######## dmem_arbiter ########
### Wire density map, dmem_arbiter

24 x 17 tiles, from black (low) to pale yellow (high), scaled to the fullest tile. Values are wire area over tile area, all layers added.
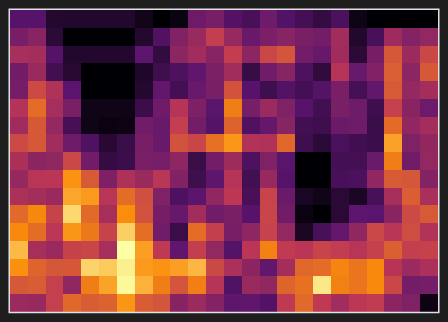

`config.mk`:
```
export PLATFORM = sky130hd
export DESIGN_NAME = dmem_arbiter
export DESIGN_NICKNAME = d
export VERILOG_FILES = /design/src/rtl/dmem_arbiter_pkg.sv /design/src/rtl/dmem_arbiter_rr_pick2.sv /design/src/rtl/dmem_arbiter.sv
export SDC_FILE = /design/constraint.sdc
export NUM_CORES = 1
export LEC_CHECK = 0
export CORE_ASPECT_RATIO = 0.7
export CORE_UTILIZATION = 26
export DETAILED_ROUTE_END_ITERATION = 10
export PLACE_DENSITY = 0.9
export SYNTH_ARGS = -nofsm -noshare
export SYNTH_HDL_FRONTEND = slang
export SYNTH_SLANG_ARGS = --single-unit
```
`constraint.sdc`:
```
create_clock -name clk -period 1.85 [get_ports clk]
set_input_delay 0.37 -clock clk [delete_from_list [all_inputs] [get_ports clk]]
set_output_delay 0.37 -clock clk [all_outputs]
set_load 0.005 [all_outputs]
```
`src/rtl/dmem_arbiter_pkg.sv`:
```
// Shared definitions for the data-memory arbiter: requester indices, arbiter
// state encoding and the lock-counter helper.
package dmem_arbiter_pkg;

    localparam int REQ_CPU      = 0;
    localparam int REQ_LDR      = 1;
    localparam int MAX_LOCK_DEF = 4;
    localparam int LCNT_W       = 4;

    typedef enum logic {
        ARB_FREE   = 1'b0,
        ARB_LOCKED = 1'b1
    } arb_st_e;

    // Lock counter saturates at all-ones instead of wrapping.
    function automatic logic [LCNT_W-1:0] lcnt_inc(input logic [LCNT_W-1:0] c);
        return (c == {LCNT_W{1'b1}}) ? c : c + {{(LCNT_W-1){1'b0}}, 1'b1};
    endfunction

endpackage

```
`src/rtl/dmem_arbiter_rr_pick2.sv`:
```
// Two-way priority pick: a lone request wins outright, a tie goes to prio_i.
module rr_pick2 (
    input  logic [1:0] req_i,
    input  logic       prio_i,
    output logic [1:0] gnt_o
);

    always_comb begin
        gnt_o = req_i;
        if (req_i == 2'b11) begin
            gnt_o = prio_i ? 2'b10 : 2'b01;
        end
    end

endmodule

```
`src/rtl/dmem_arbiter.sv`:
```
// Round-robin arbiter for the shared single-port data memory, with bounded
// lock bursts and a registered, one-cycle read/error response.
module dmem_arbiter
    import dmem_arbiter_pkg::*;
#(
    parameter int MAX_LOCK = MAX_LOCK_DEF,
    parameter int AW       = 32
) (
    input  logic          clk,
    input  logic          reset,
    input  logic          req0,
    input  logic          req1,
    input  logic          we0,
    input  logic          we1,
    input  logic          lock0,
    input  logic          lock1,
    input  logic [AW-1:0] addr0,
    input  logic [AW-1:0] addr1,
    input  logic [31:0]   wd0,
    input  logic [31:0]   wd1,
    output logic          gnt0,
    output logic          gnt1,
    output logic          rvalid0,
    output logic          rvalid1,
    output logic [31:0]   rdata,
    output logic          err0,
    output logic          err1,
    output logic          mem_we,
    output logic [AW-1:0] mem_a,
    output logic [31:0]   mem_wd,
    input  logic [31:0]   mem_rd
);

    localparam logic [LCNT_W-1:0] MAX_LOCK_C = LCNT_W'(MAX_LOCK);

    arb_st_e           st_q, st_d;
    logic              prio_q, prio_d;
    logic              owner_q, owner_d;
    logic [LCNT_W-1:0] lcnt_q, lcnt_d;

    logic [1:0]        rvalid_q, rvalid_d;
    logic [1:0]        err_q, err_d;
    logic [31:0]       rdata_q, rdata_d;

    logic [1:0]        req_v;
    logic [1:0]        pick_req;
    logic              pick_prio;
    logic [1:0]        pick_gnt;

    logic              gnt_any;
    logic              gidx;
    logic              g_we;
    logic              g_lock;
    logic [AW-1:0]     g_addr;
    logic [31:0]       g_wd;
    logic              g_mis;

    assign req_v[REQ_CPU] = req0;
    assign req_v[REQ_LDR] = req1;

    // While locked the owner keeps the tie-break unless its budget is spent,
    // in which case a waiting peer wins; an absent owner lets the peer in.
    always_comb begin
        pick_req  = reset ? 2'b00 : req_v;
        pick_prio = prio_q;
        if (st_q == ARB_LOCKED) begin
            pick_prio = (lcnt_q >= MAX_LOCK_C) ? ~owner_q : owner_q;
        end
    end

    rr_pick2 u_pick (
        .req_i  (pick_req),
        .prio_i (pick_prio),
        .gnt_o  (pick_gnt)
    );

    assign gnt0    = pick_gnt[REQ_CPU];
    assign gnt1    = pick_gnt[REQ_LDR];
    assign gnt_any = |pick_gnt;
    assign gidx    = pick_gnt[REQ_LDR];

    assign g_we   = gidx ? we1   : we0;
    assign g_lock = gidx ? lock1 : lock0;
    assign g_addr = gidx ? addr1 : addr0;
    assign g_wd   = gidx ? wd1   : wd0;
    assign g_mis  = |g_addr[1:0];

    // Misaligned accesses are granted but never reach the memory.
    assign mem_we = gnt_any & g_we & ~g_mis;
    assign mem_a  = gnt_any ? g_addr : '0;
    assign mem_wd = gnt_any ? g_wd   : '0;

    always_comb begin
        st_d    = st_q;
        owner_d = owner_q;
        lcnt_d  = lcnt_q;
        prio_d  = prio_q;
        if (gnt_any) begin
            prio_d = ~gidx;
            if (st_q == ARB_LOCKED && gidx == owner_q && g_lock) begin
                lcnt_d = lcnt_inc(lcnt_q);
            end else if (g_lock) begin
                st_d    = ARB_LOCKED;
                owner_d = gidx;
                lcnt_d  = {{(LCNT_W-1){1'b0}}, 1'b1};
            end else begin
                st_d   = ARB_FREE;
                lcnt_d = '0;
            end
        end else begin
            st_d   = ARB_FREE;
            lcnt_d = '0;
        end
    end

    always_comb begin
        rvalid_d = 2'b00;
        err_d    = 2'b00;
        rdata_d  = rdata_q;
        if (gnt_any) begin
            if (g_mis) begin
                rvalid_d = pick_gnt;
                err_d    = pick_gnt;
                rdata_d  = '0;
            end else if (!g_we) begin
                rvalid_d = pick_gnt;
                rdata_d  = mem_rd;
            end
        end
    end

    always_ff @(posedge clk) begin
        if (reset) begin
            st_q     <= ARB_FREE;
            prio_q   <= 1'b0;
            owner_q  <= 1'b0;
            lcnt_q   <= '0;
            rvalid_q <= 2'b00;
            err_q    <= 2'b00;
            rdata_q  <= '0;
        end else begin
            st_q     <= st_d;
            prio_q   <= prio_d;
            owner_q  <= owner_d;
            lcnt_q   <= lcnt_d;
            rvalid_q <= rvalid_d;
            err_q    <= err_d;
            rdata_q  <= rdata_d;
        end
    end

    assign rvalid0 = rvalid_q[REQ_CPU];
    assign rvalid1 = rvalid_q[REQ_LDR];
    assign err0    = err_q[REQ_CPU];
    assign err1    = err_q[REQ_LDR];
    assign rdata   = rdata_q;

endmodule

```
######## cmd_frame_ctrl ########
`src/rtl/cmd_frame_pkg.sv`:
```
// Shared types and constants for the command-frame controller.
// CRC constants follow the reader-to-tag CRC-16: CCITT polynomial, all-ones preset.
// A received frame with its complemented CRC appended leaves the 0x1D0F residue.
package cmd_frame_pkg;

  localparam int          MAX_BITS_DEF  = 64;
  localparam logic [15:0] CRC16_POLY    = 16'h1021;
  localparam logic [15:0] CRC16_PRESET  = 16'hFFFF;
  localparam logic [15:0] CRC16_RESIDUE = 16'h1D0F;

  typedef enum logic [2:0] {
    ST_IDLE    = 3'd0,
    ST_RECV    = 3'd1,
    ST_HOLD    = 3'd2,
    ST_T1_WAIT = 3'd3,
    ST_REPLY   = 3'd4
  } state_e;

  // One serial CRC-16 step, MSB-first shift register.
  function automatic logic [15:0] crc16_step(input logic [15:0] crc, input logic bit_in);
    logic fb;
    fb = crc[15] ^ bit_in;
    return {crc[14:0], 1'b0} ^ (fb ? CRC16_POLY : 16'h0000);
  endfunction

endpackage

```
`src/rtl/cmd_crc16_ser.sv`:
```
// Serial CRC-16 register: clear to preset, advance one bit per enable.
// Built only when CMD_CRC16_CHK_EN is defined; otherwise this file is empty.
`ifdef CMD_CRC16_CHK_EN
module cmd_crc16_ser
  import cmd_frame_pkg::*;
(
  input  logic        clk,
  input  logic        rst_n,
  input  logic        clr_i,
  input  logic        en_i,
  input  logic        bit_i,
  output logic [15:0] crc_o
);

  logic [15:0] crc_q;

  // Clear wins over a simultaneous bit so a restart always begins from the preset.
  always_ff @(posedge clk or negedge rst_n) begin
    if (!rst_n) begin
      crc_q <= CRC16_PRESET;
    end else if (clr_i) begin
      crc_q <= CRC16_PRESET;
    end else if (en_i) begin
      crc_q <= crc16_step(crc_q, bit_i);
    end
  end

  assign crc_o = crc_q;

endmodule
`endif

```
`src/rtl/cmd_frame_ctrl.sv`:
```
// Command-frame controller: assembles demodulated bits into a frame, hands it to the
// decoder, counts down T1 and strobes the modulator for the reply.
// Optional build macro CMD_CRC16_CHK_EN adds a serial CRC-16 check of each frame.
//
// Decoder handshake: o_cmd_valid rises the cycle after the frame closes and stays high,
// with o_cmd_bits/o_cmd_len/o_cmd_pre stable, until a cycle with i_cmd_ready high; the
// frame is transferred in that cycle and o_cmd_valid is low from the next cycle on.
module cmd_frame_ctrl
  import cmd_frame_pkg::*;
#(
  parameter int MAX_BITS = MAX_BITS_DEF,
  parameter int LEN_W    = 7,
  parameter int T1_W     = 9
) (
  input  logic                clk,
  input  logic                rst_n,
  input  logic                i_data_dem,
  input  logic                i_valid_dem,
  input  logic                i_newcmd_dem,
  input  logic                i_preamble_dem,
  input  logic [T1_W-1:0]     i_t1_dem,
  input  logic                i_t1_start_dem,
  output logic [MAX_BITS-1:0] o_cmd_bits,
  output logic [LEN_W-1:0]    o_cmd_len,
  output logic                o_cmd_pre,
  output logic                o_cmd_valid,
  input  logic                i_cmd_ready,
  input  logic                i_reply_req,
  output logic                o_reply_start,
  input  logic                i_reply_done,
  output logic                o_busy,
  output logic                o_overflow,
  output logic                o_t1_miss,
  output logic                o_crc_ok
);

  state_e              state_q;
  logic [MAX_BITS-1:0] buf_q;
  logic [LEN_W-1:0]    len_q;
  logic [T1_W-1:0]     cnt_q;
  logic                pre_q;
  logic                valid_q;
  logic                ovf_q;
  logic                miss_q;
  logic                req_flag_q;

  // Helper values for the append / close / countdown paths.
  logic [MAX_BITS-1:0] buf_app;
  logic [LEN_W-1:0]    len_inc;
  logic [LEN_W-1:0]    len_close;
  logic                at_max;
  logic [T1_W-1:0]     cnt_dec;
  logic                restart;

  assign buf_app   = {buf_q[MAX_BITS-2:0], i_data_dem};
  assign len_inc   = len_q + 1'b1;
  assign len_close = i_valid_dem ? len_inc : len_q;
  assign at_max    = (len_q == LEN_W'(MAX_BITS));
  assign cnt_dec   = (cnt_q == '0) ? '0 : cnt_q - 1'b1;
  // A new command aborts any frame in progress; the reply phase is half-duplex.
  assign restart   = i_newcmd_dem && (state_q != ST_REPLY);

`ifdef CMD_CRC16_CHK_EN
  logic [15:0] crc_w;
  logic [15:0] crc_close;
  logic        crc_en;
  logic        crc_ok_q;

  assign crc_en    = (state_q == ST_RECV) && i_valid_dem && !i_newcmd_dem && !at_max;
  // A bit arriving with the end-of-frame strobe must be folded into the check.
  assign crc_close = i_valid_dem ? crc16_step(crc_w, i_data_dem) : crc_w;

  cmd_crc16_ser u_crc (
    .clk   (clk),
    .rst_n (rst_n),
    .clr_i (restart),
    .en_i  (crc_en),
    .bit_i (i_data_dem),
    .crc_o (crc_w)
  );

  // CRC verdict is latched at frame close; short frames cannot carry a valid CRC.
  always_ff @(posedge clk or negedge rst_n) begin
    if (!rst_n) begin
      crc_ok_q <= 1'b0;
    end else if (restart) begin
      crc_ok_q <= 1'b0;
    end else if (state_q == ST_RECV && i_t1_start_dem && !(i_valid_dem && at_max)) begin
      crc_ok_q <= (len_close > LEN_W'(16)) && (crc_close == CRC16_RESIDUE);
    end
  end

  assign o_crc_ok = crc_ok_q;
`else
  assign o_crc_ok = 1'b1;
`endif

  // Main frame FSM with its registered outputs, buffer, length and T1 counter.
  always_ff @(posedge clk or negedge rst_n) begin
    if (!rst_n) begin
      state_q    <= ST_IDLE;
      buf_q      <= '0;
      len_q      <= '0;
      cnt_q      <= '0;
      pre_q      <= 1'b0;
      valid_q    <= 1'b0;
      ovf_q      <= 1'b0;
      miss_q     <= 1'b0;
      req_flag_q <= 1'b0;
    end else begin
      ovf_q  <= 1'b0;
      // A reply request with no frame pending is too late by definition.
      miss_q <= (state_q == ST_IDLE) && i_reply_req;
      if (restart) begin
        state_q    <= ST_RECV;
        buf_q      <= '0;
        len_q      <= '0;
        valid_q    <= 1'b0;
        req_flag_q <= 1'b0;
      end else begin
        case (state_q)
          ST_RECV: begin
            if (i_valid_dem && at_max) begin
              ovf_q   <= 1'b1;
              state_q <= ST_IDLE;
            end else begin
              if (i_valid_dem) begin
                buf_q <= buf_app;
                len_q <= len_inc;
              end
              if (i_t1_start_dem) begin
                if (len_close == '0) begin
                  state_q <= ST_IDLE;
                end else begin
                  cnt_q   <= i_t1_dem;
                  pre_q   <= i_preamble_dem;
                  valid_q <= 1'b1;
                  state_q <= ST_HOLD;
                end
              end
            end
          end
          ST_HOLD: begin
            cnt_q <= cnt_dec;
            if (i_reply_req) req_flag_q <= 1'b1;
            if (i_cmd_ready) begin
              valid_q <= 1'b0;
              state_q <= ST_T1_WAIT;
            end
          end
          ST_T1_WAIT: begin
            if (cnt_q == '0) begin
              req_flag_q <= 1'b0;
              state_q    <= (req_flag_q || i_reply_req) ? ST_REPLY : ST_IDLE;
            end else begin
              cnt_q <= cnt_dec;
              if (i_reply_req) req_flag_q <= 1'b1;
            end
          end
          ST_REPLY: begin
            if (i_reply_done) state_q <= ST_IDLE;
          end
          default: begin
            state_q <= ST_IDLE;
          end
        endcase
      end
    end
  end

  // The reply strobe fires in the very cycle T1 expires so the modulator starts on time;
  // a request arriving in that same cycle still counts.
  assign o_reply_start = (state_q == ST_T1_WAIT) && !i_newcmd_dem && (cnt_q == '0) &&
                         (req_flag_q || i_reply_req);

  assign o_busy      = (state_q != ST_IDLE);
  assign o_cmd_bits  = buf_q;
  assign o_cmd_len   = len_q;
  assign o_cmd_pre   = pre_q;
  assign o_cmd_valid = valid_q;
  assign o_overflow  = ovf_q;
  assign o_t1_miss   = miss_q;

endmodule
```
`config.mk`:
```
export PLATFORM = sky130hd
export DESIGN_NAME = cmd_frame_ctrl
export DESIGN_NICKNAME = d
export VERILOG_FILES = /design/src/rtl/cmd_frame_pkg.sv /design/src/rtl/cmd_crc16_ser.sv /design/src/rtl/cmd_frame_ctrl.sv
export SDC_FILE = /design/constraint.sdc
export NUM_CORES = 1
export LEC_CHECK = 0
export ABC_CLOCK_PERIOD_IN_PS = 2800
export CAP_MARGIN = 20
export CORE_UTILIZATION = 45
export DETAILED_ROUTE_END_ITERATION = 7
export GPL_TIMING_DRIVEN = 0
export PLACE_DENSITY_LB_ADDON = 0.08
export SYNTH_ARGS = -nofsm -noshare
export SYNTH_HDL_FRONTEND = slang
export SYNTH_HIERARCHICAL = 1
export SYNTH_SLANG_ARGS = --single-unit
export TNS_END_PERCENT = 100
```
`constraint.sdc`:
```
create_clock -name clk -period 2.8 [get_ports clk]
set_input_delay 0.56 -clock clk [delete_from_list [all_inputs] [get_ports clk]]
set_output_delay 0.56 -clock clk [all_outputs]
set_load 0.005 [all_outputs]
```
######## sr_latch_driver_flat ########
--- config.mk ---
export PLATFORM = sky130hd
export DESIGN_NAME = sr_latch_driver_flat
export DESIGN_NICKNAME = d
export VERILOG_FILES = /design/src/rtl/sr_latch_driver_pkg.sv /design/src/rtl/sr_latch_driver_if.sv /design/src/rtl/sr_latch_driver_fb_sync.sv /design/src/rtl/sr_latch_driver.sv /design/src/flat_wrapper.sv
export SDC_FILE = /design/constraint.sdc
export NUM_CORES = 1
export LEC_CHECK = 0
export CAP_MARGIN = 20
export CORE_ASPECT_RATIO = 1.25
export CORE_UTILIZATION = 45
export CTS_CLUSTER_SIZE = 30
export DETAILED_ROUTE_END_ITERATION = 7
export HOLD_SLACK_MARGIN = 0.02
export PLACE_DENSITY = 0.71
export SLEW_MARGIN = 20
export SYNTH_ARGS = -nofsm -noshare
export SYNTH_HDL_FRONTEND = slang
export SYNTH_SLANG_ARGS = --single-unit
--- constraint.sdc ---
create_clock -name clk -period 1.3 [get_ports clk]
set_input_delay 0.26 -clock clk [delete_from_list [all_inputs] [get_ports clk]]
set_output_delay 0.26 -clock clk [all_outputs]
set_load 0.02 [all_outputs]
--- src/rtl/sr_latch_driver_pkg.sv ---
// Shared types and helpers for the SR latch driver: FSM state encoding,
// feedback synchronizer depth and the counter width helper.
package sr_latch_drv_pkg;

    typedef enum logic [1:0] {
        IDLE  = 2'd0,
        PULSE = 2'd1,
        CHECK = 2'd2,
        GAP   = 2'd3
    } state_e;

    localparam int SYNC_STAGES = 2;

    // Bits needed for a counter that runs 0..n-1 (at least one bit).
    function automatic int cnt_width(input int n);
        int w;
        if (n <= 2) begin
            w = 1;
        end else begin
            w = $clog2(n);
        end
        return w;
    endfunction

endpackage

--- src/rtl/sr_latch_driver_if.sv ---
// Request/status bundle between a requester (master) and the SR latch
// driver (slave).
interface sr_latch_driver_if;
    logic req_valid;
    logic req_value;
    logic req_ready;
    logic done;
    logic err;
    logic known_q;
    logic known_vld;

    modport master (
        output req_valid, req_value,
        input  req_ready, done, err, known_q, known_vld
    );

    modport slave (
        input  req_valid, req_value,
        output req_ready, done, err, known_q, known_vld
    );
endinterface

--- src/rtl/sr_latch_driver_fb_sync.sv ---
// Multi-flop synchronizer bringing the asynchronous latch Q/Q_bar readback
// into the clk domain. Both chains clear to 0 on rst.
module sr_fb_sync
    import sr_latch_drv_pkg::*;
(
    input  logic clk,
    input  logic rst,
    input  logic q_fb,
    input  logic qb_fb,
    output logic sync_q,
    output logic sync_qb
);

    logic [SYNC_STAGES-1:0] q_sync_q;
    logic [SYNC_STAGES-1:0] q_sync_d;
    logic [SYNC_STAGES-1:0] qb_sync_q;
    logic [SYNC_STAGES-1:0] qb_sync_d;

    // Shift the raw feedback one stage deeper each cycle.
    always_comb begin
        q_sync_d  = {q_sync_q[SYNC_STAGES-2:0], q_fb};
        qb_sync_d = {qb_sync_q[SYNC_STAGES-2:0], qb_fb};
    end

    // Synchronizer flops with synchronous clear.
    always_ff @(posedge clk) begin
        if (rst) begin
            q_sync_q  <= {SYNC_STAGES{1'b0}};
            qb_sync_q <= {SYNC_STAGES{1'b0}};
        end else begin
            q_sync_q  <= q_sync_d;
            qb_sync_q <= qb_sync_d;
        end
    end

    assign sync_q  = q_sync_q[SYNC_STAGES-1];
    assign sync_qb = qb_sync_q[SYNC_STAGES-1];

endmodule

--- src/rtl/sr_latch_driver.sv ---
// SR latch driver: accepts a valid/ready write, issues one timed active-low
// set or reset pulse to an external NAND latch, confirms it from synchronized
// Q/Q_bar readback, inserts dead time and reports done/err.
// Optional macro SR_LATCH_DRIVER_SKIP_REDUNDANT_EN: skip the pulse when the
// latch is already known and observed to hold the requested value.
module sr_latch_driver
    import sr_latch_drv_pkg::*;
#(
    parameter int PULSE_CYC   = 4,
    parameter int TIMEOUT_CYC = 16,
    parameter int GAP_CYC     = 1
)
(
    input  logic               clk,
    input  logic               rst,
    sr_latch_driver_if.slave   bus,
    output logic               s_n,
    output logic               r_n,
    input  logic               q_fb,
    input  logic               qb_fb
);

    localparam int PW = cnt_width(PULSE_CYC);
    localparam int TW = cnt_width(TIMEOUT_CYC);
    localparam int GW = cnt_width(GAP_CYC);

    state_e        state_q, state_d;
    logic          value_q, value_d;
    logic [PW-1:0] pulse_cnt_q, pulse_cnt_d;
    logic [TW-1:0] tmo_cnt_q, tmo_cnt_d;
    logic [GW-1:0] gap_cnt_q, gap_cnt_d;
    logic          s_n_q, s_n_d;
    logic          r_n_q, r_n_d;
    logic          done_q, done_d;
    logic          err_q, err_d;
    logic          known_q_q, known_q_d;
    logic          known_vld_q, known_vld_d;
    logic          req_ready_q, req_ready_d;
    logic          skip_q, skip_d;

    logic          sync_q_s;
    logic          sync_qb_s;
    logic          accept_s;
    logic          match_s;
    logic          skip_ok_s;

    sr_fb_sync u_fb_sync (
        .clk     (clk),
        .rst     (rst),
        .q_fb    (q_fb),
        .qb_fb   (qb_fb),
        .sync_q  (sync_q_s),
        .sync_qb (sync_qb_s)
    );

    // Decide whether an incoming request is already satisfied by the latch.
    always_comb begin
        skip_ok_s = 1'b0;
`ifdef SR_LATCH_DRIVER_SKIP_REDUNDANT_EN
        if (known_vld_q && (bus.req_value == known_q_q) &&
            (sync_q_s == bus.req_value) && (sync_qb_s == ~bus.req_value)) begin
            skip_ok_s = 1'b1;
        end else begin
            skip_ok_s = 1'b0;
        end
`endif
    end

    assign accept_s = bus.req_valid & req_ready_q;
    // Forbidden feedback (both equal) can never satisfy this.
    assign match_s  = (sync_q_s == value_q) && (sync_qb_s == ~value_q);

    // Next-state and registered-output logic of the write sequencer.
    always_comb begin
        state_d     = state_q;
        value_d     = value_q;
        pulse_cnt_d = {PW{1'b0}};
        tmo_cnt_d   = {TW{1'b0}};
        gap_cnt_d   = {GW{1'b0}};
        s_n_d       = 1'b1;
        r_n_d       = 1'b1;
        done_d      = 1'b0;
        err_d       = err_q;
        known_q_d   = known_q_q;
        known_vld_d = known_vld_q;
        skip_d      = 1'b0;
        req_ready_d = 1'b0;

        case (state_q)
            IDLE: begin
                if (skip_q) begin
                    done_d = 1'b1;
                end else if (accept_s) begin
                    value_d = bus.req_value;
                    err_d   = 1'b0;
                    if (skip_ok_s) begin
                        skip_d = 1'b1;
                    end else begin
                        state_d = PULSE;
                        s_n_d   = ~bus.req_value;
                        r_n_d   = bus.req_value;
                    end
                end else begin
                    state_d = IDLE;
                end
            end
            PULSE: begin
                if (pulse_cnt_q == PW'(PULSE_CYC - 1)) begin
                    state_d = CHECK;
                end else begin
                    pulse_cnt_d = pulse_cnt_q + PW'(1);
                    s_n_d       = ~value_q;
                    r_n_d       = value_q;
                end
            end
            CHECK: begin
                if (match_s || (tmo_cnt_q == TW'(TIMEOUT_CYC - 1))) begin
                    if (match_s) begin
                        known_q_d   = value_q;
                        known_vld_d = 1'b1;
                    end else begin
                        err_d       = 1'b1;
                        known_vld_d = 1'b0;
                    end
                    if (GAP_CYC == 0) begin
                        state_d = IDLE;
                        done_d  = 1'b1;
                    end else begin
                        state_d = GAP;
                    end
                end else begin
                    tmo_cnt_d = tmo_cnt_q + TW'(1);
                end
            end
            GAP: begin
                if (gap_cnt_q == GW'(GAP_CYC - 1)) begin
                    state_d = IDLE;
                    done_d  = 1'b1;
                end else begin
                    gap_cnt_d = gap_cnt_q + GW'(1);
                end
            end
            default: begin
                state_d = IDLE;
            end
        endcase

        req_ready_d = (state_d == IDLE) && !skip_d;
    end

    // Sequencer state and output registers with synchronous reset.
    always_ff @(posedge clk) begin
        if (rst) begin
            state_q     <= IDLE;
            value_q     <= 1'b0;
            pulse_cnt_q <= {PW{1'b0}};
            tmo_cnt_q   <= {TW{1'b0}};
            gap_cnt_q   <= {GW{1'b0}};
            s_n_q       <= 1'b1;
            r_n_q       <= 1'b1;
            done_q      <= 1'b0;
            err_q       <= 1'b0;
            known_q_q   <= 1'b0;
            known_vld_q <= 1'b0;
            req_ready_q <= 1'b1;
            skip_q      <= 1'b0;
        end else begin
            state_q     <= state_d;
            value_q     <= value_d;
            pulse_cnt_q <= pulse_cnt_d;
            tmo_cnt_q   <= tmo_cnt_d;
            gap_cnt_q   <= gap_cnt_d;
            s_n_q       <= s_n_d;
            r_n_q       <= r_n_d;
            done_q      <= done_d;
            err_q       <= err_d;
            known_q_q   <= known_q_d;
            known_vld_q <= known_vld_d;
            req_ready_q <= req_ready_d;
            skip_q      <= skip_d;
        end
    end

    assign s_n           = s_n_q;
    assign r_n           = r_n_q;
    assign bus.req_ready = req_ready_q;
    assign bus.done      = done_q;
    assign bus.err       = err_q;
    assign bus.known_q   = known_q_q;
    assign bus.known_vld = known_vld_q;

endmodule

--- src/flat_wrapper.sv ---
// flat-port wrapper written by rule: the top's interface ports become plain ports
module sr_latch_driver_flat import sr_latch_drv_pkg::*;
#(
    parameter int PULSE_CYC   = 4,
    parameter int TIMEOUT_CYC = 16,
    parameter int GAP_CYC     = 1
)
  (clk, rst, s_n, r_n, q_fb, qb_fb, bus_req_valid, bus_req_value, bus_req_ready, bus_done, bus_err, bus_known_q, bus_known_vld);
  sr_latch_driver_if bus_i ();
  input  logic clk;
  input  logic rst;
  output logic s_n;
  output logic r_n;
  input  logic q_fb;
  input  logic qb_fb;
  input wire logic [$bits(bus_i.req_valid)-1:0] bus_req_valid;
  input wire logic [$bits(bus_i.req_value)-1:0] bus_req_value;
  output wire logic [$bits(bus_i.req_ready)-1:0] bus_req_ready;
  output wire logic [$bits(bus_i.done)-1:0] bus_done;
  output wire logic [$bits(bus_i.err)-1:0] bus_err;
  output wire logic [$bits(bus_i.known_q)-1:0] bus_known_q;
  output wire logic [$bits(bus_i.known_vld)-1:0] bus_known_vld;
  assign bus_i.req_valid = bus_req_valid;
  assign bus_i.req_value = bus_req_value;
  assign bus_req_ready = bus_i.req_ready;
  assign bus_done = bus_i.done;
  assign bus_err = bus_i.err;
  assign bus_known_q = bus_i.known_q;
  assign bus_known_vld = bus_i.known_vld;
  sr_latch_driver #(.PULSE_CYC(PULSE_CYC), .TIMEOUT_CYC(TIMEOUT_CYC), .GAP_CYC(GAP_CYC)) u_core (.clk(clk), .rst(rst), .bus(bus_i), .s_n(s_n), .r_n(r_n), .q_fb(q_fb), .qb_fb(qb_fb));
endmodule
### Cell placement, dmem_arbiter

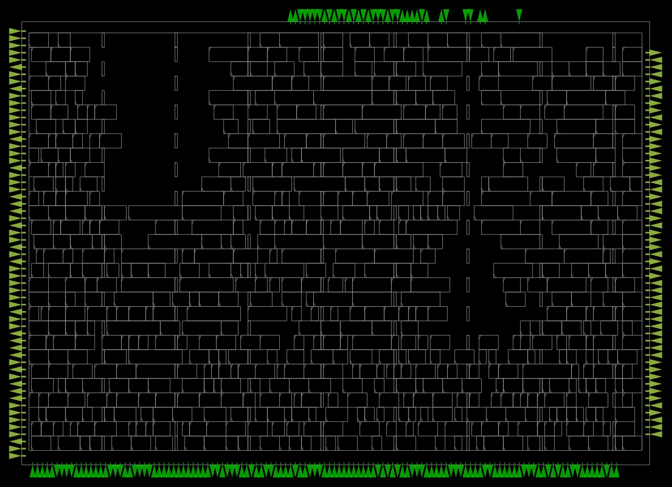
Post-Layout Cell Count: 809
flip-flops: 43
FP Rows: 29

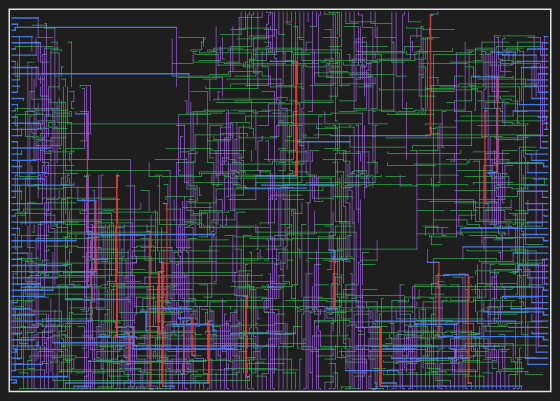
*Routed metal, one colour a layer, dmem_arbiter*
legend:
  met4:
    colour: red
    wire_length: 425 um
  met2:
    colour: purple
    wire_length: 7700 um
  met3:
    colour: blue
    wire_length: 1210 um
  met1:
    colour: green
    wire_length: 5610 um

About 'Wire density map' of dmem_arbiter:
densest ninth of the die: bottom left
fullest tile: 0.64
nearly empty tiles: 4.9%
mean over tiles: 0.25

==> reports/metrics.yaml, dmem_arbiter <==
violations: "setup timing"
antennaDiodeCount: 0
fin_ws_ns: -0.5450
wl_met2_um: 7696
outcome: "finished, violations left"
cp_cell_sequence: "o21a_4 > o311ai_4 > nand2b_4 > buf_6 > buf_6 > buf_16 > nand2_4 > a21oi_2 > buf_2"
grt_use_met1_pct: 31.36
finalInstanceArea_um2: 6640
synth_cell_types: 35
path_depth: 9
seq_share_pct: 13.00
p_seq_mw: 0.975
setup_viol: 102
nMultiInputCombCells: 278
crit_end: "mem_a[29]"
critPathLaunchType: "flop"
reg2reg_to: "rdata[26]"
die-area_um2: 9939
ys_sh_aoi_pct: 29.67
dmem_arbiter: metrics by stage:
step	total power [mW]	hold WS [ns]	TNS [ns]	setup WS (ns)	std cells
global placement	2.011	0.4541	-60.00	-0.8100	757
CTS	3.341	0.4746	-35.61	-0.5338	809
detailed placement	2.036	0.4530	-61.90	-0.8507	757
finish	3.380	0.4715	-37.49	-0.5450	809
global route	3.499	0.4908	-45.46	-0.6179	809
floorplan	1.318	0.4619	-5.486	-0.1243	355
dmem_arbiter: sequential cells by signal (all words and copies together), names as in the netlist:
| name | count |
|---|---|
| err_q | 2 |
| lcnt_q | 4 |
| owner_q | 1 |
| prio_q | 1 |
| rdata | 32 |
| rvalid_q | 2 |
| st_q | 1 |
dmem_arbiter: timing repair:
| item | CTS | global route |
|---|---|---|
| pin swaps | 50 | 44 |
| resized | 374 | 63 |
| setup endpoints to repair | 104 | 104 |
| gates cloned | 18 | 2 |
| buffers inserted | 28 | 9 |
dmem_arbiter: cell families (layout without fill, tap and decap cells):
logic type,Yosys count,count (layout)
XOR/XNOR,1,1
AND/OR/NAND/NOR,160,160
buffers and inverters,34,364
multiplexers,3,3
flip-flops,43,43
AND-OR/OR-AND,113,113
adder cells (fa/ha/maj),1,1
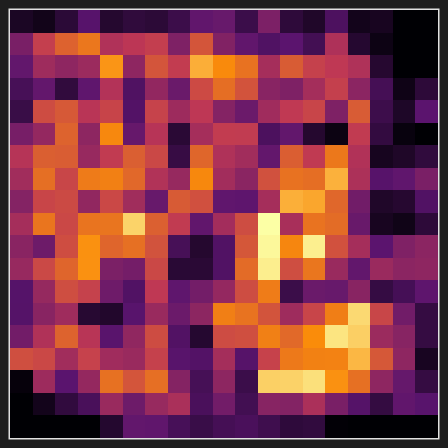
*Wire density map, cmd_frame_ctrl*
19 x 19 tiles, from black (low) to pale yellow (high), scaled to the fullest tile. Values are wire area over tile area, all layers added.
nearly empty tiles: 5.0%
densest ninth of the die: left middle
tiles over half the peak: 35%
mean over tiles: 0.16
fullest tile: 0.41
emptiest ninth of the die: top right

==> reports/metrics.yaml, cmd_frame_ctrl <==
crit_path_start: "cnt_q[0]"
clock_area_share_pct: 3.451
first_iter_violations: 139
num_rows: 34
holdBufCountCts: 0
clkSinkCount: 88
drc: 0
nClkBuffers: 10
critPathTopFamily: "simple AND/OR/NAND/NOR gates"
outcome: "finished, final reports clean"
ys.flop_type: "dfrtp_1"
p_seq_mw: 1.44
mi_logic_area_um2: 1714
clock_power_share_pct: 27.9
core_region_area_um2: 8721
finalInstanceArea_um2: 5401
clk_pin_slew_ns: 0.09
dr_total_vias: 3570
min_period_over_period_pct: 94.10
dpl_worst_slack_ns: -0.1807
report.final.slew_viol_count: 0
flops: 88
root_buffer: "clkbuf_8"
comb-cell-share_pct: 31.73
wl_um: 9512
grt_pass1_wl_um: 16060
max_slew_margin_pct: 58.96
warning_count: 27
rsz0062_at_grt: "no"
seq_power_share_pct: 48.7
synth_top_cell_by_area: "dfrtp_1"
largest_class: "flip-flops and latches"
lay_top_count: "nand2_1"
routabilityCongestion: 0.7937
postRouteAntennaNets: 0
antennaDiodeCount: 0
ys_seq_share_pct: 54.09
die_x_um: 97.12
dp_cells: 664
vias_per_cell: 5.227
worstPathArrival_ns: 2.07
syn_inst: 461
-- cmd_frame_ctrl: stage by stage --
step                setup TNS [ns]  power [mW]  hold slack [ns]
detailed placement          -1.800       2.108           0.5007
CTS                              0       2.998           0.1779
finish                           0       2.968           0.1644
global route                     0       3.143           0.2076
global placement           -190.05       2.092           0.4944
floorplan                        0       1.874           0.2644
-- cmd_frame_ctrl: kinds of logic after synthesis --
| logic type | share of synthesized area, % |
|---|---|
| simple gates | 21.02 |
| fa+ha+maj | 0.9220 |
| compound gates | 16.96 |
| mux | 1.444 |
| flops | 54.09 |
| other cells | 0.09211 |
| buf+inv | 4.395 |
| xor+xnor | 1.076 |
-- cmd_frame_ctrl: metal layers --
metal  GRT usage (%)  share of wire [%]  vias up
met2           33.10                 46       92
met3           4.604                5.9       11
li1                -                  -     1772
met1           28.61                 47     1695
met4           7.348                1.3        0
met5               0                  0        -
-- cmd_frame_ctrl: registers in the layout, indices dropped and copies added, names as in the netlist --
| register | flops |
|---|---|
| cnt_q | 9 |
| o_cmd_bits | 64 |
| o_cmd_len | 7 |
| o_cmd_pre | 1 |
| o_cmd_valid | 1 |
| o_overflow | 1 |
| o_t1_miss | 1 |
| req_flag_q | 1 |
| state_q | 3 |
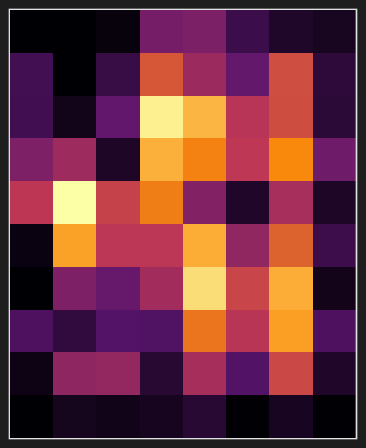
*Wire density map, sr_latch_driver_flat*
8 x 10 tiles, from black (low) to pale yellow (high), scaled to the fullest tile. Values are wire area over tile area, all layers added.
fullest tile: 0.33
densest ninth of the die: middle
nearly empty tiles: 10%

==> reports/metrics.yaml, sr_latch_driver_flat <==
worstSkewPairLatency_ns: 0.30
largest_reg_flops: 4
flops: 21
outcome: "finished, final reports clean"
dr.max_layer_used: "met4"
combPwrFrac_pct: 11.0
edf_count: 0
reg2reg_to: "u_core.r_n"
nNetsFinal: 114
top_register: "u_core.tmo_cnt_q"
syn_area_um2: 832.0
fmax_mhz: 796.3
hold_path_depth: 1
fp_util_pct: 47.70
crit_path_start: "u_core.bus.known_q"
grt_max_degree: 13
buffers: 21
ys_seq_share_pct: 50.53
regArea_um2: 422.9
cts_tree: "done"
met2_usage_pct: 32.54
switching_share_pct: 23.37
==> sr_latch_driver_flat: cell usage after synthesis, drive strengths merged (2+ instances only) <==
library cell  number  share of area [%]
clkbuf             2                1.1
nor2b              7                5.3
nand3b             2                1.8
ha                 2                3.0
nand2b             3                3.2
nand2              3                1.4
nor3b              2                2.4
nor2               6                2.7
a21oi              7                4.2
dfxtp             21                 51
inv                3                1.4
o21ai              4                2.4
or2                3                2.3
==> sr_latch_driver_flat: per-stage QoR <==
step	power (mW)	util, %	hold slack [ns]	worst slack, ns	setup TNS [ns]
after floorplan	0.7589	-	0.3603	0.1395	0
after global placement	0.8208	58.90	0.4162	-0.1357	-1.118
after detailed placement	0.8242	58.90	0.4162	-0.1788	-1.456
after CTS	1.127	59.97	0.4327	0.01868	0
after global routing	1.160	60.40	0.4559	0.0005799	0
final	1.112	60.40	0.4295	0.04423	0
==> sr_latch_driver_flat: logic make-up after synthesis <==
logic type      Yosys count
compound gates           18
xor+xnor                  1
fa+ha+maj                 2
buf+inv                   6
flops                    21
other cells               1
simple gates             34
==> sr_latch_driver_flat: repair_timing <==
item                       CTS  global route
setup endpoints to repair    7             5
gates resized                7             3
pin swaps                    0             1

==> screenshots <==
M1 wires.
Supply wires on this layer in grey.
shot_01.png
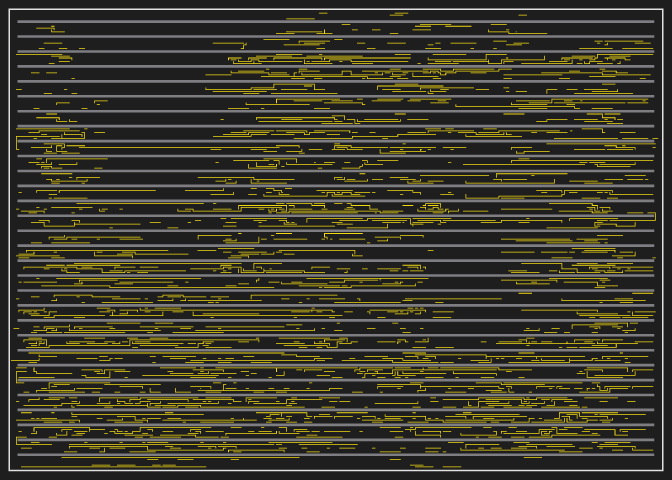
shot_02.png
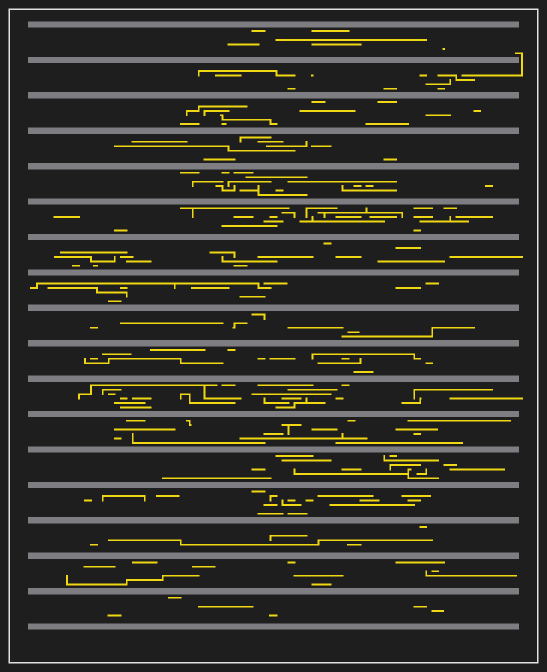
shot_03.png
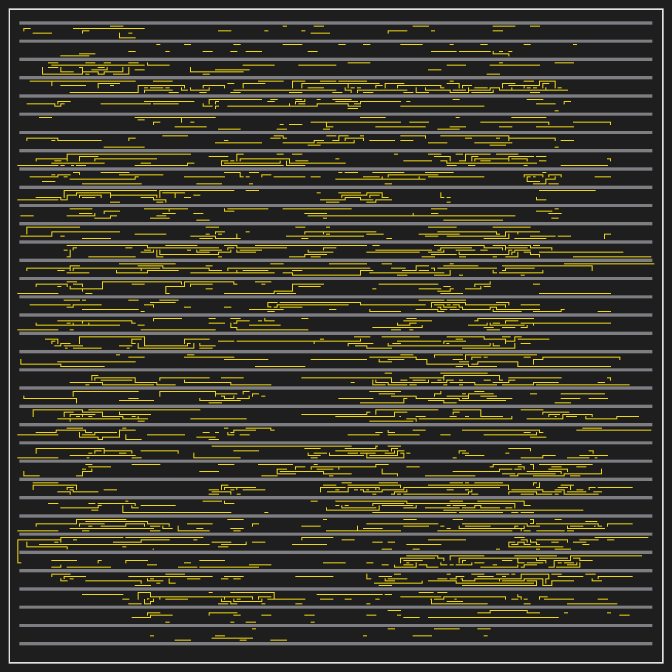
| from | picture |
|---|---|
| cmd_frame_ctrl | shot_03.png |
| dmem_arbiter | shot_01.png |
| sr_latch_driver_flat | shot_02.png |

Key to shot_02.png:
share of all routed wire: 40%
main direction: horizontal
wire length on this layer: 597 um


######## pc_fetch_unit ########
File: config.mk
export PLATFORM = sky130hd
export DESIGN_NAME = pc_fetch_unit
export DESIGN_NICKNAME = d
export VERILOG_FILES = /design/src/rtl/pc_fetch_unit.sv
export SDC_FILE = /design/constraint.sdc
export NUM_CORES = 1
export LEC_CHECK = 0
export ABC_AREA = 1
export CORE_ASPECT_RATIO = 1.4
export CORE_MARGIN = 1
export CORE_UTILIZATION = 35
export DETAILED_ROUTE_END_ITERATION = 8
export DONT_BUFFER_PORTS = 1
export GPL_TIMING_DRIVEN = 0
export HOLD_SLACK_MARGIN = 0.02
export PLACE_DENSITY = 0.55
export SKIP_LAST_GASP = 1
export SYNTH_ARGS = -nofsm -noshare
export SYNTH_HDL_FRONTEND = slang
export SYNTH_SLANG_ARGS = --single-unit
File: constraint.sdc
create_clock -name clk -period 4.2 [get_ports clk]
set_input_delay 0.84 -clock clk [delete_from_list [all_inputs] [get_ports clk]]
set_output_delay 0.84 -clock clk [all_outputs]
set_load 0.01 [all_outputs]
File: src/rtl/pc_fetch_unit.sv
// pc_fetch_unit: program-counter stage feeding the single-cycle control decoder.
// Holds the PC and selects the next PC from the decoder's PCSrc. It also
// synchronises irq_in and latches each rising edge as a pending IRQ.
// Optional feature: define PC_EPC_EN to add the EPC output and its register.
// SYNC_STAGES must be at least 2.
module pc_fetch_unit #(
    parameter logic [31:0] RESET_VEC   = 32'h8000_0000,
    parameter logic [31:0] ILLOP_VEC   = 32'h8000_0004,
    parameter logic [31:0] XADR_VEC    = 32'h8000_0008,
    parameter int unsigned SYNC_STAGES = 2
) (
    input  logic        clk,
    input  logic        reset,
    input  logic [2:0]  PCSrc,
    input  logic        ALUOut0,
    input  logic [31:0] Imm32,
    input  logic [25:0] JT,
    input  logic [31:0] DataBusA,
    input  logic        imem_ready,
    input  logic        irq_in,
    output logic [31:0] PC,
    output logic [31:0] PC_plus4,
    output logic        PC_sv,
    output logic        IRQ
`ifdef PC_EPC_EN
    ,
    output logic [31:0] EPC
`endif
);

    logic [31:0]            pc_q;
    logic [31:0]            pc_d;
    logic [31:0]            pc_plus4;
    logic [31:0]            con_ba;
    logic [SYNC_STAGES-1:0] sync_q;
    logic                   sync_prev_q;
    logic                   pend_q;
    logic                   pend_d;
    logic                   irq_rise;

    assign pc_plus4 = pc_q + 32'd4;
    assign con_ba   = pc_plus4 + (Imm32 << 2);

    // Next-PC select; the low two bits are always cleared so the PC stays word aligned.
    always_comb begin
        pc_d = pc_plus4;
        unique case (PCSrc)
            3'b000:  pc_d = pc_plus4;
            3'b001:  pc_d = ALUOut0 ? con_ba : pc_plus4;
            3'b010:  pc_d = {pc_plus4[31:28], JT, 2'b00};
            3'b011:  pc_d = DataBusA;
            3'b100:  pc_d = ILLOP_VEC;
            default: pc_d = XADR_VEC;   // 101 exception, 110/111 illegal codes
        endcase
        pc_d[1:0] = 2'b00;
    end

    // PC register: advances only when instruction memory has the current word.
    always_ff @(posedge clk) begin
        if (!reset) begin
            pc_q <= RESET_VEC;
        end else if (imem_ready) begin
            pc_q <= pc_d;
        end
    end

    // A rising edge at the synchroniser output sets pending; a new edge beats a simultaneous clear.
    assign irq_rise = sync_q[SYNC_STAGES-1] & ~sync_prev_q;

    // Pending-interrupt next state: set on edge, cleared when the interrupt vector is taken.
    always_comb begin
        pend_d = pend_q;
        if (irq_rise) begin
            pend_d = 1'b1;
        end else if (imem_ready && (PCSrc == 3'b100)) begin
            pend_d = 1'b0;
        end
    end

    // Synchroniser and pending flag; the chain keeps shifting during a stall so edges are not lost.
    always_ff @(posedge clk) begin
        if (!reset) begin
            sync_q      <= '0;
            sync_prev_q <= 1'b0;
            pend_q      <= 1'b0;
        end else begin
            sync_q      <= {sync_q[SYNC_STAGES-2:0], irq_in};
            sync_prev_q <= sync_q[SYNC_STAGES-1];
            pend_q      <= pend_d;
        end
    end

`ifdef PC_EPC_EN
    logic [31:0] epc_q;

    // Exception PC: an interrupt re-executes the interrupted instruction, an exception skips it.
    always_ff @(posedge clk) begin
        if (!reset) begin
            epc_q <= '0;
        end else if (imem_ready) begin
            if (PCSrc == 3'b100) begin
                epc_q <= pc_q;
            end else if (PCSrc[2]) begin
                epc_q <= pc_plus4;
            end
        end
    end

    assign EPC = epc_q;
`endif

    assign PC       = pc_q;
    assign PC_plus4 = pc_plus4;
    assign PC_sv    = pc_q[31];
    assign IRQ      = pend_q;

endmodule

######## rgb_breath_pwm ########
<file path="config.mk">
export PLATFORM = sky130hd
export DESIGN_NAME = rgb_breath_pwm
export DESIGN_NICKNAME = d
export VERILOG_FILES = /design/src/rtl/rgb_pwm_pkg.sv /design/src/rtl/pwm_ramp.sv /design/src/rtl/rgb_breath_pwm.sv
export SDC_FILE = /design/constraint.sdc
export NUM_CORES = 1
export LEC_CHECK = 0
export CORE_MARGIN = 4
export CORE_UTILIZATION = 52
export DETAILED_ROUTE_END_ITERATION = 12
export PLACE_DENSITY = 0.72
export SETUP_SLACK_MARGIN = 0.05
export SLEW_MARGIN = 20
export SYNTH_ARGS = -nofsm -noshare
export SYNTH_HDL_FRONTEND = slang
export SYNTH_SLANG_ARGS = --single-unit
</file>
<file path="constraint.sdc">
create_clock -name clk -period 4.1 [get_ports clk]
set_input_delay 0.41 -clock clk [delete_from_list [all_inputs] [get_ports clk]]
set_output_delay 0.41 -clock clk [all_outputs]
set_load 0.005 [all_outputs]
</file>
<file path="src/rtl/rgb_pwm_pkg.sv">
// rtl/rgb_pwm_pkg.sv - shared mode encodings for the multi-channel breathing PWM
package rgb_pwm_pkg;
   localparam int MODE_W = 2;
   localparam logic [MODE_W-1:0] MODE_STATIC = 2'd0;
   localparam logic [MODE_W-1:0] MODE_TRI    = 2'd1;
   localparam logic [MODE_W-1:0] MODE_SAW    = 2'd2;
endpackage

</file>
<file path="src/rtl/pwm_ramp.sv">
// rtl/pwm_ramp.sv - one channel's duty register and direction flag, updated at period boundaries
module pwm_ramp
   import rgb_pwm_pkg::*;
#(
   parameter int CNT_W     = 13,
   parameter int STEP_W    = 4,
   parameter int DUTY_MAX  = 8000,
   parameter int INIT_DUTY = 0
) (
   input  logic              clk,
   input  logic              rst_n,
   input  logic              boundary,
   input  logic [MODE_W-1:0] mode,
   input  logic [STEP_W-1:0] step,
   input  logic [CNT_W-1:0]  duty_static,
   output logic [CNT_W-1:0]  duty,
   output logic              up_down
);
   localparam logic [CNT_W:0] MAX_EXT = (CNT_W+1)'(DUTY_MAX);

   logic [CNT_W-1:0] duty_q, duty_d;
   logic             up_q, up_d;
   logic [CNT_W:0]   step_ext;
   logic [CNT_W:0]   sum;

   // One extra bit so a rising ramp near the ceiling can never wrap to a small value.
   assign step_ext = (CNT_W+1)'(step);
   assign sum      = {1'b0, duty_q} + step_ext;

   always_comb begin
      duty_d = duty_q;
      up_d   = up_q;
      if (boundary && (step != '0)) begin
         case (mode)
            MODE_TRI: begin
               if (up_q) begin
                  if (sum >= MAX_EXT) begin
                     duty_d = MAX_EXT[CNT_W-1:0];
                     up_d   = 1'b0;
                  end else begin
                     duty_d = sum[CNT_W-1:0];
                  end
               end else begin
                  if ({1'b0, duty_q} <= step_ext) begin
                     duty_d = '0;
                     up_d   = 1'b1;
                  end else begin
                     duty_d = duty_q - step_ext[CNT_W-1:0];
                  end
               end
            end
            MODE_SAW: begin
               duty_d = (sum > MAX_EXT) ? '0 : sum[CNT_W-1:0];
               up_d   = 1'b1;
            end
            default: begin
               duty_d = (duty_static > MAX_EXT[CNT_W-1:0]) ? MAX_EXT[CNT_W-1:0] : duty_static;
            end
         endcase
      end
   end

   always_ff @(posedge clk or negedge rst_n) begin
      if (!rst_n) begin
         duty_q <= CNT_W'(INIT_DUTY);
         up_q   <= 1'b1;
      end else begin
         duty_q <= duty_d;
         up_q   <= up_d;
      end
   end

   assign duty    = duty_q;
   assign up_down = up_q;
endmodule

</file>
<file path="src/rtl/rgb_breath_pwm.sv">
// rtl/rgb_breath_pwm.sv - shared period counter, per-channel duty ramps and registered PWM compare
module rgb_breath_pwm
   import rgb_pwm_pkg::*;
#(
   parameter int CHANNELS = 3,
   parameter int CNT_W    = 13,
   parameter int PERIOD   = 8190,
   parameter int DUTY_MAX = 8000,
   parameter int STEP_W   = 4
) (
   input  logic                      clk,
   input  logic                      rst_n,
   input  logic                      en,
   input  logic [MODE_W-1:0]         mode,
   input  logic [CHANNELS*CNT_W-1:0] duty_static,
   input  logic [STEP_W-1:0]         step,
   output logic [CHANNELS-1:0]       pwm_out,
   output logic [CHANNELS-1:0]       up_down,
   output logic                      period_tick
);
   localparam logic [CNT_W-1:0] TERM    = CNT_W'(PERIOD);
   localparam logic [CNT_W-1:0] TERM_M1 = CNT_W'(PERIOD - 1);

   logic [CNT_W-1:0]    cnt_q, cnt_d;
   logic                tick_q, tick_d;
   logic [CHANNELS-1:0] pwm_q, pwm_d;
   logic                boundary;
   logic [CNT_W-1:0]    duty [CHANNELS];

   assign boundary = en && (cnt_q == TERM);

   always_comb begin
      cnt_d = cnt_q;
      if (en) begin
         cnt_d = (cnt_q == TERM) ? '0 : cnt_q + 1'b1;
      end
      // Registered so the pulse lines up with the cycle where cnt sits at PERIOD.
      tick_d = en && (cnt_q == TERM_M1);
   end

   generate
      for (genvar k = 0; k < CHANNELS; k++) begin : g_ch
         pwm_ramp #(
            .CNT_W    (CNT_W),
            .STEP_W   (STEP_W),
            .DUTY_MAX (DUTY_MAX),
            .INIT_DUTY((k * DUTY_MAX) / CHANNELS)
         ) u_ramp (
            .clk        (clk),
            .rst_n      (rst_n),
            .boundary   (boundary),
            .mode       (mode),
            .step       (step),
            .duty_static(duty_static[k*CNT_W +: CNT_W]),
            .duty       (duty[k]),
            .up_down    (up_down[k])
         );
      end
   endgenerate

   always_comb begin
      pwm_d = '0;
      for (int k = 0; k < CHANNELS; k++) begin
         pwm_d[k] = en && (cnt_q < duty[k]);
      end
   end

   always_ff @(posedge clk or negedge rst_n) begin
      if (!rst_n) begin
         cnt_q  <= '0;
         tick_q <= 1'b0;
         pwm_q  <= '0;
      end else begin
         cnt_q  <= cnt_d;
         tick_q <= tick_d;
         pwm_q  <= pwm_d;
      end
   end

   assign pwm_out     = pwm_q;
   assign period_tick = tick_q;
endmodule
</file>
######## arf_rat ########
### src/rtl/arf_rat.sv
// arf_rat: architectural register file plus register alias table, fed by ROB retire and dispatch rename
// Ports: clk/rst (async active-high reset); retire_* commits a ROB result into the ARF;
//   dispatch_* renames a destination to a ROB id on fire (valid & ready);
//   src1/src2 lookups return renamed flag, producing ROB id and ARF data combinationally;
//   fetch_redirect_valid_i drops every speculative mapping at the next edge.
// Build option: RETIRE_BYPASS_EN forwards a same-cycle retire to a matching lookup.
module arf_rat #(
  parameter int N_ARF    = 32,
  parameter int XLEN     = 32,
  parameter int ROB_ID_W = 4
) (
  input  logic                clk,
  input  logic                rst,
  input  logic                retire_i,
  input  logic [ROB_ID_W-1:0] retire_rob_id_i,
  input  logic [4:0]          retire_arf_id_i,
  input  logic [XLEN-1:0]     retire_reg_data_i,
  input  logic                dispatch_valid_i,
  input  logic                dispatch_ready_i,
  input  logic                dispatch_dst_valid_i,
  input  logic [4:0]          dispatch_dst_arf_id_i,
  input  logic [ROB_ID_W-1:0] dispatch_rob_id_i,
  input  logic [4:0]          src1_arf_id_i,
  input  logic [4:0]          src2_arf_id_i,
  output logic                src1_renamed_o,
  output logic [ROB_ID_W-1:0] src1_rob_id_o,
  output logic [XLEN-1:0]     src1_data_o,
  output logic                src2_renamed_o,
  output logic [ROB_ID_W-1:0] src2_rob_id_o,
  output logic [XLEN-1:0]     src2_data_o,
  input  logic                fetch_redirect_valid_i
);
  logic [XLEN-1:0]     arf_q [N_ARF];
  logic [XLEN-1:0]     arf_d [N_ARF];
  logic [N_ARF-1:0]    rat_valid_q, rat_valid_d;
  logic [ROB_ID_W-1:0] rat_rob_q [N_ARF];
  logic [ROB_ID_W-1:0] rat_rob_d [N_ARF];
  logic                ren [2];
  logic [ROB_ID_W-1:0] rob [2];
  logic [XLEN-1:0]     dat [2];
  logic [4:0]          sid;
  logic                fire;

  assign fire = dispatch_valid_i & dispatch_ready_i & dispatch_dst_valid_i & (dispatch_dst_arf_id_i != 5'd0);

  // Retire clears a mapping only if it still names the retiring ROB id; dispatch is applied
  // afterwards so a same-cycle rename of the same register wins, and a redirect overrides both.
  always_comb begin
    arf_d       = arf_q;
    rat_valid_d = rat_valid_q;
    rat_rob_d   = rat_rob_q;
    if (retire_i && retire_arf_id_i != 5'd0) begin
      arf_d[retire_arf_id_i] = retire_reg_data_i;
      if (rat_valid_q[retire_arf_id_i] && rat_rob_q[retire_arf_id_i] == retire_rob_id_i)
        rat_valid_d[retire_arf_id_i] = 1'b0;
    end
    if (fetch_redirect_valid_i) rat_valid_d = '0;
    else if (fire) begin
      rat_valid_d[dispatch_dst_arf_id_i] = 1'b1;
      rat_rob_d[dispatch_dst_arf_id_i]   = dispatch_rob_id_i;
    end
  end

  always_ff @(posedge clk or posedge rst)
    if (rst) begin
      arf_q       <= '{default: '0};
      rat_valid_q <= '0;
      rat_rob_q   <= '{default: '0};
    end else begin
      arf_q       <= arf_d;
      rat_valid_q <= rat_valid_d;
      rat_rob_q   <= rat_rob_d;
    end

  // x0 is never written, so its ARF slot stays zero and only the renamed flag needs masking.
  always_comb begin
    sid = 5'd0;
    for (int s = 0; s < 2; s++) begin
      sid    = (s == 1) ? src2_arf_id_i : src1_arf_id_i;
      ren[s] = (sid != 5'd0) && rat_valid_q[sid];
      rob[s] = rat_rob_q[sid];
      dat[s] = arf_q[sid];
`ifdef RETIRE_BYPASS_EN
      if (ren[s] && retire_i && retire_arf_id_i == sid && retire_rob_id_i == rat_rob_q[sid]) begin
        ren[s] = 1'b0;
        dat[s] = retire_reg_data_i;
      end
`endif
    end
  end

  assign src1_renamed_o = ren[0];
  assign src1_rob_id_o  = rob[0];
  assign src1_data_o    = dat[0];
  assign src2_renamed_o = ren[1];
  assign src2_rob_id_o  = rob[1];
  assign src2_data_o    = dat[1];
endmodule

### config.mk
export PLATFORM = sky130hd
export DESIGN_NAME = arf_rat
export DESIGN_NICKNAME = d
export VERILOG_FILES = /design/src/rtl/arf_rat.sv
export SDC_FILE = /design/constraint.sdc
export NUM_CORES = 2
export LEC_CHECK = 0
export CAP_MARGIN = 10
export CORE_MARGIN = 5
export CORE_UTILIZATION = 45
export DETAILED_ROUTE_END_ITERATION = 12
export GPL_TIMING_DRIVEN = 0
export PLACE_DENSITY = 0.69
export SYNTH_ARGS = -nofsm -noshare
export SYNTH_HDL_FRONTEND = slang
export SYNTH_SLANG_ARGS = --single-unit
### constraint.sdc
create_clock -name clk -period 65.8 [get_ports clk]
set_clock_uncertainty 0.15 [all_clocks]
set_input_delay 9.87 -clock clk [delete_from_list [all_inputs] [get_ports clk]]
set_output_delay 9.87 -clock clk [all_outputs]
set_load 0.005 [all_outputs]
######## time_display_mux ########
`config.mk`:
```
export PLATFORM = sky130hd
export DESIGN_NAME = time_display_mux
export DESIGN_NICKNAME = d
export VERILOG_FILES = /design/src/rtl/time_display_mux.sv
export SDC_FILE = /design/constraint.sdc
export NUM_CORES = 1
export LEC_CHECK = 0
export ABC_CLOCK_PERIOD_IN_PS = 5300
export CAP_MARGIN = 10
export CELL_PAD_IN_SITES_DETAIL_PLACEMENT = 1
export CELL_PAD_IN_SITES_GLOBAL_PLACEMENT = 1
export CORE_AREA = 5 5 110 112
export DETAILED_ROUTE_END_ITERATION = 6
export DIE_AREA = 0 0 115 117
export PLACE_DENSITY = 0.76
export SLEW_MARGIN = 20
export SYNTH_ARGS = -nofsm -noshare
export SYNTH_HDL_FRONTEND = slang
export SYNTH_SLANG_ARGS = --single-unit
export TNS_END_PERCENT = 100
```
`constraint.sdc`:
```
create_clock -name clk -period 5.3 [get_ports clk]
set_clock_uncertainty 0.05 [all_clocks]
set_input_delay 1.325 -clock clk [delete_from_list [all_inputs] [get_ports clk]]
set_output_delay 1.325 -clock clk [all_outputs]
set_load 0.01 [all_outputs]
```
`src/rtl/time_display_mux.sv`:
```
// Converts binary seconds/minutes to BCD and scans them onto a 4-digit common-anode
// 7-segment display, with a separator dot and optional blinking of one digit pair.
module time_display_mux #(
    parameter int CLK_HZ     = 100_000_000,
    parameter int REFRESH_HZ = 1000,
    parameter int BLINK_HZ   = 2
) (
    input  logic       clk,
    input  logic       reset,
    input  logic [5:0] seconds,
    input  logic [5:0] minutes,
    input  logic       blink_en,
    input  logic       blink_sel,
    output logic [6:0] seg,
    output logic       dp,
    output logic [3:0] an
);

    localparam int DIV = CLK_HZ / (REFRESH_HZ * 4);
    localparam int BPH = CLK_HZ / (2 * BLINK_HZ);
    localparam int SW  = (DIV > 1) ? $clog2(DIV) : 1;
    localparam int BW  = (BPH > 1) ? $clog2(BPH) : 1;
    localparam logic [SW-1:0] SLOT_LAST  = SW'(DIV - 1);
    localparam logic [BW-1:0] BLINK_LAST = BW'(BPH - 1);
    localparam logic [6:0]    SEG_DASH   = 7'b0111111;

    function automatic logic [6:0] encodeDigit(input logic [3:0] d);
        case (d)
            4'd0:    encodeDigit = 7'b1000000;
            4'd1:    encodeDigit = 7'b1111001;
            4'd2:    encodeDigit = 7'b0100100;
            4'd3:    encodeDigit = 7'b0110000;
            4'd4:    encodeDigit = 7'b0011001;
            4'd5:    encodeDigit = 7'b0010010;
            4'd6:    encodeDigit = 7'b0000010;
            4'd7:    encodeDigit = 7'b1111000;
            4'd8:    encodeDigit = 7'b0000000;
            4'd9:    encodeDigit = 7'b0010000;
            default: encodeDigit = 7'b1111111;
        endcase
    endfunction

    // Comparison chain instead of a divider; out-of-range values show a dash.
    function automatic logic [6:0] pairSegments(input logic [5:0] v, input logic wantTens);
        logic [3:0] tens;
        logic [3:0] ones;
        if      (v >= 6'd50) begin tens = 4'd5; ones = 4'(v - 6'd50); end
        else if (v >= 6'd40) begin tens = 4'd4; ones = 4'(v - 6'd40); end
        else if (v >= 6'd30) begin tens = 4'd3; ones = 4'(v - 6'd30); end
        else if (v >= 6'd20) begin tens = 4'd2; ones = 4'(v - 6'd20); end
        else if (v >= 6'd10) begin tens = 4'd1; ones = 4'(v - 6'd10); end
        else                 begin tens = 4'd0; ones = v[3:0];        end
        if (v > 6'd59)
            pairSegments = SEG_DASH;
        else
            pairSegments = encodeDigit(wantTens ? tens : ones);
    endfunction

    logic [SW-1:0] slotCnt, slotNext;
    logic [1:0]    digitIdx, digitNext;
    logic [5:0]    secSnap, minSnap, secNext, minNext;
    logic [BW-1:0] blinkCnt, blinkNext;
    logic          blinkPhase, phaseNext;
    logic          firstClk;
    logic          loadSnap;
    logic [5:0]    pairVal;
    logic [6:0]    segNext;
    logic [3:0]    anNext;
    logic          dpNext;

    // Outputs are computed from the next state so the registered outputs always match
    // the scan position held after the same edge.
    always_comb begin
        slotNext  = (slotCnt == SLOT_LAST) ? '0 : slotCnt + SW'(1);
        digitNext = (slotCnt == SLOT_LAST) ? digitIdx + 2'd1 : digitIdx;
        loadSnap  = firstClk || ((slotCnt == SLOT_LAST) && (digitIdx == 2'd3));
        secNext   = loadSnap ? seconds : secSnap;
        minNext   = loadSnap ? minutes : minSnap;
        blinkNext = (blinkCnt == BLINK_LAST) ? '0 : blinkCnt + BW'(1);
        phaseNext = (blinkCnt == BLINK_LAST) ? ~blinkPhase : blinkPhase;
        pairVal   = digitNext[1] ? minNext : secNext;
        segNext   = pairSegments(pairVal, digitNext[0]);
        dpNext    = (digitNext != 2'd2);
        anNext    = 4'b1111;
        if (slotNext != '0)
            anNext = ~(4'b0001 << digitNext);
        if (blink_en && phaseNext && (digitNext[1] == blink_sel))
            anNext = 4'b1111;
    end

    always_ff @(posedge clk or negedge reset) begin
        if (!reset) begin
            slotCnt    <= '0;
            digitIdx   <= 2'd0;
            secSnap    <= 6'd0;
            minSnap    <= 6'd0;
            blinkCnt   <= '0;
            blinkPhase <= 1'b0;
            firstClk   <= 1'b1;
            seg        <= 7'b1111111;
            dp         <= 1'b1;
            an         <= 4'b1111;
        end else begin
            slotCnt    <= slotNext;
            digitIdx   <= digitNext;
            secSnap    <= secNext;
            minSnap    <= minNext;
            blinkCnt   <= blinkNext;
            blinkPhase <= phaseNext;
            firstClk   <= 1'b0;
            seg        <= segNext;
            dp         <= dpNext;
            an         <= anNext;
        end
    end

endmodule

```
### M1 wires, arf_rat

Supply wires on this layer in grey.
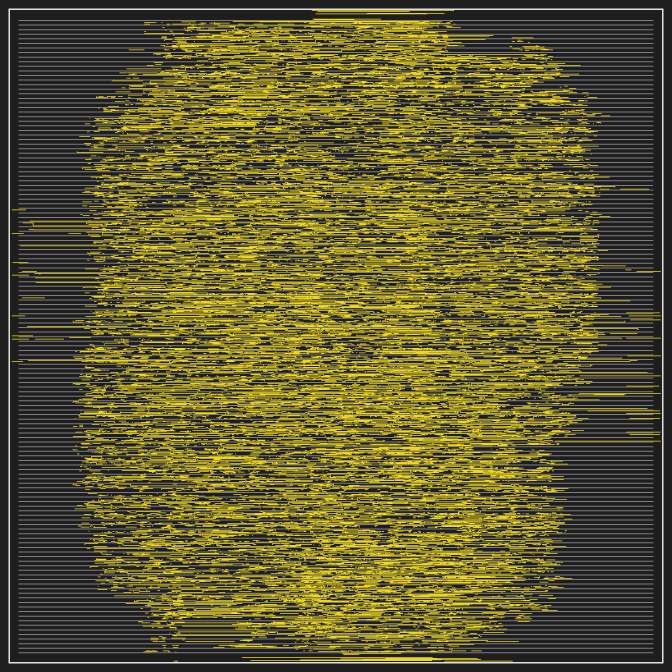
wire length on this layer: 88.6 mm
longest straight run: 113 um
nets with wire on the layer: 4145
via count: 43.06k
Routed Wire Length: 248600 um
met1 usage: 40.74%

==> reports/metrics.yaml, arf_rat <==
cp_cell_sequence: "clkbuf_1 > clkbuf_1 > clkbuf_1 > mux4_2 > mux4_2 > mux2_2 > clkdlybuf4s50_1"
maxCapViolCount: 0
switching_share_pct: 27.94
areaGrowthSynthToFinish_pct: 14.22
ys_ff: 1184
taps: 1890
finalCriticalPeriod_ns: 24.73
warning_count: 52
dp_hpwl_um: 170700
path_depth: 7
power_leader: "sequential cells"
p_seq_mw: 0.942
simple_gate_share_pct: 1.358
root_buffer: "clkbuf_16"
fmax_mhz: 40.44
drc: 0
holdBufCountCts: 0
vias_per_cell: 6.906
mi_logic_area_um2: 32470
worstPathArrival_ns: 14.71
cts_resized: 0
outcome: "finished, final reports clean"
reg2reg_depth: 9
report.final.slew_viol_count: 0
place_area_um2: 68510
setup_viol: 0
tightest_slew_ns: 1.413
clock_area_share_pct: 6.140
ys_seq_share_pct: 46.32
flops: 1184
p_comb_mw: 0.479
die-area_um2: 149800
rsz0062_at_grt: "no"
syn_area_um2: 63970
r2r_slack_ns: 62.81
port_buffers: 126
met3_usage_pct: 13.06
arf_rat: synthesized netlist by cell type (2+ instances only):
cell type	instances	area [um^2]
nand2b_1	9	56.30
mux2_2	1206	13580
a22oi_1	10	75.07
nand2_1	53	198.9
nand3b_1	4	30.03
o31ai_1	2	15.01
mux4_2	744	16760
buf_1	85	319.1
dfrtp_1	1184	29630
o221ai_1	4	35.03
o21ai_0	12	60.06
or2_2	6	37.54
clkbuf_1	279	1047
buf_2	75	375.4
o211ai_1	2	15.01
a211oi_1	2	15.01
a31oi_1	14	87.58
nor3b_1	3	22.52
xnor2_1	3	26.28
nor2_1	43	161.4
buf_6	8	90.09
nor2b_1	5	31.28
inv_1	8	30.03
nor4_1	3	18.77
or3_1	6	37.54
nor3_1	27	135.1
a32oi_1	3	26.28
or3b_2	4	35.03
mux2i_1	53	530.5
buf_4	3	22.52
a21boi_0	2	15.01
o22ai_1	20	125.1
nand3_1	6	30.03
a21oi_1	25	125.1
arf_rat: state kept, by name, summed over array words and instances, names as in the netlist:
register,cells
rat_rob_q,128
rat_valid_q,32
arf_q,1024
arf_rat: per-layer routing:
layer	wire length [um]	share of wire [%]
met5	257	0.10
met4	19720	7.9
met3	31420	13
met2	108600	44
met1	88590	36
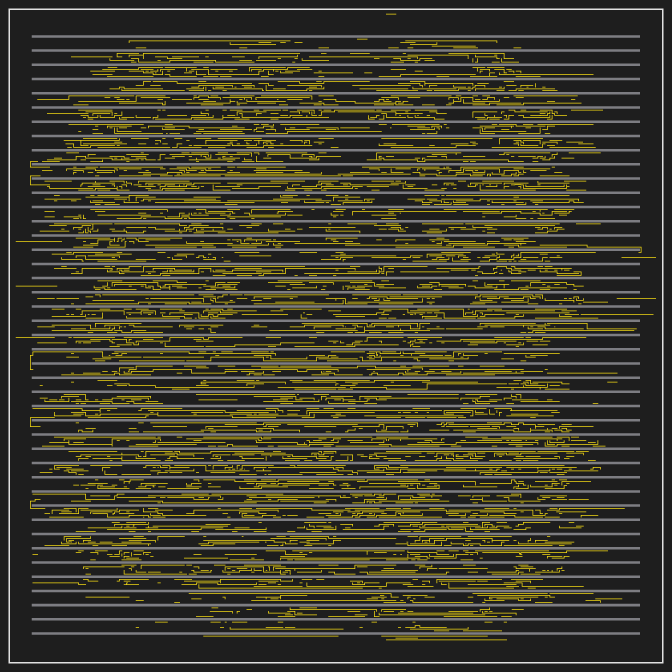
*M1 wires, rgb_breath_pwm*
Supply wires on this layer in grey.
share of all routed wire: 43%
main direction: horizontal

==> reports/metrics.yaml, rgb_breath_pwm <==
tns_ns: 0
syn_area_um2: 7086
maxCapViolCount: 0
place_area_um2: 7818
ys_ff: 59
postRouteAntennaNets: 0
grt_antenna_before_repair: 0
critPathLaunchType: "primary input"
clkSinkCount: 59
topCellsByArea: "dfrtp_1 15%, ha_1 11%, dfstp_2 5.9%"
tightest_slew_ns: 0.9617
warning_count: 41
synth_top_cell_by_area: "dfrtp_1"
p_leak_nw: 3.401
comb-cell-share_pct: 62.78
drt-wirelength-per-cell_um: 21.26
critPathBufInv: 2
outcome: "finished, final reports clean"
lay_top_count: "nor2_1"
cts_resized: 0
buffers: 83
nClkBuffers: 9
dpl_worst_slack_ns: 0.2073
finalInstanceArea_um2: 8112
r2r_slack_ns: 0.76
dp_cells: 1126
yosysTopAreaCellShare_pct: 15.19
clk_pin_slew_ns: 0.06
mi_logic_area_um2: 5092
antennaDiodeCount: 0
switching_share_pct: 37.31
taps: 176
cp_cell_sequence: "clkdlybuf4s50_1 > inv_1 > ha_1 > nand2b_1 > a211o_1 > a2111o_1 > a21oi_2 > a21oi_1 > o31ai_1 > o221ai_1 > a21o_1"
cts_tree: "done"
hold_viol: 0
## rgb_breath_pwm: power groups by stage
stage	logic [mW]	clock network [mW]	registers [mW]
after CTS	0.763	0.779	0.733
after global placement	0.752	0	0.743
after floorplan	0.537	0	0.694
after detailed placement	0.754	0	0.743
final	0.779	0.776	0.735
after global routing	0.858	0.801	0.743
## rgb_breath_pwm: layer usage
layer,up-vias,GRT usage [%],routed length (um)
li1,3464,-,-
met1,3487,43.17,10390
met2,459,47.23,10620
met3,72,5.232,2471
met4,0,10.90,796
met5,-,0,0
## rgb_breath_pwm: cells by family (layout without fill, tap and decap cells)
logic type / count (synthesis) / after routing / synth area share [%]
buf+inv: 111 / 167 / 7.010
simple gates: 321 / 321 / 23.29
flops: 59 / 59 / 21.12
fa+ha+maj: 71 / 71 / 13.17
mux: 8 / 8 / 1.201
compound gates: 287 / 287 / 27.65
xor+xnor: 53 / 53 / 6.551
## rgb_breath_pwm: sequential cells by signal, indices dropped and copies added, names as in the netlist
register             count
pwm_out                  3
g_ch.u_ramp.duty        39
g_ch.u_ramp.up_down      3
cnt_q                   13
period_tick              1
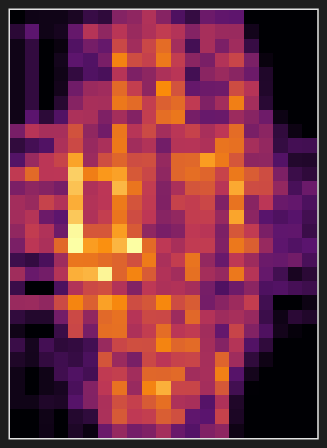
*Wire density map, pc_fetch_unit*
21 x 30 tiles, from black (low) to pale yellow (high), scaled to the fullest tile. Values are wire area over tile area, all layers added.
tiles over half the peak: 29%
mean over tiles: 0.22
nearly empty tiles: 13%
Routed Wire Length: 21570 um
via count: 6206
drt wl/cell: 17.71 um
gr usage total: 27.24%

==> reports/metrics.yaml, pc_fetch_unit <==
report.final.slew_viol_count: 0
edf_count: 0
crit_required_ns: 4.41
tightest_slew_ns: 0.9687
vias_per_cell: 5.095
finalInstanceArea_um2: 5823
fin_ws_ns: 0.4562
crit_end: "PC[29]"
xor_share_pct: 2.862
dpl_worst_slack_ns: 0.5435
drc: 0
fin_util_pct: 38.68
clkSinkCount: 34
fmax_mhz: 267.1
core_region_area_um2: 15050
synth_top_cell_by_area: "nand2_1"
post-cts-setup-buffer-count: 0
taps: 192
finalNonFillerCells: 1218
dp_hpwl_um: 18600
met2_usage_pct: 49.87
p_leak_nw: 3.025
dp_cells: 1210
num_io_pins: 164
buffer_area_share_pct: 1.998
synth_cell_types: 45
min_period_over_period_pct: 89.14
synth_area_per_cell_um2: 5.340
critPathLaunchType: "flop"
die-area_um2: 16000
port_buffers: 0
worstPathArrival_ns: 3.96
comb-cell-share_pct: 68.63
outcome: "finished, final reports clean"
ys_area_um2: 5420
die_x_um: 107.2
[pc_fetch_unit: critical path, cell delays in order, from the launching register on]
cell	delay [ns]
dfxtp_1	0.52
ha_1	0.27
nand3_2	0.14
inv_2	0.16
nand2_4	0.10
nor2_4	0.18
nand3_2	0.09
nor2_2	0.12
xor2_2	0.38
ha_1	0.36
nand2_1	0.15
inv_1	0.05
nand2_1	0.06
nand3_1	0.11
a21oi_1	0.25
nor2_1	0.09
nor2_1	0.16
nand2_1	0.07
nand2_1	0.05
nand3_1	0.08
nand2_1	0.08
nand2_1	0.06
a21oi_1	0.12
[pc_fetch_unit: flip-flops by register name (all words and copies together), names as in the netlist]
signal / count
IRQ: 1
PC: 30
sync_q: 2
sync_prev_q: 1
[pc_fetch_unit: cell families after synthesis]
group / Yosys count
buf+inv: 194
flops: 34
simple gates: 612
fa+ha+maj: 37
compound gates: 121
xor+xnor: 16
other cells: 1
[pc_fetch_unit: layer usage]
layer / vias to the layer above / part of all wire [%]
met4: 0 / 5.6
met2: 200 / 50
met5: - / 0
met3: 64 / 5.0
li1: 3211 / -
met1: 2731 / 39
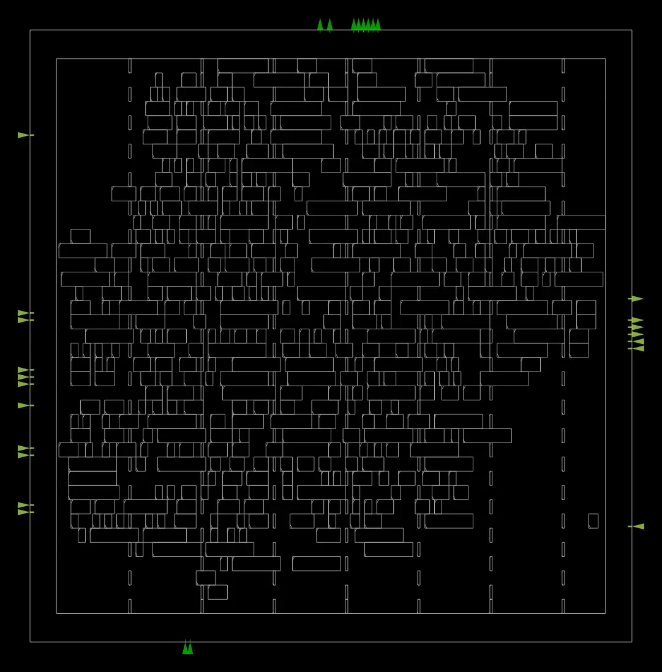
*Cell placement, time_display_mux*
final core utilization: 43.94%
number of fill cells: 1264
FP Rows: 39
Tapcell Cnt: 143

==> reports/metrics.yaml, time_display_mux <==
finalNonFillerCells: 604
drt-wirelength-per-cell_um: 17.63
buffers: 41
ir_drop_v: 0.0001731
finalInstanceArea_um2: 4888
ys_area_um2: 4075
clock_area_share_pct: 6.348
ys_ff: 68
synth_cell_types: 72
crit_path_start: "slotCnt[9]"
syn_area_um2: 4075
critPathBufInv: 3
vias_per_cell: 5.490
cts_tree: "done"
r2r_slack_ns: 0.23
cp_cell_sequence: "or4b_4 > or4_4 > and2_4 > inv_4 > mux2i_1 > mux2i_2 > buf_4 > ha_1 > a2111oi_2 > o311ai_1 > nand2_1 > mux2_2 > nand4_1 > inv_1 > ha_1 > mux2_4 > a32oi_2"
seq_power_share_pct: 38.9
ys_seq_share_pct: 42.16
htreeDepth: 3
synth_warnings: 0
simple_gate_share_pct: 20.85
numCtsBuffers: 9
worstHoldStart: "blinkPhase"
worstPathArrival_ns: 5.26
intPower_mw: 1.108
core_region_area_um2: 11130
mi_logic_area_um2: 2233
drc: 0
buffer_area_share_pct: 7.576
critPathMaxStageDelay_ns: 0.64
max_slew_margin_pct: 34.33
die_height_um: 117
dp_cells: 588
syn_inst: 415
ys_cells: 415
reg2reg_depth: 17
mux_area_share_pct: 6.847
outcome: "finished, final reports clean"
ys.flop_type: "dfrtp_1"
fp_util_pct: 36.63
track_usage_pct: 16.93
adder_share_pct: 4.912
min_to: "blinkPhase"
critPathLaunchType: "flop"
-- time_display_mux: synth_stat cells, types with 3 or more instances --
cell | instances | area [um^2]
nand4_1 | 5 | 31.28
inv_1 | 18 | 67.56
nand2b_1 | 3 | 18.77
nand3_1 | 19 | 95.09
dfstp_2 | 13 | 341.6
o21ai_0 | 10 | 50.05
and2_1 | 6 | 37.54
a22oi_1 | 3 | 22.52
nor2_1 | 39 | 146.4
nor3_1 | 5 | 25.02
mux2_2 | 4 | 45.04
a21oi_1 | 9 | 45.04
o21a_1 | 3 | 22.52
mux2i_1 | 16 | 160.2
clkbuf_1 | 7 | 26.28
xor2_1 | 24 | 210.2
nor4_1 | 3 | 18.77
and3_1 | 17 | 106.4
dfrtp_1 | 55 | 1376
o211ai_1 | 4 | 30.03
xnor2_1 | 17 | 148.9
or3_1 | 4 | 25.02
nand2_1 | 55 | 206.5
a211oi_1 | 3 | 22.52
ha_1 | 16 | 200.2
-- time_display_mux: layer usage --
metal	up-vias	share of wire, %	wire, um	GRT usage [%]
met5	-	0	0	0
met4	0	2.5	265	5.790
met3	23	4.0	423	3.136
met2	85	49	5168	28.28
met1	1654	45	4790	22.18
li1	1554	-	-	-


==> notes/layouts.md <==
Pictures saved along the way, in no particular order.

Cell placement.
picture 1
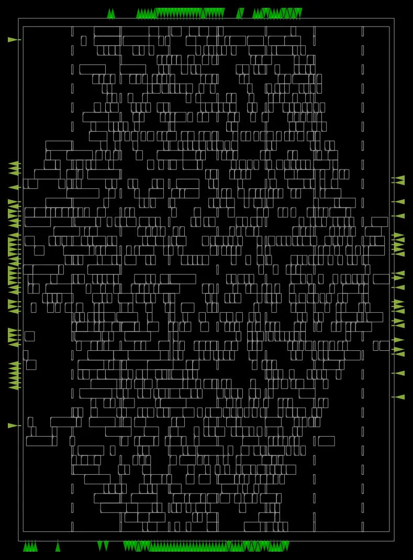
picture 2
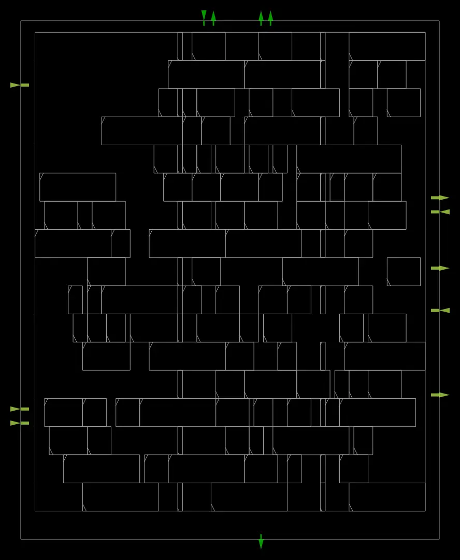
picture 3
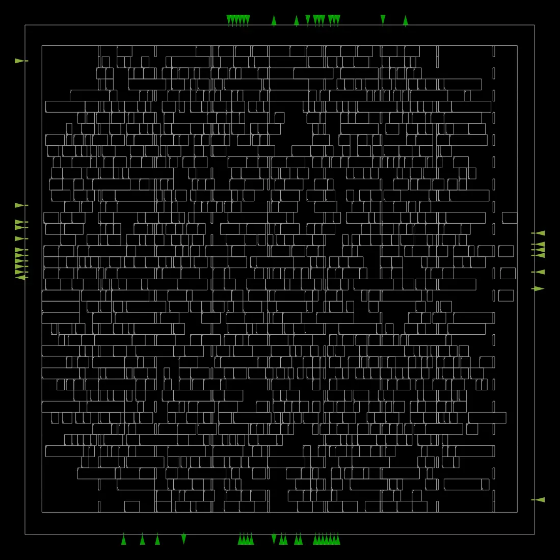
picture 4
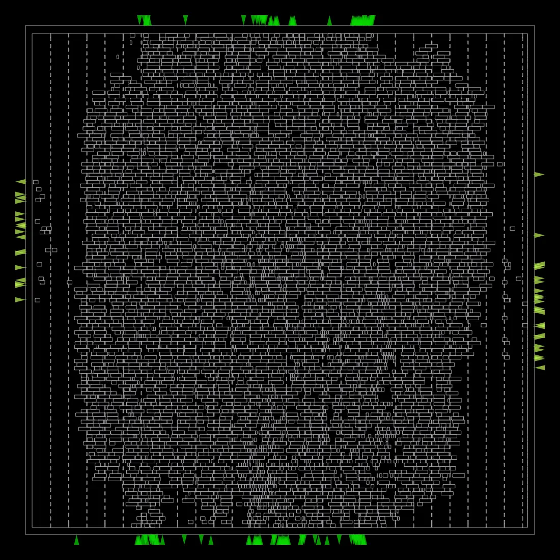
picture 5
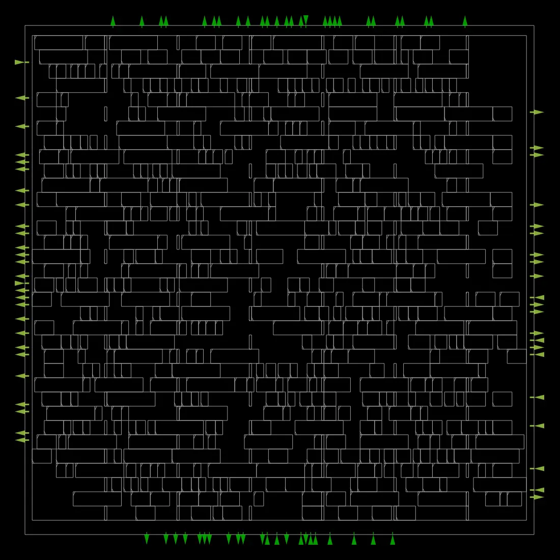
picture 5: cmd_frame_ctrl
picture 4: arf_rat
picture 1: pc_fetch_unit
picture 3: rgb_breath_pwm
picture 2: sr_latch_driver_flat


==> screenshots <==
Cell classes on the final placement.
image #1
Scale bar: 20 um. Fill, decap, tap and diode cells in grey.
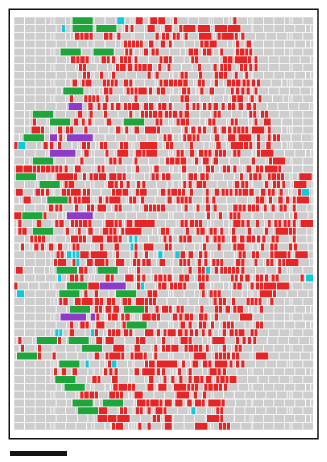
image #2
Scale bar: 20 um. Fill, decap, tap and diode cells in grey.
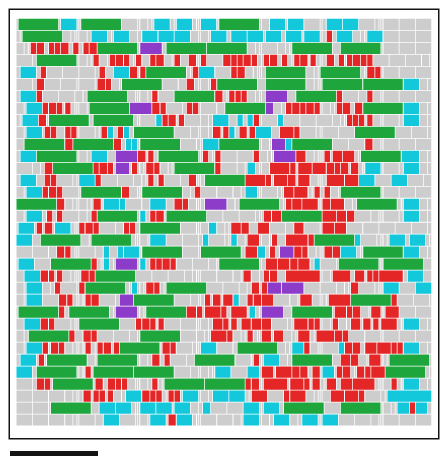
image #3
Scale bar: 100 um. Fill, decap, tap and diode cells in grey.
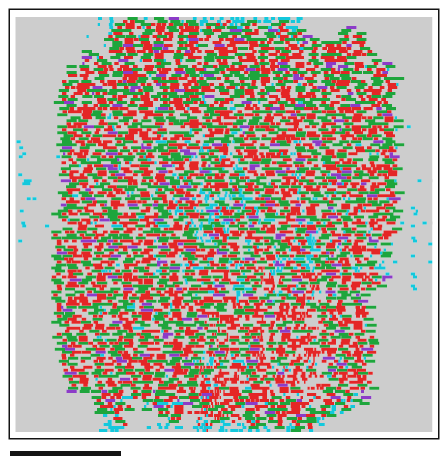
image #4
Scale bar: 20 um. Fill, decap, tap and diode cells in grey.
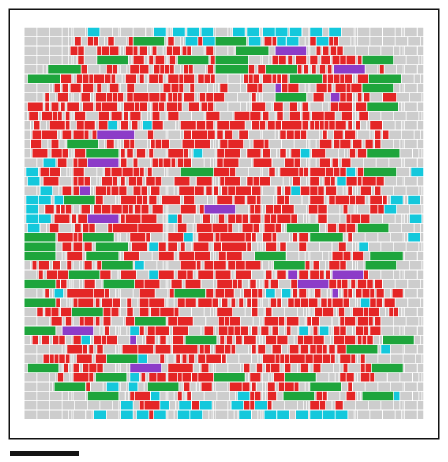
image #5
Scale bar: 10 um. Fill, decap, tap and diode cells in grey.
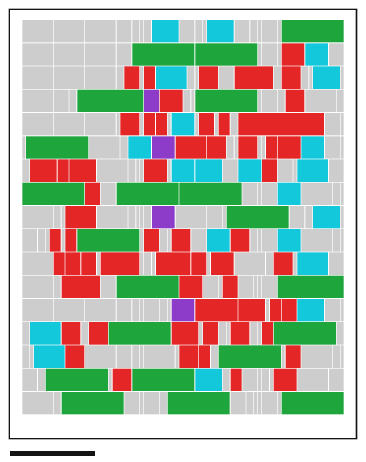
image #6
Scale bar: 20 um. Fill, decap, tap and diode cells in grey.
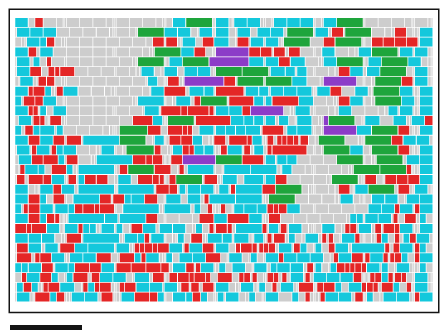
| picture | from |
|---|---|
| image #4 | rgb_breath_pwm |
| image #3 | arf_rat |
| image #6 | dmem_arbiter |
| image #5 | sr_latch_driver_flat |
| image #2 | cmd_frame_ctrl |
| image #1 | pc_fetch_unit |
The one with the fewest cells is image #5.
The one with the most cells is image #3.

Key to image #6:
legend:
  all other logic:
    colour: red
    cells: 283
  flip-flops:
    colour: green
    cells: 43
  clock drivers and dummy loads:
    colour: purple
    cells: 8
  other buffers and delay cells:
    colour: cyan
    cells: 351

Power figures rest on the tool's default switching activity, not on a simulated workload.
